######## design 1 ########
Figure 1. Ports around the boundary (design 1).
(3 px per um) Pins as bars across the die edge, other pins in gray.
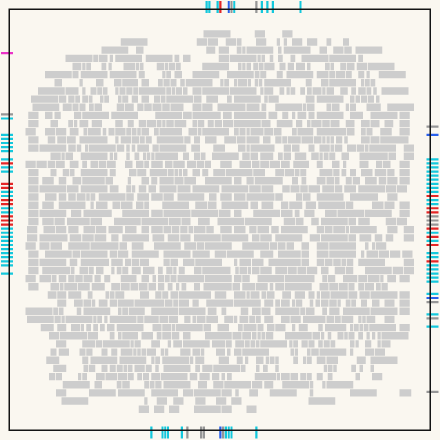

### config.mk
export PLATFORM = sky130hd
export DESIGN_NAME = clock_enable_gen_flat
export DESIGN_NICKNAME = d
export VERILOG_FILES = /design/src/rtl/clock_enable_gen_if.sv /design/src/rtl/clock_enable_gen.sv /design/src/flat_wrapper.sv
export SDC_FILE = /design/constraint.sdc
export NUM_CORES = 1
export LEC_CHECK = 0
export CAP_MARGIN = 30
export CORE_MARGIN = 5
export CORE_UTILIZATION = 52
export CTS_CLUSTER_SIZE = 10
export DETAILED_ROUTE_END_ITERATION = 12
export PLACE_DENSITY_LB_ADDON = 0.25
export SLEW_MARGIN = 20
export SYNTH_ARGS = -nofsm -noshare
export SYNTH_HDL_FRONTEND = slang
export SYNTH_SLANG_ARGS = --single-unit
### constraint.sdc
create_clock -name clock -period 2.8 [get_ports clock]
set_input_delay 0.56 -clock clock [delete_from_list [all_inputs] [get_ports clock]]
set_output_delay 0.56 -clock clock [all_outputs]
set_load 0.005 [all_outputs]
### src/rtl/clock_enable_gen_if.sv
// Bundles the configuration inputs, run/step controls and tick/square/divisor outputs of
// clock_enable_gen. The master drives controls; the slave (the generator) drives the outputs.
interface clock_enable_gen_if #(
   parameter int NUM_CH = 4,
   parameter int CNT_W  = 16,
   parameter int CH_W   = 2
);
   logic                    cfg_we;
   logic [CH_W-1:0]         cfg_sel;
   logic [CNT_W-1:0]        cfg_div;
   logic [NUM_CH-1:0]       ch_run;
   logic                    step_mode;
   logic                    step_req;
   logic [NUM_CH-1:0]       tick;
   logic [NUM_CH-1:0]       square;
   logic [NUM_CH*CNT_W-1:0] div_q;

   modport master (
      output cfg_we, cfg_sel, cfg_div, ch_run, step_mode, step_req,
      input  tick, square, div_q
   );

   modport slave (
      input  cfg_we, cfg_sel, cfg_div, ch_run, step_mode, step_req,
      output tick, square, div_q
   );
endinterface

### src/rtl/clock_enable_gen.sv
// Multi-channel programmable clock-enable generator: per-channel divider producing a one-cycle
// tick and a 50% square wave, with a CPU single-step mode on channel STEP_CH.
module clock_enable_gen #(
   parameter int                      NUM_CH   = 4,
   parameter int                      CNT_W    = 16,
   parameter int                      CH_W     = 2,
   parameter logic [NUM_CH*CNT_W-1:0] DIV_INIT = {16'd50000, 16'd50, 16'd2, 16'd1},
   parameter int                      STEP_CH  = 2
) (
   input  logic              clock,
   input  logic              reset,
   clock_enable_gen_if.slave bus
);
   typedef enum logic [1:0] {ST_RUN, ST_HOLD, ST_FIRE} step_state_t;

   logic                    req_q_reg;
   logic                    step_rise;
   logic [NUM_CH-1:0]       tick_vec;
   logic [NUM_CH-1:0]       square_vec;
   logic [NUM_CH*CNT_W-1:0] div_vec;

   always_ff @(posedge clock or negedge reset) begin
      if (!reset) begin
         req_q_reg <= 1'b0;
      end else begin
         req_q_reg <= bus.step_req;
      end
   end

   assign step_rise = bus.step_req & ~req_q_reg;

   genvar gi;
   generate
      for (gi = 0; gi < NUM_CH; gi++) begin : g_ch
         logic [CNT_W-1:0] cnt_reg;
         logic [CNT_W-1:0] cnt_next;
         logic [CNT_W-1:0] div_reg;
         logic             tick_reg;
         logic             tick_next;
         logic             square_reg;
         logic             toggle;
         logic             wr_hit;

         // Selects at or beyond NUM_CH never match any channel index.
         assign wr_hit = bus.cfg_we && (int'(bus.cfg_sel) == gi);

         always_ff @(posedge clock or negedge reset) begin
            if (!reset) begin
               div_reg <= DIV_INIT[gi*CNT_W +: CNT_W];
            end else if (wr_hit) begin
               div_reg <= bus.cfg_div;
            end
         end

         // Free-running divider; a write restarts the period and overrides a coincident wrap.
         always_comb begin
            cnt_next  = cnt_reg;
            tick_next = 1'b0;
            toggle    = 1'b0;
            if (wr_hit) begin
               cnt_next = '0;
            end else if (bus.ch_run[gi]) begin
               if (div_reg == '0) begin
                  cnt_next = '0;
               end else if (cnt_reg == div_reg - CNT_W'(1)) begin
                  cnt_next  = '0;
                  tick_next = 1'b1;
                  toggle    = 1'b1;
               end else begin
                  cnt_next = cnt_reg + CNT_W'(1);
               end
            end
         end

         if (gi == STEP_CH) begin : g_step
            step_state_t state_reg;

            always_ff @(posedge clock or negedge reset) begin
               if (!reset) begin
                  state_reg  <= ST_RUN;
                  cnt_reg    <= '0;
                  tick_reg   <= 1'b0;
                  square_reg <= 1'b0;
               end else begin
                  case (state_reg)
                     ST_RUN: begin
                        if (bus.step_mode) begin
                           state_reg <= ST_HOLD;
                           cnt_reg   <= '0;
                           tick_reg  <= 1'b0;
                        end else begin
                           cnt_reg    <= cnt_next;
                           tick_reg   <= tick_next;
                           square_reg <= square_reg ^ toggle;
                        end
                     end
                     ST_HOLD: begin
                        cnt_reg  <= '0;
                        tick_reg <= 1'b0;
                        if (!bus.step_mode) begin
                           state_reg <= ST_RUN;
                        end else if (step_rise && bus.ch_run[gi]) begin
                           state_reg <= ST_FIRE;
                        end
                     end
                     ST_FIRE: begin
                        // The pulse always completes, even if step mode was just dropped.
                        cnt_reg    <= '0;
                        tick_reg   <= 1'b1;
                        square_reg <= ~square_reg;
                        state_reg  <= bus.step_mode ? ST_HOLD : ST_RUN;
                     end
                     default: begin
                        state_reg <= ST_RUN;
                        cnt_reg   <= '0;
                        tick_reg  <= 1'b0;
                     end
                  endcase
               end
            end
         end else begin : g_free
            always_ff @(posedge clock or negedge reset) begin
               if (!reset) begin
                  cnt_reg    <= '0;
                  tick_reg   <= 1'b0;
                  square_reg <= 1'b0;
               end else begin
                  cnt_reg    <= cnt_next;
                  tick_reg   <= tick_next;
                  square_reg <= square_reg ^ toggle;
               end
            end
         end

         assign tick_vec[gi]                  = tick_reg;
         assign square_vec[gi]                = square_reg;
         assign div_vec[gi*CNT_W +: CNT_W]    = div_reg;
      end
   endgenerate

   assign bus.tick   = tick_vec;
   assign bus.square = square_vec;
   assign bus.div_q  = div_vec;
endmodule

### src/flat_wrapper.sv
// flat-port wrapper written by rule: the top's interface ports become plain ports
module clock_enable_gen_flat 
#(
   parameter int                      NUM_CH   = 4,
   parameter int                      CNT_W    = 16,
   parameter int                      CH_W     = 2,
   parameter logic [NUM_CH*CNT_W-1:0] DIV_INIT = {16'd50000, 16'd50, 16'd2, 16'd1},
   parameter int                      STEP_CH  = 2
)
  (clock, reset, bus_cfg_we, bus_cfg_sel, bus_cfg_div, bus_ch_run, bus_step_mode, bus_step_req, bus_tick, bus_square, bus_div_q);
  clock_enable_gen_if #(.NUM_CH(NUM_CH), .CNT_W(CNT_W), .CH_W(CH_W)) bus_i ();
  input  logic clock;
  input  logic reset;
  input wire logic [$bits(bus_i.cfg_we)-1:0] bus_cfg_we;
  input wire logic [$bits(bus_i.cfg_sel)-1:0] bus_cfg_sel;
  input wire logic [$bits(bus_i.cfg_div)-1:0] bus_cfg_div;
  input wire logic [$bits(bus_i.ch_run)-1:0] bus_ch_run;
  input wire logic [$bits(bus_i.step_mode)-1:0] bus_step_mode;
  input wire logic [$bits(bus_i.step_req)-1:0] bus_step_req;
  output wire logic [$bits(bus_i.tick)-1:0] bus_tick;
  output wire logic [$bits(bus_i.square)-1:0] bus_square;
  output wire logic [$bits(bus_i.div_q)-1:0] bus_div_q;
  assign bus_i.cfg_we = bus_cfg_we;
  assign bus_i.cfg_sel = bus_cfg_sel;
  assign bus_i.cfg_div = bus_cfg_div;
  assign bus_i.ch_run = bus_ch_run;
  assign bus_i.step_mode = bus_step_mode;
  assign bus_i.step_req = bus_step_req;
  assign bus_tick = bus_i.tick;
  assign bus_square = bus_i.square;
  assign bus_div_q = bus_i.div_q;
  clock_enable_gen #(.NUM_CH(NUM_CH), .CNT_W(CNT_W), .CH_W(CH_W), .DIV_INIT(DIV_INIT), .STEP_CH(STEP_CH)) u_core (.clock(clock), .reset(reset), .bus(bus_i));
endmodule
######## design 2 ########
<file path="config.mk">
export PLATFORM = sky130hd
export DESIGN_NAME = fib_engine
export DESIGN_NICKNAME = d
export VERILOG_FILES = /design/src/rtl/fib_engine.sv
export SDC_FILE = /design/constraint.sdc
export NUM_CORES = 1
export LEC_CHECK = 0
export CAP_MARGIN = 25
export CORE_AREA = 8 8 169 171
export CTS_CLUSTER_DIAMETER = 120
export CTS_CLUSTER_SIZE = 8
export DETAILED_ROUTE_END_ITERATION = 16
export DIE_AREA = 0 0 177 179
export GPL_TIMING_DRIVEN = 0
export HOLD_SLACK_MARGIN = 0.12
export PLACE_DENSITY = 0.88
export SYNTH_ARGS = -nofsm -noshare
export SYNTH_HDL_FRONTEND = slang
export SYNTH_SLANG_ARGS = --single-unit
</file>
<file path="constraint.sdc">
create_clock -name clk -period 13.6 [get_ports clk]
set_input_delay 1.36 -clock clk [delete_from_list [all_inputs] [get_ports clk]]
set_output_delay 1.36 -clock clk [all_outputs]
set_load 0.01 [all_outputs]
</file>
<file path="src/rtl/fib_engine.sv">
// fib_engine: computes F(n) mod 2^WIDTH (F(0)=F(1)=1) by explicit stack recursion.
// Ports:
//   clk     - system clock, all state updates on the rising edge
//   rst     - asynchronous active-high reset
//   start   - request a new computation (sampled only in IDLE)
//   n_in    - argument n, captured on the edge that accepts start
//   busy    - high in every state except IDLE
//   done    - one-cycle pulse at the end of a job (success or error)
//   result  - F(n) mod 2^WIDTH, held until the next accepted start
//   ovf     - sticky per job: some addition carried out of WIDTH bits
//   err     - sticky per job: stack overflow abort
//   sp      - number of occupied stack frames
module fib_engine #(
    parameter int WIDTH = 8,
    parameter int DEPTH = 16
) (
    input  logic                         clk,
    input  logic                         rst,
    input  logic                         start,
    input  logic [WIDTH-1:0]             n_in,
    output logic                         busy,
    output logic                         done,
    output logic [WIDTH-1:0]             result,
    output logic                         ovf,
    output logic                         err,
    output logic [$clog2(DEPTH+1)-1:0]   sp
);

    localparam int SPW = $clog2(DEPTH + 1);
    localparam int IW  = $clog2(DEPTH);

    typedef enum logic [2:0] {IDLE, EVAL, RET, DONE, ERR} state_t;

    typedef struct packed {
        logic [WIDTH-1:0] n;
        logic             flag;  // 0: first child pending, 1: acc holds F(n-1)
        logic [WIDTH-1:0] acc;
    } frame_t;

    state_t           state;
    logic [WIDTH-1:0] cur;
    logic [WIDTH-1:0] ret;
    frame_t           stk [DEPTH];

    logic [IW-1:0]    top_idx;
    logic [IW-1:0]    push_idx;
    frame_t           top;
    logic [WIDTH:0]   sum;

    // Index math is truncated to the array index width; sp is only used as a
    // push index when sp < DEPTH and as a top index when sp > 0.
    assign top_idx  = IW'(sp - SPW'(1));
    assign push_idx = IW'(sp);
    assign top      = stk[top_idx];
    assign sum      = {1'b0, top.acc} + {1'b0, ret};

    always_ff @(posedge clk or posedge rst) begin
        if (rst) begin
            state  <= IDLE;
            cur    <= '0;
            ret    <= '0;
            sp     <= '0;
            busy   <= 1'b0;
            done   <= 1'b0;
            result <= '0;
            ovf    <= 1'b0;
            err    <= 1'b0;
            for (int unsigned i = 0; i < DEPTH; i++) begin
                stk[i] <= '0;
            end
        end else begin
            done <= 1'b0;
            case (state)
                IDLE: begin
                    if (start) begin
                        cur   <= n_in;
                        ovf   <= 1'b0;
                        err   <= 1'b0;
                        ret   <= '0;
                        busy  <= 1'b1;
                        state <= EVAL;
                    end
                end
                EVAL: begin
                    if (cur < WIDTH'(2)) begin
                        ret   <= WIDTH'(1);
                        state <= RET;
                    end else if (sp != SPW'(DEPTH)) begin
                        stk[push_idx] <= '{n: cur, flag: 1'b0, acc: '0};
                        sp            <= sp + SPW'(1);
                        cur           <= cur - WIDTH'(1);
                    end else begin
                        // done and err are visible during the ERR cycle
                        err   <= 1'b1;
                        done  <= 1'b1;
                        state <= ERR;
                    end
                end
                RET: begin
                    if (sp == '0) begin
                        result <= ret;
                        done   <= 1'b1;
                        state  <= DONE;
                    end else if (!top.flag) begin
                        // park F(n-1) in the frame and descend into n-2
                        stk[top_idx] <= '{n: top.n, flag: 1'b1, acc: ret};
                        cur          <= top.n - WIDTH'(2);
                        state        <= EVAL;
                    end else begin
                        ret <= sum[WIDTH-1:0];
                        if (sum[WIDTH]) ovf <= 1'b1;
                        sp  <= sp - SPW'(1);
                    end
                end
                DONE: begin
                    busy  <= 1'b0;
                    state <= IDLE;
                end
                ERR: begin
                    result <= '0;
                    sp     <= '0;
                    busy   <= 1'b0;
                    state  <= IDLE;
                end
                default: state <= IDLE;
            endcase
        end
    end

endmodule
</file>
######## design 3 ########
<file path="src/rtl/sipo_word_collector_if.sv">
// rtl/sipo_word_collector_if.sv - serial-bit and word handshake bundle for sipo_word_collector
interface sipo_word_collector_if #(
    parameter int W     = 4,
    parameter int DEPTH = 4
) ();
    localparam int LW = $clog2(DEPTH + 1);

    logic          bit_in;
    logic          bit_vld;
    logic          dir;
    logic          flush;
    logic          word_rdy;
    logic [W-1:0]  word_out;
    logic          word_vld;
    logic          full;
    logic [LW-1:0] level;
    logic          busy;
    logic          ovf;

    modport master (
        output bit_in, bit_vld, dir, flush, word_rdy,
        input  word_out, word_vld, full, level, busy, ovf
    );

    modport slave (
        input  bit_in, bit_vld, dir, flush, word_rdy,
        output word_out, word_vld, full, level, busy, ovf
    );
endinterface

</file>
<file path="src/rtl/sipo_word_collector.sv">
// rtl/sipo_word_collector.sv - packs serial bits into W-bit words and buffers them in a DEPTH-entry FIFO
module sipo_word_collector #(
    parameter int W     = 4,
    parameter int DEPTH = 4
) (
    input  logic                 clk,
    input  logic                 rst,
    sipo_word_collector_if.slave bus
);
    localparam int CW = $clog2(W);
    localparam int PW = $clog2(DEPTH);
    localparam int LW = $clog2(DEPTH + 1);

    logic [W-1:0]  acc;
    logic [W-1:0]  next_word;
    logic [CW-1:0] bit_cnt;
    logic [PW-1:0] wr_ptr;
    logic [PW-1:0] rd_ptr;
    logic [LW-1:0] level;
    logic          ovf;
    logic [W-1:0]  mem [DEPTH];

    logic complete;
    logic empty;
    logic full;
    logic pop;
    logic push;
    logic ovf_set;

    always_comb begin
        next_word = bus.dir ? {bus.bit_in, acc[W-1:1]} : {acc[W-2:0], bus.bit_in};
        empty     = (level == '0);
        full      = (level == LW'(DEPTH));
        complete  = bus.bit_vld && (bit_cnt == CW'(W - 1));
        pop       = !bus.flush && !empty && bus.word_rdy;
        // A pop on the same edge frees the slot, so a full FIFO can still accept
        push      = !bus.flush && complete && (!full || pop);
        ovf_set   = !bus.flush && complete && full && !pop;
    end

    always_ff @(posedge clk or negedge rst) begin
        if (!rst) begin
            acc     <= '0;
            bit_cnt <= '0;
            wr_ptr  <= '0;
            rd_ptr  <= '0;
            level   <= '0;
            ovf     <= 1'b0;
        end else if (bus.flush) begin
            acc     <= '0;
            bit_cnt <= '0;
            wr_ptr  <= '0;
            rd_ptr  <= '0;
            level   <= '0;
            ovf     <= 1'b0;
        end else begin
            if (bus.bit_vld) begin
                if (complete) begin
                    acc     <= '0;
                    bit_cnt <= '0;
                end else begin
                    acc     <= next_word;
                    bit_cnt <= bit_cnt + CW'(1);
                end
            end
            if (push) wr_ptr <= wr_ptr + PW'(1);
            if (pop)  rd_ptr <= rd_ptr + PW'(1);
            case ({push, pop})
                2'b10:   level <= level + LW'(1);
                2'b01:   level <= level - LW'(1);
                default: level <= level;
            endcase
            if (ovf_set) ovf <= 1'b1;
        end
    end

    // Storage needs no reset: the head is masked while the FIFO is empty
    always_ff @(posedge clk) begin
        if (push) mem[wr_ptr] <= next_word;
    end

    assign bus.word_out = empty ? '0 : mem[rd_ptr];
    assign bus.word_vld = !empty;
    assign bus.full     = full;
    assign bus.level    = level;
    assign bus.busy     = (bit_cnt != '0);
    assign bus.ovf      = ovf;
endmodule

</file>
<file path="src/flat_wrapper.sv">
// flat-port wrapper written by rule: the top's interface ports become plain ports
module sipo_word_collector_flat 
#(
    parameter int W     = 4,
    parameter int DEPTH = 4
)
  (clk, rst, bus_bit_in, bus_bit_vld, bus_dir, bus_flush, bus_word_rdy, bus_word_out, bus_word_vld, bus_full, bus_level, bus_busy, bus_ovf);
  sipo_word_collector_if #(.W(W), .DEPTH(DEPTH)) bus_i ();
  input  logic clk;
  input  logic rst;
  input wire logic [$bits(bus_i.bit_in)-1:0] bus_bit_in;
  input wire logic [$bits(bus_i.bit_vld)-1:0] bus_bit_vld;
  input wire logic [$bits(bus_i.dir)-1:0] bus_dir;
  input wire logic [$bits(bus_i.flush)-1:0] bus_flush;
  input wire logic [$bits(bus_i.word_rdy)-1:0] bus_word_rdy;
  output wire logic [$bits(bus_i.word_out)-1:0] bus_word_out;
  output wire logic [$bits(bus_i.word_vld)-1:0] bus_word_vld;
  output wire logic [$bits(bus_i.full)-1:0] bus_full;
  output wire logic [$bits(bus_i.level)-1:0] bus_level;
  output wire logic [$bits(bus_i.busy)-1:0] bus_busy;
  output wire logic [$bits(bus_i.ovf)-1:0] bus_ovf;
  assign bus_i.bit_in = bus_bit_in;
  assign bus_i.bit_vld = bus_bit_vld;
  assign bus_i.dir = bus_dir;
  assign bus_i.flush = bus_flush;
  assign bus_i.word_rdy = bus_word_rdy;
  assign bus_word_out = bus_i.word_out;
  assign bus_word_vld = bus_i.word_vld;
  assign bus_full = bus_i.full;
  assign bus_level = bus_i.level;
  assign bus_busy = bus_i.busy;
  assign bus_ovf = bus_i.ovf;
  sipo_word_collector #(.W(W), .DEPTH(DEPTH)) u_core (.clk(clk), .rst(rst), .bus(bus_i));
endmodule
</file>
<file path="config.mk">
export PLATFORM = sky130hd
export DESIGN_NAME = sipo_word_collector_flat
export DESIGN_NICKNAME = d
export VERILOG_FILES = /design/src/rtl/sipo_word_collector_if.sv /design/src/rtl/sipo_word_collector.sv /design/src/flat_wrapper.sv
export SDC_FILE = /design/constraint.sdc
export NUM_CORES = 1
export LEC_CHECK = 0
export ABC_AREA = 1
export CORE_UTILIZATION = 30
export CTS_CLUSTER_SIZE = 40
export DETAILED_ROUTE_END_ITERATION = 8
export GPL_TIMING_DRIVEN = 0
export PLACE_DENSITY_LB_ADDON = 0.08
export SYNTH_ARGS = -nofsm -noshare
export SYNTH_HDL_FRONTEND = slang
export SYNTH_SLANG_ARGS = --single-unit
</file>
<file path="constraint.sdc">
create_clock -name clk -period 4.81 [get_ports clk]
set_clock_uncertainty 0.2 [all_clocks]
set_input_delay 0.481 -clock clk [delete_from_list [all_inputs] [get_ports clk]]
set_output_delay 0.481 -clock clk [all_outputs]
set_load 0.02 [all_outputs]
</file>
Figure 2. The metal 4 layer (design 2).
(2 px per um) Supply wires on this layer in gray. Cells faint in the background.
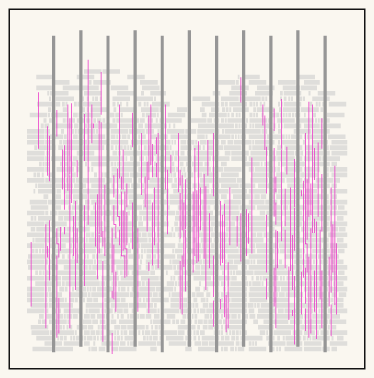
The longest straight run is 82.3 um. 120 nets have wire on it. The layer holds 8.3% of the routed length.

Figure 3. Ports around the boundary (design 2).
(2 px per um) Pins as bars across the die edge, other pins in gray.
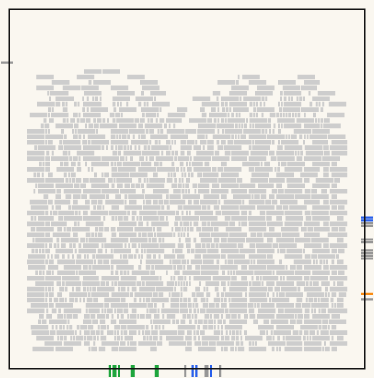
Green shows n_in, pins 8, direction input, edge bottom. Blue shows sp, pins 5, direction output, edge 3 bottom, 2 right. Orange shows ovf, pins 1, direction output, edge right.
All pins by edge: 15 bottom, 12 right, 1 left.

==> Changelog: implementation, design 2 <==
## Implementation

- Synth Flop Type: dfrtp_1
- Endpoints failing hold: 0
- Die Y: roughly 180 um
- Clk power: 994 uW
- Gate power share: 48.9%
- Largest Register: stk
- Final core occ: 69.4%
- H-tree depth: 2
- Status: complete, no violations
- End of the critical path: ovf$_DFFE_PP0P_
- Min Tclk post-route: 8140 ps
- Type of origin of the critical path: flip-flop
- Seq/Total Area, Yosys: 48.3%
- Cts hold-fix bufs: 0
- Fp util: 61.9%
- Reg clk slew, reported paths: around 50 ps
- Wire per inst: approximately 28 um
- Placed cells: approximately 1,800
- CP Launch Point: sp[0]$_DFFE_PP0P_
- Share of cells above drive strength 1: 15.6%
- Critical path peak fanout: 10
- Core Region: 25,800 um2
- Async SR Flop Fraction: 100%
- Clock tree from TritonCTS: built
- Simple-gate share of the synthesized area: approximately 11%
- Worst setup EP type: flip-flop
[design 2: metal layers]
metal	GRT usage (%)	vias to the layer above	wire, um
met1	39.3	6744	17400
met2	51.5	1346	23600
met3	9.35	359	6680
li1	-	5461	-
met4	24.6	4	4330
met5	0	-	27
[design 2: area by class of cell]
type | count | area (um2)
fill | 1671 | 7870
sequential | 308 | 7710
multi-input combinational | 980 | 7520
clock buffer | 45 | 1130
buffer | 119 | 663
tap | 335 | 419
timing repair buffer | 31 | 338
inverter | 17 | 73.8
clock inverter | 3 | 47.5
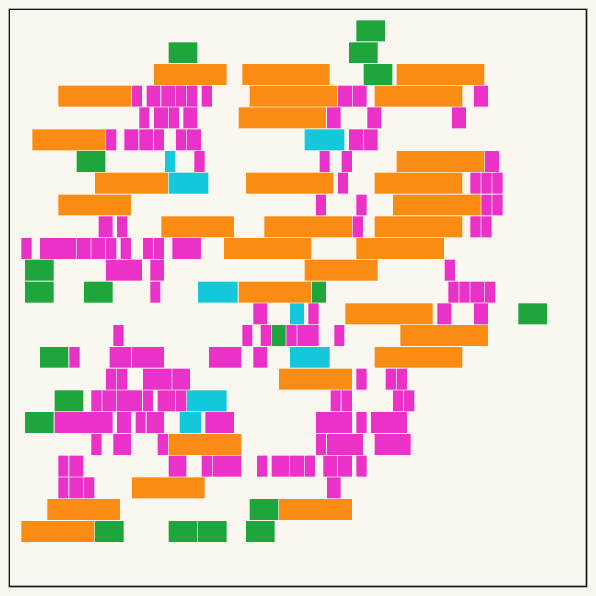
Figure 4: design 3, cells colored by class.
(8 px per um)
Green shows other buffers and delay cells, cells 19. Cyan shows clock drivers and dummy loads, cells 8. Orange shows flops, cells 30. Magenta shows all other logic, cells 120.
Seq/total area: 46.0%
Core Region: 4720 um2
count of standard-cell rows: 25
Final Instance Area: 1810 um2
final core occ: 38.3%

Figure 5. The clock network (design 3).
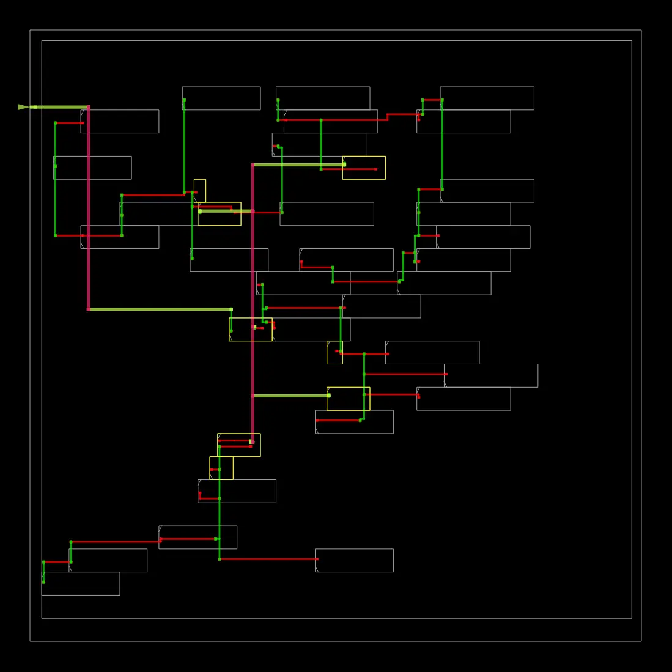
Clk power: 192 uW
worst-skew pair later-pin latency: 270 ps
Num CTS Buffers: 5
seq_cells: 30
# clk buffers: 5

==> Changelog: implementation, design 3 <==
## Implementation

- GR Util met1: 16.6%
- Reg clk slew, reported paths: 60 ps
- Critical path, cell by cell: buf_2 -> inv_1 -> buf_2 -> o21ai_0 -> a21oi_1 -> clkdlybuf4s50_1
- Reg-to-reg startpoint: u_core.bus.level[0]$_DFFE_PN0P_
- Layout Area Growth over Synthesis: 23.1%
- Hold Path Stages: 1
- DR pass1 iterations: 4
- Synth Warn #: 0
- Vias per cell: around 4.4
- Min Tclk post-route: approximately 2700 ps
- Slowest cell on the critical path: clkdlybuf4s50_1
- Combinational gate area: 542 um2
- Mapped Area: around 1500 um2
- Gate power share: 6.4%
- CTS max path bufs: 2
- Min-delay worst type: flip-flop to flip-flop
- Share of cells above drive strength 1: 10.7%
- Clk sinks: 30
- Synth Flop Type: edfxtp_1
- End of the critical path: bus_word_out[1]
- WS Path Type: flip-flop to output port
- Status: complete, no violations
- DR top layer: met4
- Detailed Route WL: 2.71 mm
- H-tree depth: 2
- Largest cells by area: edfxtp_1 (33%), dfrtp_1 (24%), o21ai_0 (5.8%)
- Initial antenna violation count: 0
- Fin crit share: 55.3%
- Final Wtd Congestion: 0.725
- Pwr top: registers
- Max Freq: between 300 and 400 MHz
- Top flop regs: u_core.mem: 16 flops, u_core.acc: 4 flops, u_core.bus.level: 3 flops
- Gr busiest metal: met2
- Met3 WL: between 80 and 90 um
- Unrepaired setup endpoints after global routing: false
- Die Y: between 70 and 80 um
- Dominant kind of cell: registers
- Fin. max-slew vios: 0
- Type of origin of the critical path: flip-flop
- Nonclk inv count: 23
- R2R Setup Slk: 2900 ps
- Headroom to the max-slew limit: 54.9%
- Diodes inserted: 0
- Final nets: 190
- Most common cell on crit path: buf_2
-- design 3: through the flow --
| step | instance area (um2) | hold slack, ps | setup slack, ps | instances | power [mW] |
|---|---|---|---|---|---|
| floorplan | 1470 | -14.6 | 2860 | 152 | 0.296 |
| global placement | 1720 | 280 | 2350 | 236 | 0.313 |
| detailed placement | 1720 | 292 | 2330 | 236 | 0.313 |
| CTS | 1810 | 307 | 2120 | 244 | 0.506 |
| global route | 1810 | 314 | 2010 | 244 | 0.528 |
| finish | 1810 | 303 | 2150 | 244 | 0.500 |
Figure 6. The metal 4 layer (design 1).
(3 px per um) Supply wires on this layer in gray. Cells faint in the background.
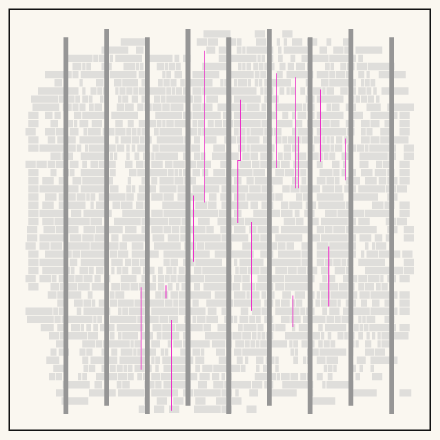
The wires run mostly vertical. The layer holds 1.4% of the routed length. The longest straight run is 50.3 um. 12 nets have wire on it.

Notes on Figure 1 above:
Blue shows bus_square, pins 4, direction output, edge 2 right, 1 top, 1 bottom. Cyan shows bus_div_q, pins 64, direction output, edge 24 left, 23 right, 9 bottom, 8 top. Red shows bus_cfg_div, pins 16, direction input, edge 8 left, 7 right, 1 top. Magenta shows clock, pins 1, direction input, edge left.
PortBufs: 98
Die Wd: 140 um
Die Y: 140 um

==> Changelog: implementation, design 1 <==
## Implementation

- Largest cells by area: dfrtp_1 (37%), mux2_2 (8.1%), xnor2_1 (3.9%)
- Multi-In Gates: slightly above 700
- Fin worst setup slack: -102 ps
- GRT Overall Usage: between 20% and 30%
- Initial antenna violation count: 0
- Share of cells above drive strength 1: 29.1%
- Ports: 99
- Gate power share: 33.0%
- Final total power: 7.20 mW
- Net switching power: 2.25 mW
- Synth top area share: 36.5%
- Gr busiest metal: met2
- GR Overflow Total: 0
- Status: complete, but fails checks
- H-tree depth: 4
- Combinational gate area: 5420 um2
- Max Freq: 345 MHz
- Setup tns final: -1070 ps
- Final core occ: 72.0%
- Final Setup Violations: 21
- Post-synth top cells: dfrtp_1 (128), nand2_1 (79), mux2_2 (63)
- CP Launch Point: u_core.g_ch[0].div_reg[7]$_DFFE_PN0P_
- Skew final: 8.24 ps
- Nonclk inv count: 24
- R2R Setup Slk: -100 ps
- Max VDD drop: about 0.53 mV
- Dominant kind of cell: multi-input combinational cells
- Synth Warn #: 0
- Met3 WL: 1.98 mm
- Layout Area Growth over Synthesis: 36.2%
- Max Cap Violations: 0
- Hold slack: 83.3 ps
- Failing checks: negative setup slack
- Detailed-route via count: about 8,000
- Post-route ant nets: 0
- Largest net degree at the start of global routing: approximately 53
- Unrepaired setup endpoints after global routing: true
- Worst-margin pin slew: 748 ps
- Seq/total area: 29.3%
- Synth area leader: dfrtp_1
- Logic share of the area: 45.4%
- Top Layout Cells: dfrtp_1 (125), buf_4 (111), clkdlybuf4s50_1 (97)
[design 1: power by group through the flow]
stage	Sequential (mW)	Clock [mW]	Combinational, mW
after global placement	2.51	0	2.11
final	2.51	2.32	2.37
after CTS	2.49	2.34	2.21
after detailed placement	2.52	0	2.14
after floorplan	2.58	0	0.993
after global routing	2.54	2.41	2.56
[design 1: kinds of logic after synthesis]
logic type                 after synthesis  share of synthesized area, %
buffers and inverters                   74                          3.72
adders and majority gates               11                          1.57
AOI/OAI and AO/OA                      169                          13.7
muxes                                   75                          9.60
DFF                                    139                          39.8
and+or+nand+nor                        389                          24.1
xor gates and xnor gates                74                          7.55

## Gallery

M3 wires.
panel A
(3 px per um) Cells faint in the background.
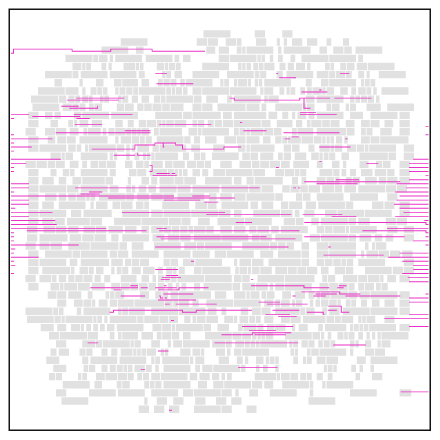
panel B
(3 px per um) Cells faint in the background.
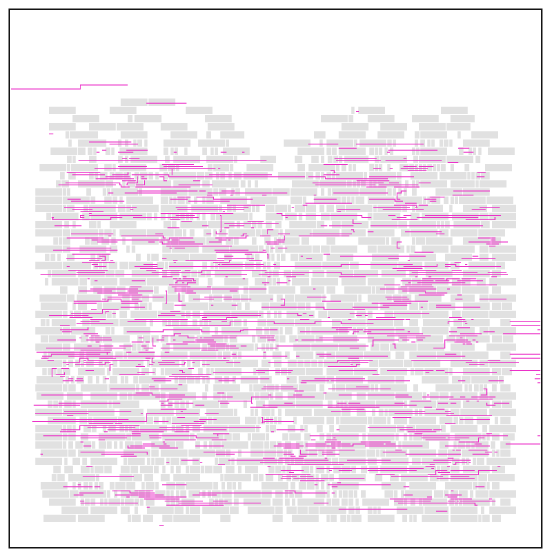
panel C
(6 px per um) Cells faint in the background.
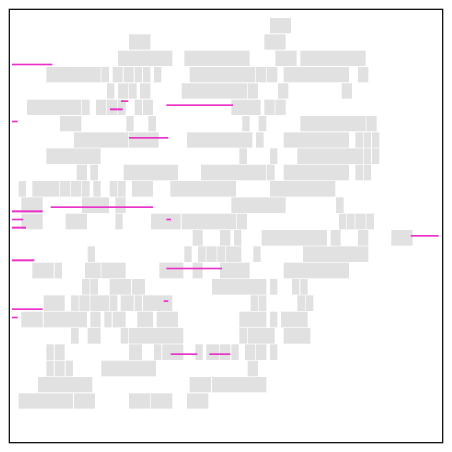
Of these, largest die: panel B
Of these, smallest die: panel C
| picture | from |
|---|---|
| panel C | design 3 |
| panel A | design 1 |
| panel B | design 2 |

Key to panel C:
The longest straight run is 16.8 um. 14 nets have wire on it.


######## design 4 ########
Figure 7. The metal 4 layer (design 4).
(2 px per um) Supply wires on this layer in gray. Cells faint in the background.
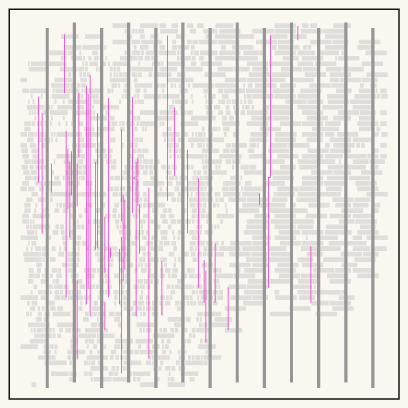

==> src/rtl/uart_rx_fifo.sv <==
// UART receiver with configurable frame format, 3-sample majority voting,
// per-character error flags and a first-word-fall-through receive FIFO.
//
// Handshake: an entry is offered while rx_valid is high. It is consumed at a
// rising clk edge where rx_valid && rx_ready. rx_data and the flags hold
// steady until that edge, and rx_ready is ignored while rx_valid is low.
module uart_rx_fifo #(
    parameter int DATA_BITS  = 8,
    parameter int PARITY     = 0,
    parameter int STOP_BITS  = 1,
    parameter int FIFO_DEPTH = 16
) (
    input  logic                              clk,
    input  logic                              rst,
    input  logic [31:0]                       baud_div,
    input  logic                              rx_pin,
    output logic [DATA_BITS-1:0]              rx_data,
    output logic                              rx_frame_err,
    output logic                              rx_parity_err,
    output logic                              rx_break,
    output logic                              rx_valid,
    input  logic                              rx_ready,
    output logic [$clog2(FIFO_DEPTH+1)-1:0]   fifo_level,
    output logic                              rx_busy,
    output logic                              rx_overrun,
    input  logic                              ovr_clr,
    output logic [2:0]                        dbg_state
);

    localparam int AW = $clog2(FIFO_DEPTH);
    localparam int LW = $clog2(FIFO_DEPTH + 1);
    // Entry layout: {break, parity_err, frame_err, data}
    localparam int EW = DATA_BITS + 3;
    localparam logic [3:0] LAST_DATA = 4'(DATA_BITS - 1);
    localparam logic [3:0] LAST_STOP = 4'(STOP_BITS - 1);

    typedef enum logic [2:0] {
        S_WAIT_HIGH = 3'd0,
        S_IDLE      = 3'd1,
        S_START     = 3'd2,
        S_DATA      = 3'd3,
        S_PARITY    = 3'd4,
        S_STOP      = 3'd5
    } state_t;

    state_t r_state;
    state_t w_state_nxt;

    // Synchroniser and edge detector
    logic       r_sync1;
    logic       r_rxs;
    logic       r_rxs_prev;
    logic [1:0] r_sync_vld;   // r_sync_vld[1]: r_rxs holds a real post-reset sample
    logic       w_start_edge;

    // Bit timing and frame accumulation
    logic [31:0]          r_div;
    logic [31:0]          r_cnt;
    logic [3:0]           r_bit_idx;
    logic                 r_samp_a;
    logic                 r_samp_b;
    logic [DATA_BITS-1:0] r_data;
    logic                 r_par_vote;
    logic                 r_par_err;
    logic                 r_stop_all1;
    logic                 r_stop_any1;

    logic [31:0] w_div_eff;
    logic [31:0] w_h;
    logic        w_at_s0;
    logic        w_at_s1;
    logic        w_at_dec;
    logic        w_at_end;
    logic        w_vote;
    logic        w_par_err;
    logic        w_stop_all1;
    logic        w_stop_any1;
    logic        w_frame_err;
    logic        w_break;
    logic        w_push;

    // FIFO
    logic [EW-1:0] r_mem [FIFO_DEPTH];
    logic [AW-1:0] r_wr_ptr;
    logic [AW-1:0] r_rd_ptr;
    logic [LW-1:0] r_count;
    logic          r_overrun;
    logic          w_full;
    logic          w_empty;
    logic          w_pop;
    logic          w_push_ok;
    logic          w_drop;
    logic [EW-1:0] w_head;
    logic [EW-1:0] w_entry;

    // Two-flop synchroniser; also remembers the previous synced value for edge detection
    always_ff @(posedge clk or negedge rst) begin
        if (!rst) begin
            r_sync1    <= 1'b1;
            r_rxs      <= 1'b1;
            r_rxs_prev <= 1'b1;
            r_sync_vld <= 2'b00;
        end else begin
            r_sync1    <= rx_pin;
            r_rxs      <= r_sync1;
            r_rxs_prev <= r_rxs;
            r_sync_vld <= {r_sync_vld[0], 1'b1};
        end
    end

    assign w_start_edge = r_rxs_prev & ~r_rxs;
    assign w_div_eff    = (baud_div < 32'd4) ? 32'd4 : baud_div;
    assign w_h          = {1'b0, r_div[31:1]};
    assign w_at_s0      = (r_cnt == w_h - 32'd1);
    assign w_at_s1      = (r_cnt == w_h);
    assign w_at_dec     = (r_cnt == w_h + 32'd1);
    assign w_at_end     = (r_cnt == r_div - 32'd1);
    // Third sample is the live synced value at the decision point
    assign w_vote       = (r_samp_a & r_samp_b) | (r_samp_a & r_rxs) | (r_samp_b & r_rxs);
    assign w_par_err    = (^r_data) ^ w_vote ^ ((PARITY == 2) ? 1'b1 : 1'b0);
    assign w_stop_all1  = r_stop_all1 & w_vote;
    assign w_stop_any1  = r_stop_any1 | w_vote;
    assign w_frame_err  = ~w_stop_all1;
    assign w_break      = (r_data == '0) && ((PARITY == 0) || !r_par_vote) && !w_stop_any1;
    assign w_entry      = {w_break, r_par_err, w_frame_err, r_data};

    // FSM state register
    always_ff @(posedge clk or negedge rst) begin
        if (!rst) r_state <= S_WAIT_HIGH;
        else      r_state <= w_state_nxt;
    end

    // FSM next state; the push fires at the decision point of the last stop bit
    always_comb begin
        w_state_nxt = r_state;
        w_push      = 1'b0;
        case (r_state)
            S_WAIT_HIGH: begin
                if (r_sync_vld[1] && r_rxs) w_state_nxt = S_IDLE;
            end
            S_IDLE: begin
                if (w_start_edge) w_state_nxt = S_START;
            end
            S_START: begin
                if (w_at_dec && w_vote) w_state_nxt = S_IDLE;
                else if (w_at_end)      w_state_nxt = S_DATA;
            end
            S_DATA: begin
                if (w_at_end && (r_bit_idx == LAST_DATA))
                    w_state_nxt = (PARITY != 0) ? S_PARITY : S_STOP;
            end
            S_PARITY: begin
                if (w_at_end) w_state_nxt = S_STOP;
            end
            S_STOP: begin
                if (w_at_dec && (r_bit_idx == LAST_STOP)) begin
                    w_push      = 1'b1;
                    w_state_nxt = w_stop_all1 ? S_IDLE : S_WAIT_HIGH;
                end
            end
            default: w_state_nxt = S_WAIT_HIGH;
        endcase
    end

    assign rx_busy   = (r_state == S_START) || (r_state == S_DATA) ||
                       (r_state == S_PARITY) || (r_state == S_STOP);
    assign dbg_state = r_state;

    // Bit counter, mid-bit samples, data shift register and per-frame flags
    always_ff @(posedge clk or negedge rst) begin
        if (!rst) begin
            r_div       <= 32'd4;
            r_cnt       <= '0;
            r_bit_idx   <= '0;
            r_samp_a    <= 1'b1;
            r_samp_b    <= 1'b1;
            r_data      <= '0;
            r_par_vote  <= 1'b0;
            r_par_err   <= 1'b0;
            r_stop_all1 <= 1'b1;
            r_stop_any1 <= 1'b0;
        end else if (r_state == S_IDLE) begin
            if (w_start_edge) begin
                r_div       <= w_div_eff;
                r_cnt       <= '0;
                r_bit_idx   <= '0;
                r_par_vote  <= 1'b0;
                r_par_err   <= 1'b0;
                r_stop_all1 <= 1'b1;
                r_stop_any1 <= 1'b0;
            end
        end else if (rx_busy) begin
            r_cnt <= w_at_end ? '0 : r_cnt + 32'd1;
            if (w_at_s0) r_samp_a <= r_rxs;
            if (w_at_s1) r_samp_b <= r_rxs;
            if (w_at_dec) begin
                if (r_state == S_DATA) r_data <= {w_vote, r_data[DATA_BITS-1:1]};
                if (r_state == S_PARITY) begin
                    r_par_vote <= w_vote;
                    r_par_err  <= w_par_err;
                end
                if (r_state == S_STOP) begin
                    r_stop_all1 <= w_stop_all1;
                    r_stop_any1 <= w_stop_any1;
                end
            end
            if (w_at_end && ((r_state == S_DATA) || (r_state == S_STOP)))
                r_bit_idx <= ((r_state == S_DATA) && (r_bit_idx == LAST_DATA)) ?
                             4'd0 : r_bit_idx + 4'd1;
        end
    end

    assign w_full    = (r_count == LW'(FIFO_DEPTH));
    assign w_empty   = (r_count == '0);
    assign w_pop     = rx_ready && !w_empty;
    // A full FIFO still accepts a push when the head leaves on the same edge
    assign w_push_ok = w_push && (!w_full || w_pop);
    assign w_drop    = w_push && w_full && !w_pop;

    // FIFO storage; no reset needed since reads are gated by the level
    always_ff @(posedge clk) begin
        if (w_push_ok) r_mem[r_wr_ptr] <= w_entry;
    end

    // FIFO pointers, level and sticky overrun (set has priority over clear)
    always_ff @(posedge clk or negedge rst) begin
        if (!rst) begin
            r_wr_ptr  <= '0;
            r_rd_ptr  <= '0;
            r_count   <= '0;
            r_overrun <= 1'b0;
        end else begin
            if (w_push_ok) r_wr_ptr <= r_wr_ptr + AW'(1);
            if (w_pop)     r_rd_ptr <= r_rd_ptr + AW'(1);
            if (w_push_ok && !w_pop)      r_count <= r_count + LW'(1);
            else if (!w_push_ok && w_pop) r_count <= r_count - LW'(1);
            if (w_drop)       r_overrun <= 1'b1;
            else if (ovr_clr) r_overrun <= 1'b0;
        end
    end

    assign w_head        = r_mem[r_rd_ptr];
    assign rx_valid      = !w_empty;
    assign rx_data       = rx_valid ? w_head[DATA_BITS-1:0] : '0;
    assign rx_frame_err  = rx_valid & w_head[EW-3];
    assign rx_parity_err = rx_valid & w_head[EW-2];
    assign rx_break      = rx_valid & w_head[EW-1];
    assign fifo_level    = r_count;
    assign rx_overrun    = r_overrun;

endmodule
==> config.mk <==
export PLATFORM = sky130hd
export DESIGN_NAME = uart_rx_fifo
export DESIGN_NICKNAME = d
export VERILOG_FILES = /design/src/rtl/uart_rx_fifo.sv
export SDC_FILE = /design/constraint.sdc
export NUM_CORES = 1
export LEC_CHECK = 0
export CAP_MARGIN = 20
export CORE_MARGIN = 5
export CORE_UTILIZATION = 45
export DETAILED_ROUTE_END_ITERATION = 8
export SLEW_MARGIN = 20
export SYNTH_ARGS = -nofsm -noshare
export SYNTH_HDL_FRONTEND = slang
export SYNTH_SLANG_ARGS = --single-unit
export TNS_END_PERCENT = 20
==> constraint.sdc <==
create_clock -name clk -period 4.7 [get_ports clk]
set_input_delay 1.175 -clock clk [delete_from_list [all_inputs] [get_ports clk]]
set_output_delay 1.175 -clock clk [all_outputs]
set_load 0.005 [all_outputs]
######## design 5 ########
===== src/rtl/wb_history_buf.sv =====
// wb_history_buf: shift history of the last DEPTH write-back records with
// entry-0 registered outputs and two youngest-match forwarding lookup ports.
`default_nettype none

module wb_history_buf #(
   parameter int          DEPTH    = 2,
   parameter int          XLEN     = 32,
   parameter logic [31:0] NOP_INST = 32'h0000_0013,
   localparam int         CW       = $clog2(DEPTH + 1)
) (
   input  logic            i_clk,
   input  logic            i_reset,
   input  logic            i_stall,
   input  logic            i_flush,
   input  logic            i_valid,
   input  logic [31:0]     i_pc,
   input  logic [31:0]     i_inst,
   input  logic [4:0]      i_rd_addr,
   input  logic            i_rd_wren,
   input  logic [XLEN-1:0] i_rd_data,
   output logic [31:0]     o_pc,
   output logic [31:0]     o_inst,
   output logic [4:0]      o_rd_addr,
   output logic            o_rd_wren,
   output logic [XLEN-1:0] o_rd_data,
   output logic            o_valid,
   input  logic [4:0]      i_rs1_addr,
   output logic            o_rs1_hit,
   output logic [XLEN-1:0] o_rs1_data,
   input  logic [4:0]      i_rs2_addr,
   output logic            o_rs2_hit,
   output logic [XLEN-1:0] o_rs2_data,
   output logic [CW-1:0]   o_count
);

   logic [DEPTH-1:0]           valid_q, valid_d;
   logic [DEPTH-1:0][31:0]     pc_q, pc_d;
   logic [DEPTH-1:0][31:0]     inst_q, inst_d;
   logic [DEPTH-1:0][4:0]      rd_addr_q, rd_addr_d;
   logic [DEPTH-1:0]           rd_wren_q, rd_wren_d;
   logic [DEPTH-1:0][XLEN-1:0] rd_data_q, rd_data_d;

   logic take;
   assign take = !i_flush && i_valid;

   // Flush forces an advance even when stalled; entry 0 then becomes a bubble.
   always_comb begin
      valid_d   = valid_q;
      pc_d      = pc_q;
      inst_d    = inst_q;
      rd_addr_d = rd_addr_q;
      rd_wren_d = rd_wren_q;
      rd_data_d = rd_data_q;
      if (i_flush || !i_stall) begin
         for (int k = DEPTH - 1; k >= 1; k--) begin
            valid_d[k]   = valid_q[k-1];
            pc_d[k]      = pc_q[k-1];
            inst_d[k]    = inst_q[k-1];
            rd_addr_d[k] = rd_addr_q[k-1];
            rd_wren_d[k] = rd_wren_q[k-1];
            rd_data_d[k] = rd_data_q[k-1];
         end
         valid_d[0]   = take;
         pc_d[0]      = take ? i_pc      : 32'd0;
         inst_d[0]    = take ? i_inst    : NOP_INST;
         rd_addr_d[0] = take ? i_rd_addr : 5'd0;
         rd_wren_d[0] = take ? i_rd_wren : 1'b0;
         rd_data_d[0] = take ? i_rd_data : '0;
      end
   end

   always_ff @(posedge i_clk or negedge i_reset) begin
      if (!i_reset) begin
         valid_q   <= '0;
         pc_q      <= '0;
         inst_q    <= '0;
         rd_addr_q <= '0;
         rd_wren_q <= '0;
         rd_data_q <= '0;
      end else begin
         valid_q   <= valid_d;
         pc_q      <= pc_d;
         inst_q    <= inst_d;
         rd_addr_q <= rd_addr_d;
         rd_wren_q <= rd_wren_d;
         rd_data_q <= rd_data_d;
      end
   end

   assign o_pc      = pc_q[0];
   assign o_inst    = inst_q[0];
   assign o_rd_addr = rd_addr_q[0];
   assign o_rd_wren = rd_wren_q[0] & valid_q[0];
   assign o_rd_data = rd_data_q[0];
   assign o_valid   = valid_q[0];

   // Scan oldest to youngest so the youngest matching entry is written last.
   always_comb begin
      o_rs1_hit  = 1'b0;
      o_rs1_data = '0;
      o_rs2_hit  = 1'b0;
      o_rs2_data = '0;
      for (int k = DEPTH - 1; k >= 0; k--) begin
         if (valid_q[k] && rd_wren_q[k] && (rd_addr_q[k] == i_rs1_addr) && (i_rs1_addr != 5'd0)) begin
            o_rs1_hit  = 1'b1;
            o_rs1_data = rd_data_q[k];
         end
         if (valid_q[k] && rd_wren_q[k] && (rd_addr_q[k] == i_rs2_addr) && (i_rs2_addr != 5'd0)) begin
            o_rs2_hit  = 1'b1;
            o_rs2_data = rd_data_q[k];
         end
      end
   end

   always_comb begin
      o_count = '0;
      for (int k = 0; k < DEPTH; k++) begin
         o_count = o_count + CW'(valid_q[k]);
      end
   end

endmodule

`default_nettype wire

===== config.mk =====
export PLATFORM = sky130hd
export DESIGN_NAME = wb_history_buf
export DESIGN_NICKNAME = d
export VERILOG_FILES = /design/src/rtl/wb_history_buf.sv
export SDC_FILE = /design/constraint.sdc
export NUM_CORES = 1
export LEC_CHECK = 0
export CAP_MARGIN = 20
export CORE_UTILIZATION = 40
export DETAILED_ROUTE_END_ITERATION = 16
export HOLD_SLACK_MARGIN = 0.02
export PLACE_DENSITY = 0.74
export SLEW_MARGIN = 20
export SYNTH_ARGS = -nofsm -noshare
export SYNTH_HDL_FRONTEND = slang
export SYNTH_SLANG_ARGS = --single-unit

===== constraint.sdc =====
create_clock -name i_clk -period 2.4 [get_ports i_clk]
set_clock_uncertainty 0.15 [all_clocks]
set_input_delay 0.48 -clock i_clk [delete_from_list [all_inputs] [get_ports i_clk]]
set_output_delay 0.48 -clock i_clk [all_outputs]
set_load 0.005 [all_outputs]

######## design 6 ########
$ cat config.mk
export PLATFORM = sky130hd
export DESIGN_NAME = shift_add_mul_ctrl
export DESIGN_NICKNAME = d
export VERILOG_FILES = /design/src/rtl/shift_add_mul_ctrl.sv
export SDC_FILE = /design/constraint.sdc
export NUM_CORES = 1
export LEC_CHECK = 0
export ABC_AREA = 1
export CORE_MARGIN = 4
export CORE_UTILIZATION = 50
export DETAILED_ROUTE_END_ITERATION = 8
export PLACE_DENSITY = 0.75
export SLEW_MARGIN = 20
export SYNTH_ARGS = -nofsm -noshare
export SYNTH_HDL_FRONTEND = slang
export SYNTH_SLANG_ARGS = --single-unit
$ cat constraint.sdc
create_clock -name clk -period 9.4 [get_ports clk]
set_input_delay 0.94 -clock clk [delete_from_list [all_inputs] [get_ports clk]]
set_output_delay 0.94 -clock clk [all_outputs]
set_load 0.01 [all_outputs]
$ cat src/rtl/shift_add_mul_ctrl.sv
// Iterative shift-and-add multiplier sharing one N-bit ripple-carry adder.
// Define MUL_SIGNED_EN for two's-complement operands (adds a SIGN correction cycle).
module shift_add_mul_ctrl #(
  parameter int unsigned N = 8
) (
  input  logic           clk,
  input  logic           rst_n,
  input  logic           start,
  input  logic [N-1:0]   a,
  input  logic [N-1:0]   b,
  output logic           busy,
  output logic           done,
  output logic [2*N-1:0] product
);

  localparam int unsigned CW = $clog2(N) + 1;

`ifdef MUL_SIGNED_EN
  typedef enum logic [1:0] {S_IDLE, S_CALC, S_DONE, S_SIGN} state_t;
`else
  typedef enum logic [1:0] {S_IDLE, S_CALC, S_DONE} state_t;
`endif

  state_t           state_q, state_d;
  logic [N-1:0]     mcand_q, mcand_d;
  logic [N-1:0]     acc_hi_q, acc_hi_d;
  logic [N-1:0]     acc_lo_q, acc_lo_d;
  logic [CW-1:0]    cnt_q, cnt_d;
  logic [2*N-1:0]   product_q, product_d;
  logic             busy_q, busy_d;
  logic             done_q, done_d;
  logic [N-1:0]     add_x, add_y;
  logic             add_ci;
  logic [N:0]       add_r;
  logic             last_step;
`ifdef MUL_SIGNED_EN
  logic             neg_q, neg_d;
`endif

  // Ripple-carry adder returning {carry_out, sum}
  function automatic logic [N:0] rca(input logic [N-1:0] x, input logic [N-1:0] y,
                                     input logic ci);
    logic         c;
    logic [N-1:0] s;
    c = ci;
    for (int i = 0; i < int'(N); i++) begin
      s[i] = x[i] ^ y[i] ^ c;
      c    = (x[i] & y[i]) | (c & (x[i] ^ y[i]));
    end
    return {c, s};
  endfunction

  assign last_step = (cnt_q == CW'(N - 1));

  always_ff @(posedge clk or negedge rst_n) begin
    if (!rst_n) begin
      state_q   <= S_IDLE;
      mcand_q   <= '0;
      acc_hi_q  <= '0;
      acc_lo_q  <= '0;
      cnt_q     <= '0;
      product_q <= '0;
      busy_q    <= 1'b0;
      done_q    <= 1'b0;
`ifdef MUL_SIGNED_EN
      neg_q     <= 1'b0;
`endif
    end else begin
      state_q   <= state_d;
      mcand_q   <= mcand_d;
      acc_hi_q  <= acc_hi_d;
      acc_lo_q  <= acc_lo_d;
      cnt_q     <= cnt_d;
      product_q <= product_d;
      busy_q    <= busy_d;
      done_q    <= done_d;
`ifdef MUL_SIGNED_EN
      neg_q     <= neg_d;
`endif
    end
  end

  always_comb begin
    state_d = state_q;
    case (state_q)
      S_IDLE: if (start) state_d = S_CALC;
`ifdef MUL_SIGNED_EN
      S_CALC: if (last_step) state_d = S_SIGN;
      S_SIGN: state_d = S_DONE;
`else
      S_CALC: if (last_step) state_d = S_DONE;
`endif
      S_DONE: state_d = S_IDLE;
      default: state_d = S_IDLE;
    endcase
  end

  always_comb begin
    mcand_d   = mcand_q;
    acc_hi_d  = acc_hi_q;
    acc_lo_d  = acc_lo_q;
    cnt_d     = cnt_q;
    product_d = product_q;
    busy_d    = busy_q;
    done_d    = 1'b0;
`ifdef MUL_SIGNED_EN
    neg_d     = neg_q;
`endif

    // Shared adder: partial-product add in CALC, low-half increment in SIGN
    add_x  = acc_hi_q;
    add_y  = acc_lo_q[0] ? mcand_q : '0;
    add_ci = 1'b0;
`ifdef MUL_SIGNED_EN
    if (state_q == S_SIGN) begin
      add_x  = ~acc_lo_q;
      add_y  = '0;
      add_ci = 1'b1;
    end
`endif
    add_r = rca(add_x, add_y, add_ci);

    case (state_q)
      S_IDLE: begin
        if (start) begin
`ifdef MUL_SIGNED_EN
          mcand_d = a[N-1] ? (~a + N'(1)) : a;
          acc_lo_d = b[N-1] ? (~b + N'(1)) : b;
          neg_d   = a[N-1] ^ b[N-1];
`else
          mcand_d  = a;
          acc_lo_d = b;
`endif
          acc_hi_d  = '0;
          cnt_d     = '0;
          product_d = '0;
          busy_d    = 1'b1;
        end
      end
      S_CALC: begin
        // Carry-out is kept: {c, sum, acc_lo} shifted right by one
        {acc_hi_d, acc_lo_d} = {add_r, acc_lo_q[N-1:1]};
        cnt_d = cnt_q + CW'(1);
`ifndef MUL_SIGNED_EN
        if (last_step) busy_d = 1'b0;
`endif
      end
`ifdef MUL_SIGNED_EN
      S_SIGN: begin
        if (neg_q) begin
          acc_lo_d = add_r[N-1:0];
          acc_hi_d = ~acc_hi_q + N'(add_r[N]);
        end
        busy_d = 1'b0;
      end
`endif
      S_DONE: begin
        product_d = {acc_hi_q, acc_lo_q};
        done_d    = 1'b1;
      end
      default: ;
    endcase
  end

  assign busy    = busy_q;
  assign done    = done_q;
  assign product = product_q;

endmodule

Figure 8. M3 wires (design 5).
(3 px per um) Cells faint in the background.
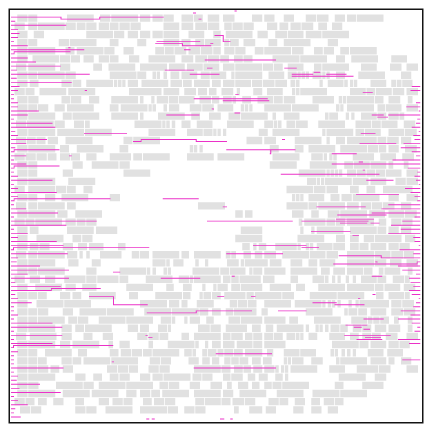
The layer holds 8.0% of the routed length. The wires run mostly horizontal. The layer carries 1,890 um of wire. The longest straight run is 45.1 um. 207 nets have wire on it.
detailed-route via count: 6,345
Detailed Route WL: 23.6 mm
global-route track usage on met3: 7.69%

==> Changelog: implementation, design 5 <==
## Implementation

- Yosys stat cell total: ~630
- End of the critical path: o_rs2_data[8]
- Tap Cells: 229
- Fin worst setup slack: -668 ps
- Internal: 4.39 mW
- Ports: between 200 and 300
- Mux area share: between 10% and 20%
- Yosys Chip Area: approximately 7300 um2
- Status: complete, but fails checks
- Mapped Area: ~7300 um2
- Clock network fraction of total power: 43.4%
- Layout Area Growth over Synthesis: 61.6%
- Combinational gate area: 3300 um2
- Clock tree from TritonCTS: built
- Hold Crit Start: rd_data_q[53]$_DFFE_PN0P_
- Fin. max-slew vios: 0
- Worst reg2reg path depth: 4
- DRT iter0 DRCs: 380
- Final Setup Violations: between 60 and 70
- Hold Path Stages: 2
- Vias per cell: 5.35
- Seq/total area: 30.0%
- Min-delay worst type: flip-flop to flip-flop
- Endpoints failing hold: 0
- Synth Area per Inst: roughly 12 um2
- Placed cells: 1,100
- Slowest cell on the critical path: dfrtp_1
- Failing checks: negative setup slack
- Die Y: 137 um
- Fin crit share: 128%
## design 5: what timing repair did
action / in CTS / in global routing
endpoints found under the hold margin: 142 / 0
hold buffers: 1 / 0
resized: 339 / 57
pin swaps: 11 / 10
gates cloned: 5 / 4
setup endpoints to repair: 67 / 66
buffers inserted: 41 / 9
## design 5: layer usage
metal,vias to the layer above,part of all wire [%],track usage (%)
met5,-,0,0
met4,0,2.8,8.67
met3,46,8.0,7.69
met2,306,50,40.5
met1,3115,39,29.0
li1,2878,-,-
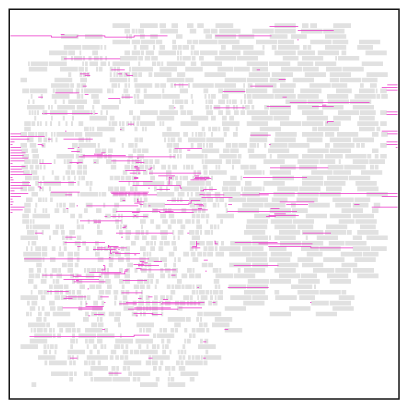
Figure 9: design 4, M3 wires.
(2 px per um) Cells faint in the background.
175 nets have wire on it. The longest straight run is 69.0 um. The layer carries 2,250 um of wire. The wires run mostly horizontal.
Detailed Route WL: 42.7 mm
global-route track usage on met3: 3.25%

Figure 10. Layout detail (design 4).
Window x 121 to 171, y 121 to 171 um. Cells in gray, sequential cells in the stronger gray; small squares are vias.
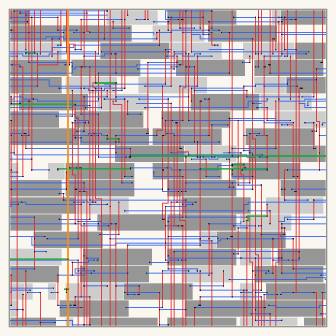
Green shows met3. Blue shows met1. Orange shows met4. Red shows met2.
Sequential cells in the window: 51. 80 logic cells have their middle in the window. Netlist names of flops here include r_mem (49), r_data (2). Most frequent: edfxtp_1 (49), mux4_2 (13), clkbuf_16 (4).

Notes on Figure 7 above:
The wires run mostly vertical. The layer carries 1,990 um of wire.

==> Changelog: implementation, design 4 <==
## Implementation

- Status: complete, no violations
- Die Y: 194 um
- Logic share of the area: 38.7%
- Worst path max stage delay: just under 800 ps
- First-pass GRT wire length: 66.0 mm
- # clk buffers: 41
- Synth area leader: edfxtp_1
- H-tree depth: 1
- GRT Overall Usage: 22.2%
- Mapped Area: 15,300 um2
- Largest cells by area: edfxtp_1 (35%), dfrtp_1 (16%), mux4_2 (8.1%)
- Num CTS Buffers: 30
- DR pass1 iterations: 5
- Most instantiated logic cell after routing: edfxtp_1
- Cts hold-fix bufs: 0
- Data required time at the worst endpoint: about 3500 ps
- Synth Flop Type: edfxtp_1
- Internal: around 5.7 mW
- DRT iter0 DRCs: roughly 780
-- design 4: flip-flops by register name, summed over array words and instances, names as in the netlist, 2 cells and up --
register / cells
r_mem: 176
r_wr_ptr: 4
fifo_level: 5
r_rd_ptr: 4
r_sync_vld: 2
dbg_state: 3
r_bit_idx: 4
r_cnt: 32
r_div: 32
r_data: 8
-- design 4: routing by layer --
metal  track usage (%)  vias up
met4              8.52        2
met5                 0        -
met1              29.3     5542
li1                  -     5174
met2              37.1      399
met3              3.25      106
Figure 11. Cells colored by class (design 6).
(8 px per um)
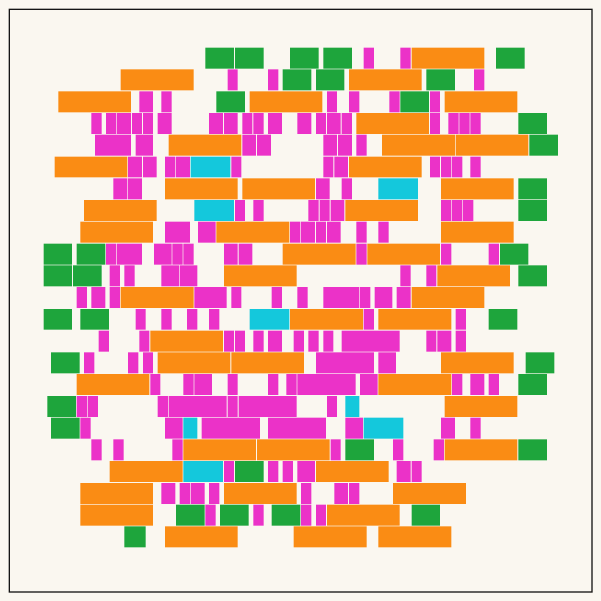
Orange shows flops, cells 48. Green shows other buffers and delay cells, cells 36. Magenta shows all other logic, cells 167. Cyan shows clock drivers and dummy loads, cells 8.
count of standard-cell rows: 23
final core occ: 63.6%
Final Instance Area: 2560 um2
Seq/total area: 46.9%

==> Changelog: implementation, design 6 <==
## Implementation

- Status: complete, no violations
- Worst reg2reg path depth: 14
- PortBufs: 36
- Combinational gate area: 777 um2
- Min-delay worst type: flip-flop to flip-flop
- Detailed-route via count: 1,564
- Worst-skew pair later-pin latency: roughly 300 ps
- Hold Crit Start: product[5]$_DFFE_PN0P_
- Hold Path Stages: 2
- CP top delay family: adder cells
- DIE AREA: 5280 um2
- Post-route ant nets: 0
- Count leader, synth: nand2_1
- Top logic family: simple AND/OR/NAND/NOR gates
- Synth top area share: between 50 and 60%
- FA/HA/MAJ Cells, Area Fraction: 7.90%
- Clock tree from TritonCTS: built
- WP depth: 14
- Mapped Nets: approximately 250
- CP Data Arrival Time: 3900 ps
- Pre-CTS setup slack: 5690 ps
- Placed cell area: around 2500 um2
- Fin worst setup slack: 5680 ps
- Nonclk inv count: 19
- Worst-margin pin slew: 688 ps
- Max Freq: 269 MHz
- Global-route track usage on met3: 3.86%
- Reg-to-reg startpoint: acc_lo_q[0]$_DFFE_PN0P_
- Fin cells: 309
- Endpoints failing hold: 0
- Final Setup Violations: 0
- Die Wd: 72.7 um
- Worst setup EP type: flip-flop
- Critical path peak fanout: 10
- Synth flops: 48
==> design 6: state kept, by name, indices dropped and copies added, names as in the netlist <==
| signal | count |
|---|---|
| done | 1 |
| busy | 1 |
| acc_lo_q | 8 |
| acc_hi_q | 8 |
| state_q | 2 |
| cnt_q | 4 |
| product | 16 |
| mcand_q | 8 |
==> design 6: report_power, final <==
part	leakage (nW)	switching, mW	internal [mW]
clock network	0.0510	0.0676	0.0588
registers	0.627	0.0481	0.273
logic	0.542	0.133	0.0928
total	1.22	0.248	0.425

==> gallery <==
The clock network.
Plate I
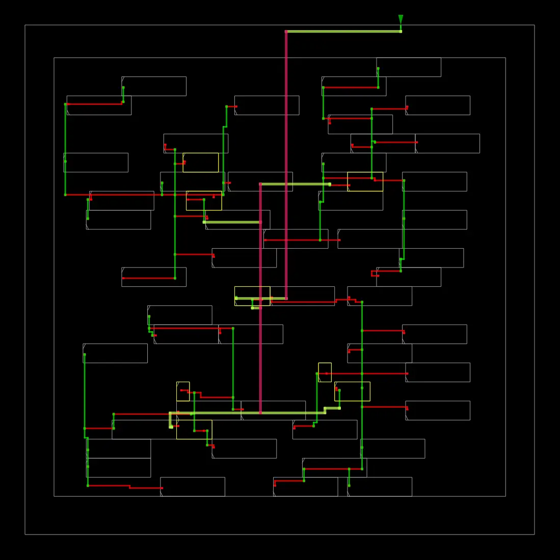
Plate II
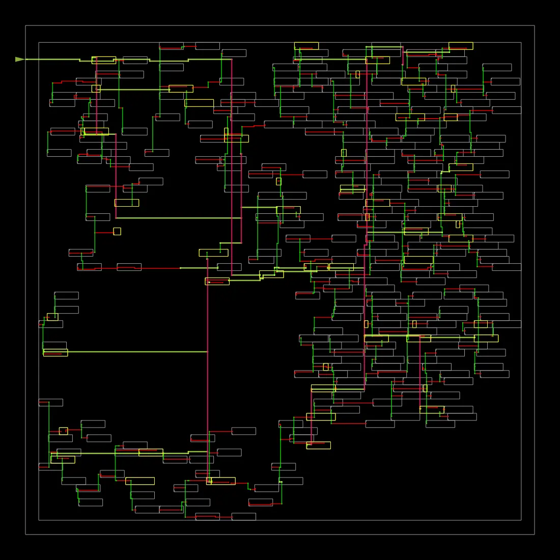
Plate III
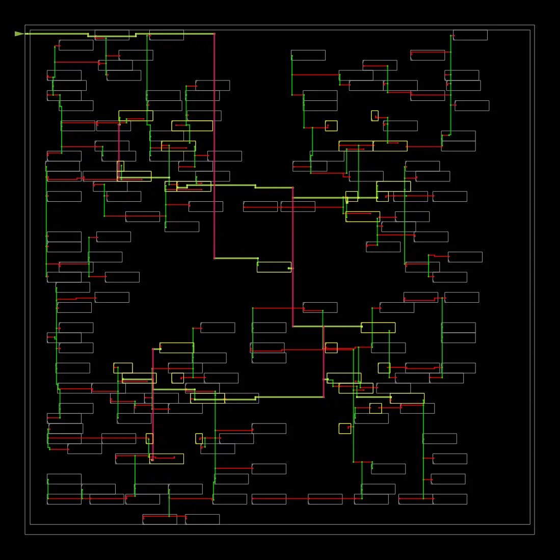
Plate II -> design 4
Plate III -> design 5
Plate I -> design 6
Of these, fewest sequential cells: Plate I
Of these, most clock buffers: Plate II


######## design 7 ########
Figure 12. Cells colored by class (design 7).
(10 px per um)
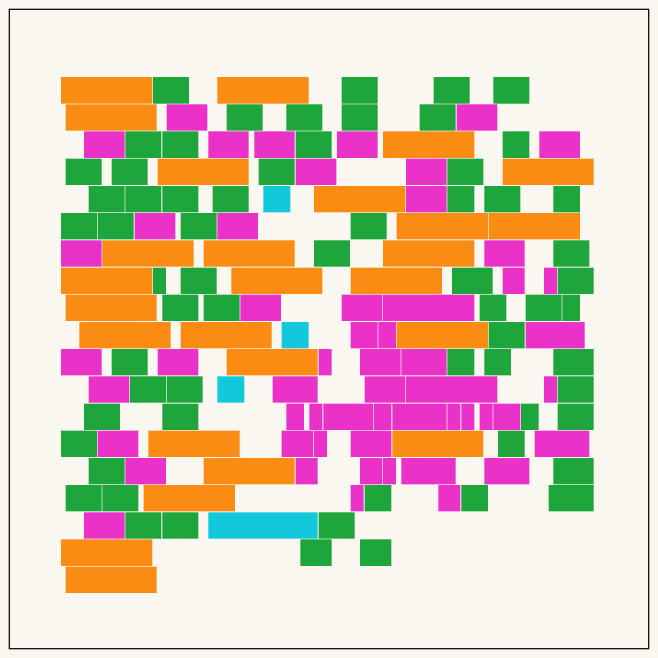

$ cat src/rtl/branch_resolve_ctrl.sv
// branch_resolve_ctrl: conditional-branch sequencer.
// Holds the {N,Z,C,V} flag register. It accepts one branch from decode and
// waits for an in-flight flag-setting op when the condition needs flags.
// It then resolves the branch and drives the PC-load and flush controls.
// Optional feature macro: FLAG_FWD_EN. When it is defined, a branch waiting on
// flags resolves in the same cycle as the flag write, using FlagIn directly.
module branch_resolve_ctrl #(
    parameter int ADDR_W    = 16,
    parameter int FLUSH_CYC = 2
) (
    input  logic              Clock,
    input  logic              Resetn,
    input  logic [3:0]        FlagIn,
    input  logic              FlagWe,
    input  logic              FlagPend,
    input  logic              BrValid,
    input  logic [1:0]        BrCond,
    input  logic [ADDR_W-1:0] BrTarget,
    output logic              BrReady,
    output logic              Stall,
    output logic              BrDone,
    output logic              BrTaken,
    output logic              PcLoad,
    output logic [ADDR_W-1:0] PcTarget,
    output logic              Flush,
    output logic [3:0]        FlagReg
);

    localparam int CW = (FLUSH_CYC > 1) ? $clog2(FLUSH_CYC + 1) : 1;
    // The FLUSH state covers every Flush cycle after the PcLoad cycle.
    localparam logic [CW-1:0] FLUSH_LOAD = CW'(FLUSH_CYC - 1);
    localparam logic [CW-1:0] CNT_ONE    = CW'(1);

    typedef enum logic [1:0] {S_IDLE, S_WAIT, S_EVAL, S_FLUSH} state_t;

    state_t          state, state_nxt;
    logic [1:0]      cond_q;
    logic [CW-1:0]   flush_cnt;
    logic            load_cnt;

    // Condition code against a flag vector: 00 always, 01 EQ, 10 GE, 11 LT.
    function automatic logic cond_true(input logic [1:0] c, input logic [3:0] f);
        case (c)
            2'b00:   cond_true = 1'b1;
            2'b01:   cond_true = f[2];
            2'b10:   cond_true = ~f[3];
            default: cond_true = f[3];
        endcase
    endfunction

    // Architectural flags are written by the ALU in every state.
    always_ff @(posedge Clock or negedge Resetn) begin
        if (!Resetn) FlagReg <= 4'h0;
        else if (FlagWe) FlagReg <= FlagIn;
    end

    // Latch the condition and target of the accepted branch.
    always_ff @(posedge Clock or negedge Resetn) begin
        if (!Resetn) begin
            cond_q   <= 2'b00;
            PcTarget <= '0;
        end else if (state == S_IDLE && BrValid) begin
            cond_q   <= BrCond;
            PcTarget <= BrTarget;
        end
    end

    // State register and the flush-length counter.
    always_ff @(posedge Clock or negedge Resetn) begin
        if (!Resetn) begin
            state     <= S_IDLE;
            flush_cnt <= '0;
        end else begin
            state <= state_nxt;
            if (load_cnt) flush_cnt <= FLUSH_LOAD;
            else if (state == S_FLUSH) flush_cnt <= flush_cnt - CNT_ONE;
        end
    end

    // Next state and decoded control outputs.
    always_comb begin
        state_nxt = state;
        load_cnt  = 1'b0;
        BrReady   = 1'b0;
        Stall     = 1'b1;
        BrDone    = 1'b0;
        BrTaken   = 1'b0;
        PcLoad    = 1'b0;
        Flush     = 1'b0;
        case (state)
            S_IDLE: begin
                BrReady = 1'b1;
                Stall   = 1'b0;
                if (BrValid) begin
                    if (FlagPend && BrCond != 2'b00) state_nxt = S_WAIT;
                    else state_nxt = S_EVAL;
                end
            end
            S_WAIT: begin
                if (FlagWe) begin
`ifdef FLAG_FWD_EN
                    // Resolve now on the forwarded flags.
                    BrDone  = 1'b1;
                    BrTaken = cond_true(cond_q, FlagIn);
                    PcLoad  = BrTaken;
                    Flush   = BrTaken;
                    if (BrTaken && FLUSH_CYC > 1) begin
                        state_nxt = S_FLUSH;
                        load_cnt  = 1'b1;
                    end else begin
                        state_nxt = S_IDLE;
                    end
`else
                    state_nxt = S_EVAL;
`endif
                end
            end
            S_EVAL: begin
                // Only the registered flags count; a same-cycle write is too late.
                BrDone  = 1'b1;
                BrTaken = cond_true(cond_q, FlagReg);
                PcLoad  = BrTaken;
                Flush   = BrTaken;
                if (BrTaken && FLUSH_CYC > 1) begin
                    state_nxt = S_FLUSH;
                    load_cnt  = 1'b1;
                end else begin
                    state_nxt = S_IDLE;
                end
            end
            default: begin
                Flush = 1'b1;
                if (flush_cnt <= CNT_ONE) state_nxt = S_IDLE;
            end
        endcase
    end

endmodule

$ cat config.mk
export PLATFORM = sky130hd
export DESIGN_NAME = branch_resolve_ctrl
export DESIGN_NICKNAME = d
export VERILOG_FILES = /design/src/rtl/branch_resolve_ctrl.sv
export SDC_FILE = /design/constraint.sdc
export NUM_CORES = 1
export LEC_CHECK = 0
export CAP_MARGIN = 25
export CORE_MARGIN = 5
export CORE_UTILIZATION = 40
export DETAILED_ROUTE_END_ITERATION = 7
export HOLD_SLACK_MARGIN = 0.05
export PLACE_DENSITY = 0.85
export RECOVER_POWER = 25
export SETUP_SLACK_MARGIN = 0.2
export SLEW_MARGIN = 0
export SYNTH_ARGS = -nofsm -noshare
export SYNTH_HDL_FRONTEND = slang
export SYNTH_SLANG_ARGS = --single-unit
$ cat constraint.sdc
create_clock -name Clock -period 2.11 [get_ports Clock]
set_clock_uncertainty 0.15 [all_clocks]
set_input_delay 0.3165 -clock Clock [delete_from_list [all_inputs] [get_ports Clock]]
set_output_delay 0.3165 -clock Clock [all_outputs]
set_load 0.005 [all_outputs]
######## design 8 ########
**src/rtl/vector_from_polar.sv**
```systemverilog
// Iterative rotation-mode CORDIC: (magnitude, angle) -> signed (x, y), one vector in flight.
// Define VECTOR_FROM_POLAR_ROUND_EN to round half-up when dropping guard bits (default truncates).
module vector_from_polar #(
    parameter int MAG_W = 16,
    parameter int ANG_W = 16,
    parameter int ITER  = 16,
    parameter int GUARD = 3
) (
    input  logic                    clk_i,
    input  logic                    rst_i,
    input  logic                    in_valid_i,
    output logic                    in_ready_o,
    input  logic [MAG_W-1:0]        mag_i,
    input  logic [ANG_W-1:0]        angle_i,
    output logic                    out_valid_o,
    input  logic                    out_ready_i,
    output logic signed [MAG_W:0]   x_o,
    output logic signed [MAG_W:0]   y_o
);

    localparam int DW    = MAG_W + 2 + GUARD;
    localparam int ZW    = ANG_W + 1;
    localparam int PW    = MAG_W + 16;
    localparam int CNT_W = (ITER > 1) ? $clog2(ITER) : 1;
    localparam int QTR   = 2 ** (ANG_W - 2);
    localparam logic [15:0] K_INV = 16'd39797;
    localparam logic signed [DW-1:0] OUT_MAX = {{(DW-MAG_W){1'b0}}, {MAG_W{1'b1}}};
    localparam logic signed [DW-1:0] OUT_MIN = ~OUT_MAX;

    typedef enum logic [1:0] {IDLE, ROTATE, FINISH, DONE} state_t;

    state_t                 state, state_nx;
    logic [CNT_W-1:0]       cnt;
    logic                   load;
    logic                   last_iter;

    logic signed [DW-1:0]   x_r, y_r;
    logic signed [ZW-1:0]   z_r;
    logic                   neg_r;

    logic [PW-1:0]          prod;
    logic signed [DW-1:0]   x_ld;
    logic signed [ZW-1:0]   z_ld;
    logic                   neg_ld;
    int                     a_int;

    logic signed [DW-1:0]   x_sh, y_sh, x_it, y_it;
    logic signed [ZW-1:0]   z_it, atan_i;
    logic signed [DW-1:0]   x_g, y_g;

    // atan(2^-i) in angle units; the table is scaled from its 16-bit form for other widths
    function automatic logic signed [ZW-1:0] atan_lut(input int i);
        int base;
        case (i)
            0:       base = 8192;
            1:       base = 4836;
            2:       base = 2555;
            3:       base = 1297;
            4:       base = 651;
            5:       base = 326;
            6:       base = 163;
            7:       base = 81;
            8:       base = 41;
            9:       base = 20;
            10:      base = 10;
            11:      base = 5;
            12:      base = 3;
            13:      base = 1;
            14:      base = 1;
            default: base = 0;
        endcase
        if (ANG_W >= 16) return ZW'(base <<< (ANG_W - 16));
        else             return ZW'(base >>> (16 - ANG_W));
    endfunction

    function automatic logic signed [DW-1:0] drop_guard(input logic signed [DW-1:0] v);
`ifdef VECTOR_FROM_POLAR_ROUND_EN
        logic signed [DW-1:0] half;
        half = DW'(2 ** (GUARD - 1));
        return (v + half) >>> GUARD;
`else
        return v >>> GUARD;
`endif
    endfunction

    function automatic logic signed [MAG_W:0] sat_out(input logic signed [DW-1:0] v);
        if (v > OUT_MAX) return OUT_MAX[MAG_W:0];
        if (v < OUT_MIN) return OUT_MIN[MAG_W:0];
        return v[MAG_W:0];
    endfunction

    // Load: gain pre-compensation, and angles beyond +/-90 deg rotate by a-180 then negate
    always_comb begin
        prod   = PW'(mag_i) * PW'(K_INV);
        x_ld   = DW'(prod >> (16 - GUARD));
        a_int  = int'($signed(angle_i));
        neg_ld = (a_int > QTR) || (a_int < -QTR);
        if (neg_ld) z_ld = ZW'($signed({~angle_i[ANG_W-1], angle_i[ANG_W-2:0]}));
        else        z_ld = ZW'($signed(angle_i));
    end

    // Rotate: one micro-rotation per cycle, direction from the sign of the residual angle
    always_comb begin
        x_sh   = x_r >>> cnt;
        y_sh   = y_r >>> cnt;
        atan_i = atan_lut(int'(cnt));
        if (!z_r[ZW-1]) begin
            x_it = x_r - y_sh;
            y_it = y_r + x_sh;
            z_it = z_r - atan_i;
        end else begin
            x_it = x_r + y_sh;
            y_it = y_r - x_sh;
            z_it = z_r + atan_i;
        end
    end

    // Finish: drop guard bits, then undo the half-turn reflection
    always_comb begin
        x_g = drop_guard(x_r);
        y_g = drop_guard(y_r);
        if (neg_r) begin
            x_g = -x_g;
            y_g = -y_g;
        end
    end

    always_comb begin
        state_nx    = state;
        in_ready_o  = 1'b0;
        out_valid_o = 1'b0;
        load        = 1'b0;
        case (state)
            IDLE: begin
                in_ready_o = 1'b1;
                if (in_valid_i) begin
                    load     = 1'b1;
                    state_nx = ROTATE;
                end
            end
            ROTATE:  if (last_iter) state_nx = FINISH;
            FINISH:  state_nx = DONE;
            DONE: begin
                out_valid_o = 1'b1;
                if (out_ready_i) state_nx = IDLE;
            end
            default: state_nx = IDLE;
        endcase
    end

    assign last_iter = (cnt == CNT_W'(ITER - 1));

    always_ff @(posedge clk_i) begin
        if (rst_i) begin
            state <= IDLE;
            cnt   <= '0;
            x_o   <= '0;
            y_o   <= '0;
        end else begin
            state <= state_nx;
            if (state == ROTATE) cnt <= last_iter ? '0 : cnt + 1'b1;
            if (state == FINISH) begin
                x_o <= sat_out(x_g);
                y_o <= sat_out(y_g);
            end
        end
    end

    always_ff @(posedge clk_i) begin
        if (load) begin
            x_r   <= x_ld;
            y_r   <= '0;
            z_r   <= z_ld;
            neg_r <= neg_ld;
        end else if (state == ROTATE) begin
            x_r <= x_it;
            y_r <= y_it;
            z_r <= z_it;
        end
    end

endmodule

```
**config.mk**
```make
export PLATFORM = sky130hd
export DESIGN_NAME = vector_from_polar
export DESIGN_NICKNAME = d
export VERILOG_FILES = /design/src/rtl/vector_from_polar.sv
export SDC_FILE = /design/constraint.sdc
export NUM_CORES = 1
export LEC_CHECK = 0
export CAP_MARGIN = 20
export CORE_MARGIN = 2
export CORE_UTILIZATION = 60
export CTS_CLUSTER_SIZE = 24
export DETAILED_ROUTE_END_ITERATION = 10
export GPL_TIMING_DRIVEN = 0
export HOLD_SLACK_MARGIN = 0.1
export PLACE_DENSITY = 0.79
export SETUP_SLACK_MARGIN = 0.4
export SLEW_MARGIN = 5
export SYNTH_ARGS = -nofsm -noshare
export SYNTH_HDL_FRONTEND = slang
export SYNTH_SLANG_ARGS = --single-unit
```
**constraint.sdc**
```tcl
create_clock -name clk_i -period 12.05 [get_ports clk_i]
set_clock_uncertainty 0.2 [all_clocks]
set_input_delay 3.0125 -clock clk_i [delete_from_list [all_inputs] [get_ports clk_i]]
set_output_delay 3.0125 -clock clk_i [all_outputs]
set_load 0.01 [all_outputs]
```

==> screenshots <==
M3 wires.
picture 1
(8 px per um) Cells faint in the background.
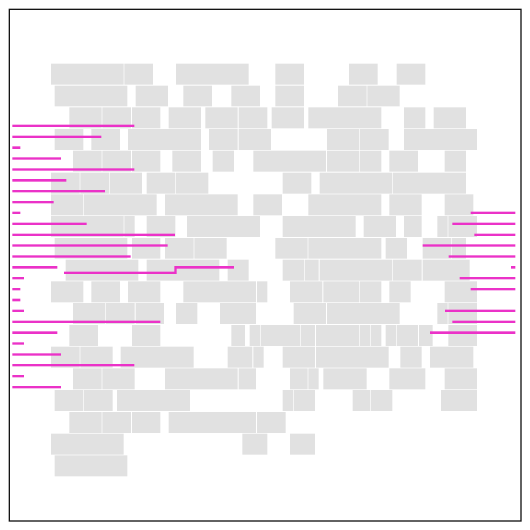
picture 2
(3 px per um) Cells faint in the background.
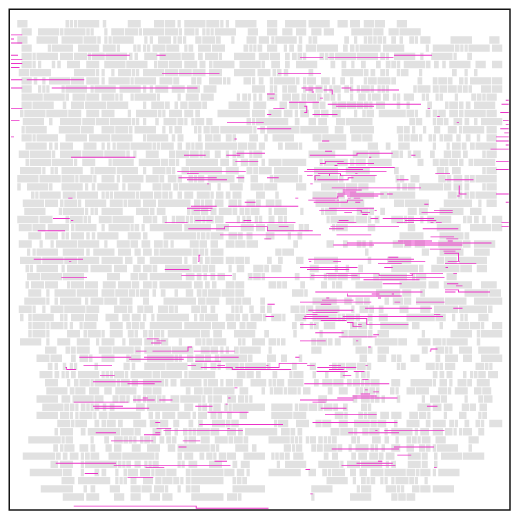
- largest die: picture 2
| picture | from |
|---|---|
| picture 1 | design 7 |
| picture 2 | design 8 |

Figure 13. Ports around the boundary (design 7).
(6 px per um) Pins as bars across the die edge, other pins in gray.
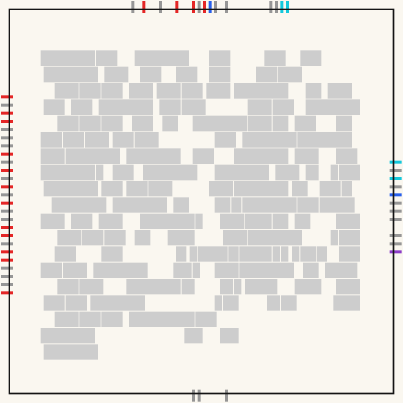
Blue shows BrCond, pins 2, direction input, edge 1 top, 1 right. Red shows BrTarget, pins 16, direction input, edge 12 left, 4 top. Purple shows Flush, pins 1, direction output, edge right. Cyan shows FlagReg, pins 4, direction output, edge 2 top, 2 right.

About Figure 12:
Cyan shows clock drivers and dummy loads, cells 4. Green shows other buffers and delay cells, cells 64. Magenta shows all other logic, cells 55. Orange shows flops, cells 26.
count of standard-cell rows: 19
Core Region: 2760 um2
Final Instance Area: 1890 um2
final core occ: 68.6%

==> Changelog: implementation, design 7 <==
## Implementation

- Status: complete, no violations
- Largest cells by area: dfrtp_1 (56%), mux2_2 (21%), ha_1 (5.4%)
- Clk sinks: 26
- M1 WL: between 1 and 1.5 mm
- Post-synth top cells: dfrtp_1 (26), mux2_2 (22), inv_1 (7)
- Dominant kind of cell: registers
- Library cells used by synthesis: 19
- # DRC: 0
- Min-delay worst type: flip-flop to flip-flop
- R2R Setup Slk: 250 ps
- CP top delay family: flip-flops
- WP depth: 4
- WS Path Type: flip-flop to output port
- Min Tclk post-route: 1930 ps
- Initial antenna violation count: 0
- Non-clock buffer share: 32.0%
- Fin worst setup slack: 180 ps
- Share of cells above drive strength 1: 34.2%
- EDFF count, synth: 0
- Max Freq: between 500 and 600 MHz
- Worst reg2reg path depth: 5
- Detailed-route via count: 908
- Reg clk slew, reported paths: around 140 ps
- Top Layout Cells: clkdlybuf4s50_1 (45), dfrtp_1 (26), mux2_2 (22)
- DR pass1 iterations: 4
- Final Setup Violations: 0
- Hold Crit Start: PcTarget[1]$_DFFE_PN0P_
- Setup tns final: 0 ps
- Setup Buffers After CTS: 7
## design 7: registers in the layout, summed over array words and instances (netlist names)
signal,count
FlagReg,4
PcTarget,16
cond_q,2
flush_cnt,2
state,2
Figure 14. Layout detail (design 8).
Window x 100 to 150, y 100 to 150 um. Cells in gray, sequential cells in the stronger gray; small squares are vias.
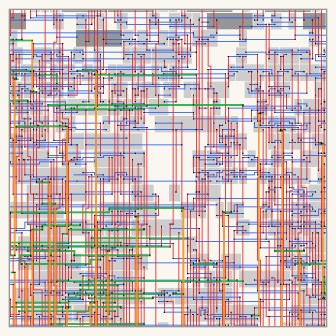
Green shows met3. Blue shows met1. Red shows met2. Orange shows met4.
Sequential cells in the window: 3. Netlist names of flops here include y_o (2), x_o (1). Most frequent: xnor2_1 (21), nand2_1 (19), a21oi_1 (17). 194 logic cells have their middle in the window.

==> Changelog: implementation, design 8 <==
## Implementation

- Status: complete, no violations
- WP buf/inv: 5
- DIE AREA: 27,700 um2
- Share of cells above drive strength 1: 7.46%
- Fin. max-slew vios: 0
- Fin worst setup slack: 2570 ps
- DRT iter0 DRCs: 1,238
- PortBufs: 70
- XOR/XNOR share of the synthesized area: 7.53%
- Synth Area per Inst: 8.86 um2
- Top Layout Cells: inv_1 (210), ha_1 (194), nor2_1 (178)
- Min-delay worst type: flip-flop to flip-flop
- Post-synth top cells: inv_1 (210), ha_1 (194), nor2_1 (178)
- Clock tree from TritonCTS: built
- Num CTS Buffers: 17
- Hold Crit Start: x_o[4]$_SDFFE_PP0P_
- Setup Buffers After CTS: 0
- Data required time at the worst endpoint: between 10,000 and 15,000 ps
- End of the critical path: x_r[18]$_DFFE_PP_
- Vias in the first global route: ~14,000
- Die Wd: ~170 um
- Non-clock buffer share: between 6 and 7%
- FA/HA/MAJ Cells, Area Fraction: ~29%
- Reg-to-reg startpoint: cnt[0]$_SDFFE_PP0P_
- Worst-skew pair later-pin latency: ~420 ps
- Fp util: 60.9%
- Yosys stat cell total: 1,786
- # resized after CTS: 0
## design 8: stage by stage
step	std cells	area [um2]
after global placement	2191	16900
after global routing	2224	17500
final	2224	17500
after detailed placement	2192	17000
after CTS	2224	17500
after floorplan	1786	15800
## design 8: layer usage
layer | GRT usage (%) | vias to the layer above | routed length, um | part of all wire, %
met5 | 0 | - | 0 | 0
met4 | 13.6 | 0 | 1880 | 4.2
met3 | 3.67 | 98 | 2670 | 5.9
met2 | 55.5 | 515 | 21500 | 48
met1 | 43.5 | 6544 | 19100 | 42
li1 | - | 6441 | - | -

######## design 9 ########
[src/rtl/instr_sequencer.sv]
// Top-level control FSM of the simple CPU.
// Fetches a 16-bit instruction {op, Ri, Rj}, decodes the opcode, pulses the
// matching execution unit's start bit, and holds the operand fields while
// that unit runs. It waits for the unit's done, with a timeout, and then
// advances the PC. HALT (op 15) and hung units park the FSM until run drops.
// Every output is a flop or a direct copy of one, so inputs never reach outputs
// through combinational logic.
module instr_sequencer #(
  parameter int PC_W    = 8,
  parameter int TIMEOUT = 15,
  parameter int CNT_W   = 4
) (
  input  logic            clk,
  input  logic            reset,
  input  logic            run,
  output logic [PC_W-1:0] imem_addr,
  output logic            imem_rd,
  input  logic [15:0]     imem_data,
  output logic [15:0]     unit_start,
  input  logic [15:0]     unit_done,
  output logic [5:0]      Ri,
  output logic [5:0]      Rj,
  output logic [PC_W-1:0] pc,
  output logic            busy,
  output logic            halted,
  output logic            fault
);

  typedef enum logic [3:0] {
    S_IDLE,
    S_FETCH,
    S_LATCH,
    S_DECODE,
    S_DISPATCH,
    S_WAIT,
    S_ADVANCE,
    S_HALTED,
    S_FAULT
  } state_t;

  localparam logic [3:0]       OP_NOP    = 4'h0;
  localparam logic [3:0]       OP_HALT   = 4'hF;
  localparam logic [CNT_W-1:0] LAST_WAIT = CNT_W'(TIMEOUT - 1);

  state_t           state;
  logic [15:0]      ir;
  logic [CNT_W-1:0] wait_cnt;
  logic [3:0]       op;

  // One-hot start mask for a unit opcode.
  function automatic logic [15:0] start_mask(input logic [3:0] code);
    start_mask = 16'h0001 << code;
  endfunction

  assign op        = ir[15:12];
  assign imem_addr = pc;

  // Sequencer FSM: each transition also loads the output flops with the values
  // belonging to the state being entered.
  always_ff @(posedge clk) begin
    if (!reset) begin
      state      <= S_IDLE;
      pc         <= '0;
      ir         <= '0;
      wait_cnt   <= '0;
      imem_rd    <= 1'b0;
      unit_start <= '0;
      Ri         <= '0;
      Rj         <= '0;
      busy       <= 1'b0;
      halted     <= 1'b0;
      fault      <= 1'b0;
    end else begin
      // Read strobe and start pulse are single-cycle unless re-armed below.
      imem_rd    <= 1'b0;
      unit_start <= '0;

      case (state)
        S_IDLE: begin
          if (run) begin
            state   <= S_FETCH;
            pc      <= '0;
            imem_rd <= 1'b1;
            busy    <= 1'b1;
          end
        end

        S_FETCH: begin
          state <= S_LATCH;
        end

        S_LATCH: begin
          ir    <= imem_data;
          state <= S_DECODE;
        end

        S_DECODE: begin
          if (op == OP_NOP) begin
            state <= S_ADVANCE;
          end else if (op == OP_HALT) begin
            state  <= S_HALTED;
            busy   <= 1'b0;
            halted <= 1'b1;
          end else begin
            state      <= S_DISPATCH;
            unit_start <= start_mask(op);
            Ri         <= ir[11:6];
            Rj         <= ir[5:0];
          end
        end

        // Done arriving during the start cycle is deliberately not looked at.
        S_DISPATCH: begin
          wait_cnt <= '0;
          state    <= S_WAIT;
        end

        // Only the dispatched unit's done counts; it wins over the timeout.
        S_WAIT: begin
          if (unit_done[op]) begin
            state <= S_ADVANCE;
            Ri    <= '0;
            Rj    <= '0;
          end else begin
            wait_cnt <= wait_cnt + CNT_W'(1);
            if (wait_cnt == LAST_WAIT) begin
              state <= S_FAULT;
              busy  <= 1'b0;
              fault <= 1'b1;
              Ri    <= '0;
              Rj    <= '0;
            end
          end
        end

        S_ADVANCE: begin
          pc      <= pc + PC_W'(1);
          state   <= S_FETCH;
          imem_rd <= 1'b1;
        end

        // pc keeps the HALT address until run is released.
        S_HALTED: begin
          if (!run) begin
            state  <= S_IDLE;
            halted <= 1'b0;
          end
        end

        // pc keeps the faulting address until run is released.
        S_FAULT: begin
          if (!run) begin
            state <= S_IDLE;
            fault <= 1'b0;
          end
        end

        default: begin
          state  <= S_IDLE;
          Ri     <= '0;
          Rj     <= '0;
          busy   <= 1'b0;
          halted <= 1'b0;
          fault  <= 1'b0;
        end
      endcase
    end
  end

endmodule

[config.mk]
export PLATFORM = sky130hd
export DESIGN_NAME = instr_sequencer
export DESIGN_NICKNAME = d
export VERILOG_FILES = /design/src/rtl/instr_sequencer.sv
export SDC_FILE = /design/constraint.sdc
export NUM_CORES = 1
export LEC_CHECK = 0
export ABC_CLOCK_PERIOD_IN_PS = 2410
export CORE_ASPECT_RATIO = 1.5
export CORE_MARGIN = 1.5
export CORE_UTILIZATION = 44
export CTS_CLUSTER_DIAMETER = 100
export DETAILED_ROUTE_END_ITERATION = 12
export GPL_TIMING_DRIVEN = 0
export PLACE_DENSITY_LB_ADDON = 0.15
export SLEW_MARGIN = 20
export SYNTH_ARGS = -nofsm -noshare
export SYNTH_HDL_FRONTEND = slang
export SYNTH_SLANG_ARGS = --single-unit
[constraint.sdc]
create_clock -name clk -period 2.41 [get_ports clk]
set_input_delay 0.482 -clock clk [delete_from_list [all_inputs] [get_ports clk]]
set_output_delay 0.482 -clock clk [all_outputs]
set_load 0.01 [all_outputs]
==> Changelog: implementation <==
## Implementation

- Fin. max-slew vios: 0
- Ports: around 83
- Leak pwr: 1.54 nW
- Clk power: 815 uW
- Net Sw Frac: 28.7%
- End of the critical path: Rj[2]$_SDFFE_PN0P_
- Most instantiated logic cell after routing: clkdlybuf4s50_1
- Flop area: 1280 um2
- Setup Buffers After CTS: 2
- Synth area leader: dfxtp_1
- Fp util: 45.4%
- Final Wtd Congestion: 0.876
- Skew final: 8.29 ps
- Critical path, cell by cell: buf_6 -> or4_4 -> a41o_1 -> a222oi_1 -> buf_4 -> buf_6 -> nand3_1 -> o211ai_2
- Final core occ: ~60%
- Reg-to-reg startpoint: ir[15]$_SDFFE_PN0N_
- GRT Overall Usage: 21.0%
- Fin worst setup slack: 250 ps
- Status: complete, no violations
- Post-synth top cells: dfxtp_1 (64), nand2_1 (50), nand3_1 (36)
- Final clock-cell share: about 4%
- Seq pwr: roughly 1.1 mW
- Seq/Total Area, Yosys: 41.5%
- # clk buffers: 12
- H-tree depth: 3
-- cell families (layout without fill, tap and decap cells) --
kind of cell	Yosys count	count (layout)	share of synthesized area (%)
AND-OR/OR-AND	67	67	15.4
multiplexers	12	12	4.54
AND/OR/NAND/NOR	162	162	25.9
other	1	2	0.121
XOR/XNOR	3	3	0.851
adder cells (fa/ha/maj)	3	3	1.22
buffers and inverters	39	136	10.6
flip-flops	64	64	41.5
-- routing by layer --
metal  track usage [%]  share of wire, %  up-vias
met5                 0                 0        -
met3              5.45               5.3       15
met1              23.5                40     1329
met2              37.9                53       95
met4              6.74               2.4        0
li1                  -                 -     1428
Figure 15. M3 wires (design 9).
(4 px per um) Cells faint in the background.
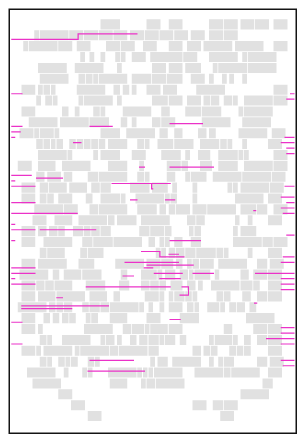
The wires run mostly horizontal. The layer holds 5.3% of the routed length. The longest straight run is 21.6 um. 61 nets have wire on it. The layer carries 403 um of wire.
detailed-route via count: 2,867
global-route track usage on met3: 5.45%
Detailed Route WL: 7.64 mm

Figure 16. Ports around the boundary (design 9).
(4 px per um) Pins as bars across the die edge, other pins in gray.
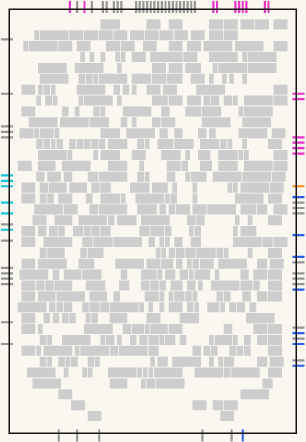
Cyan shows Ri, pins 6, direction output, edge left. Orange shows halted, pins 1, direction output, edge right. Blue shows pc, pins 8, direction output, edge 7 right, 1 bottom. Magenta shows unit_start, pins 16, direction output, edge 10 top, 6 right.

Figure 17. The metal 4 layer (design 9).
(4 px per um) Supply wires on this layer in gray. Cells faint in the background.
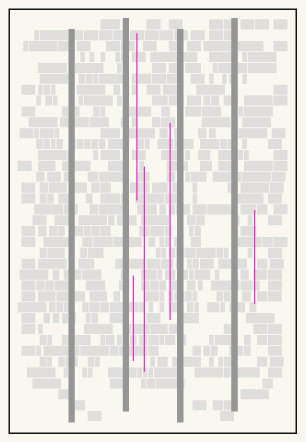
The layer carries 186 um of wire. The longest straight run is 51.0 um. The wires run mostly vertical. 5 nets have wire on it.



==> notes/layouts.md <==
Pictures saved along the way, in no particular order.

Ports around the boundary.
shot_01.png
(2 px per um) Pins as bars across the die edge, other pins in gray.
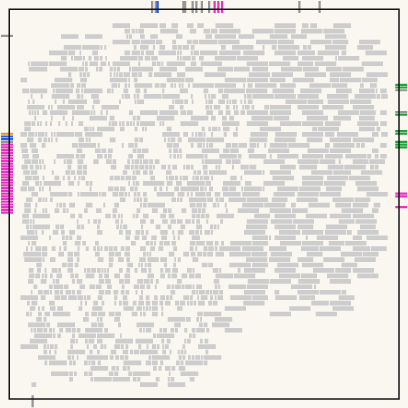
shot_02.png
(3 px per um) Pins as bars across the die edge, other pins in gray.
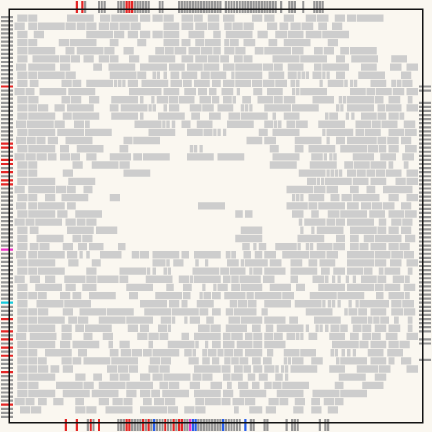
shot_03.png
(2 px per um) Pins as bars across the die edge, other pins in gray.
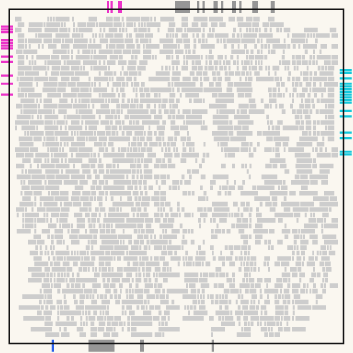
shot_04.png
(4 px per um) Pins as bars across the die edge, other pins in gray.
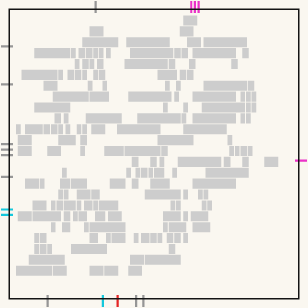
shot_05.png
(4 px per um) Pins as bars across the die edge, other pins in gray.
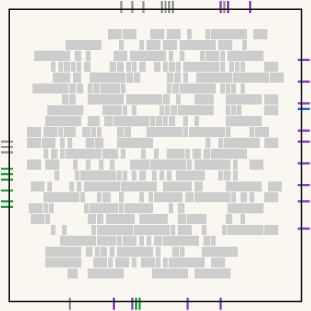
design 6: shot_05.png
design 5: shot_02.png
design 8: shot_03.png
design 3: shot_04.png
design 4: shot_01.png
Of these, largest die: shot_01.png

Key to shot_01.png:
Blue shows dbg_state, pins 3, direction output, edge 2 left, 1 top. Magenta shows baud_div, pins 32, direction input, edge 26 left, 3 right, 3 top. Orange shows rx_pin, pins 1, direction input, edge left. Green shows rx_data, pins 8, direction output, edge right.


## Gallery

Layout detail.
image #1
Window x 108 to 158, y 109 to 159 um. Cells in gray, sequential cells in the stronger gray; small squares are vias.
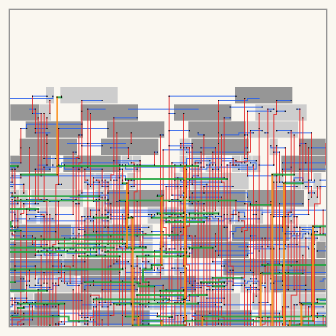
image #2
Window x 78 to 128, y 78 to 128 um. Cells in gray, sequential cells in the stronger gray; small squares are vias.
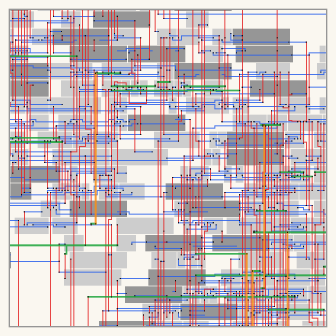
image #3
Window x 80 to 130, y 80 to 130 um. Cells in gray, sequential cells in the stronger gray; small squares are vias.
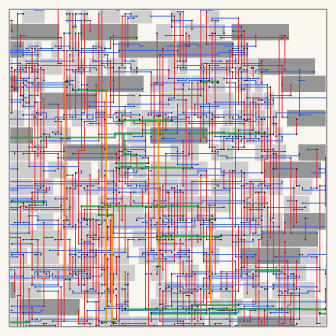
For design 5, see image #2.
For design 1, see image #3.
For design 2, see image #1.

Key to image #1:
Orange shows met4. Red shows met2. Blue shows met1. Green shows met3.
Netlist names of flops here include stk (32). 131 logic cells have their middle in the window. Sequential cells in the window: 32. Most frequent: nand2_1 (54), dfrtp_1 (32), o21ai_0 (26).

Power is estimated from default activity; no workload was simulated.
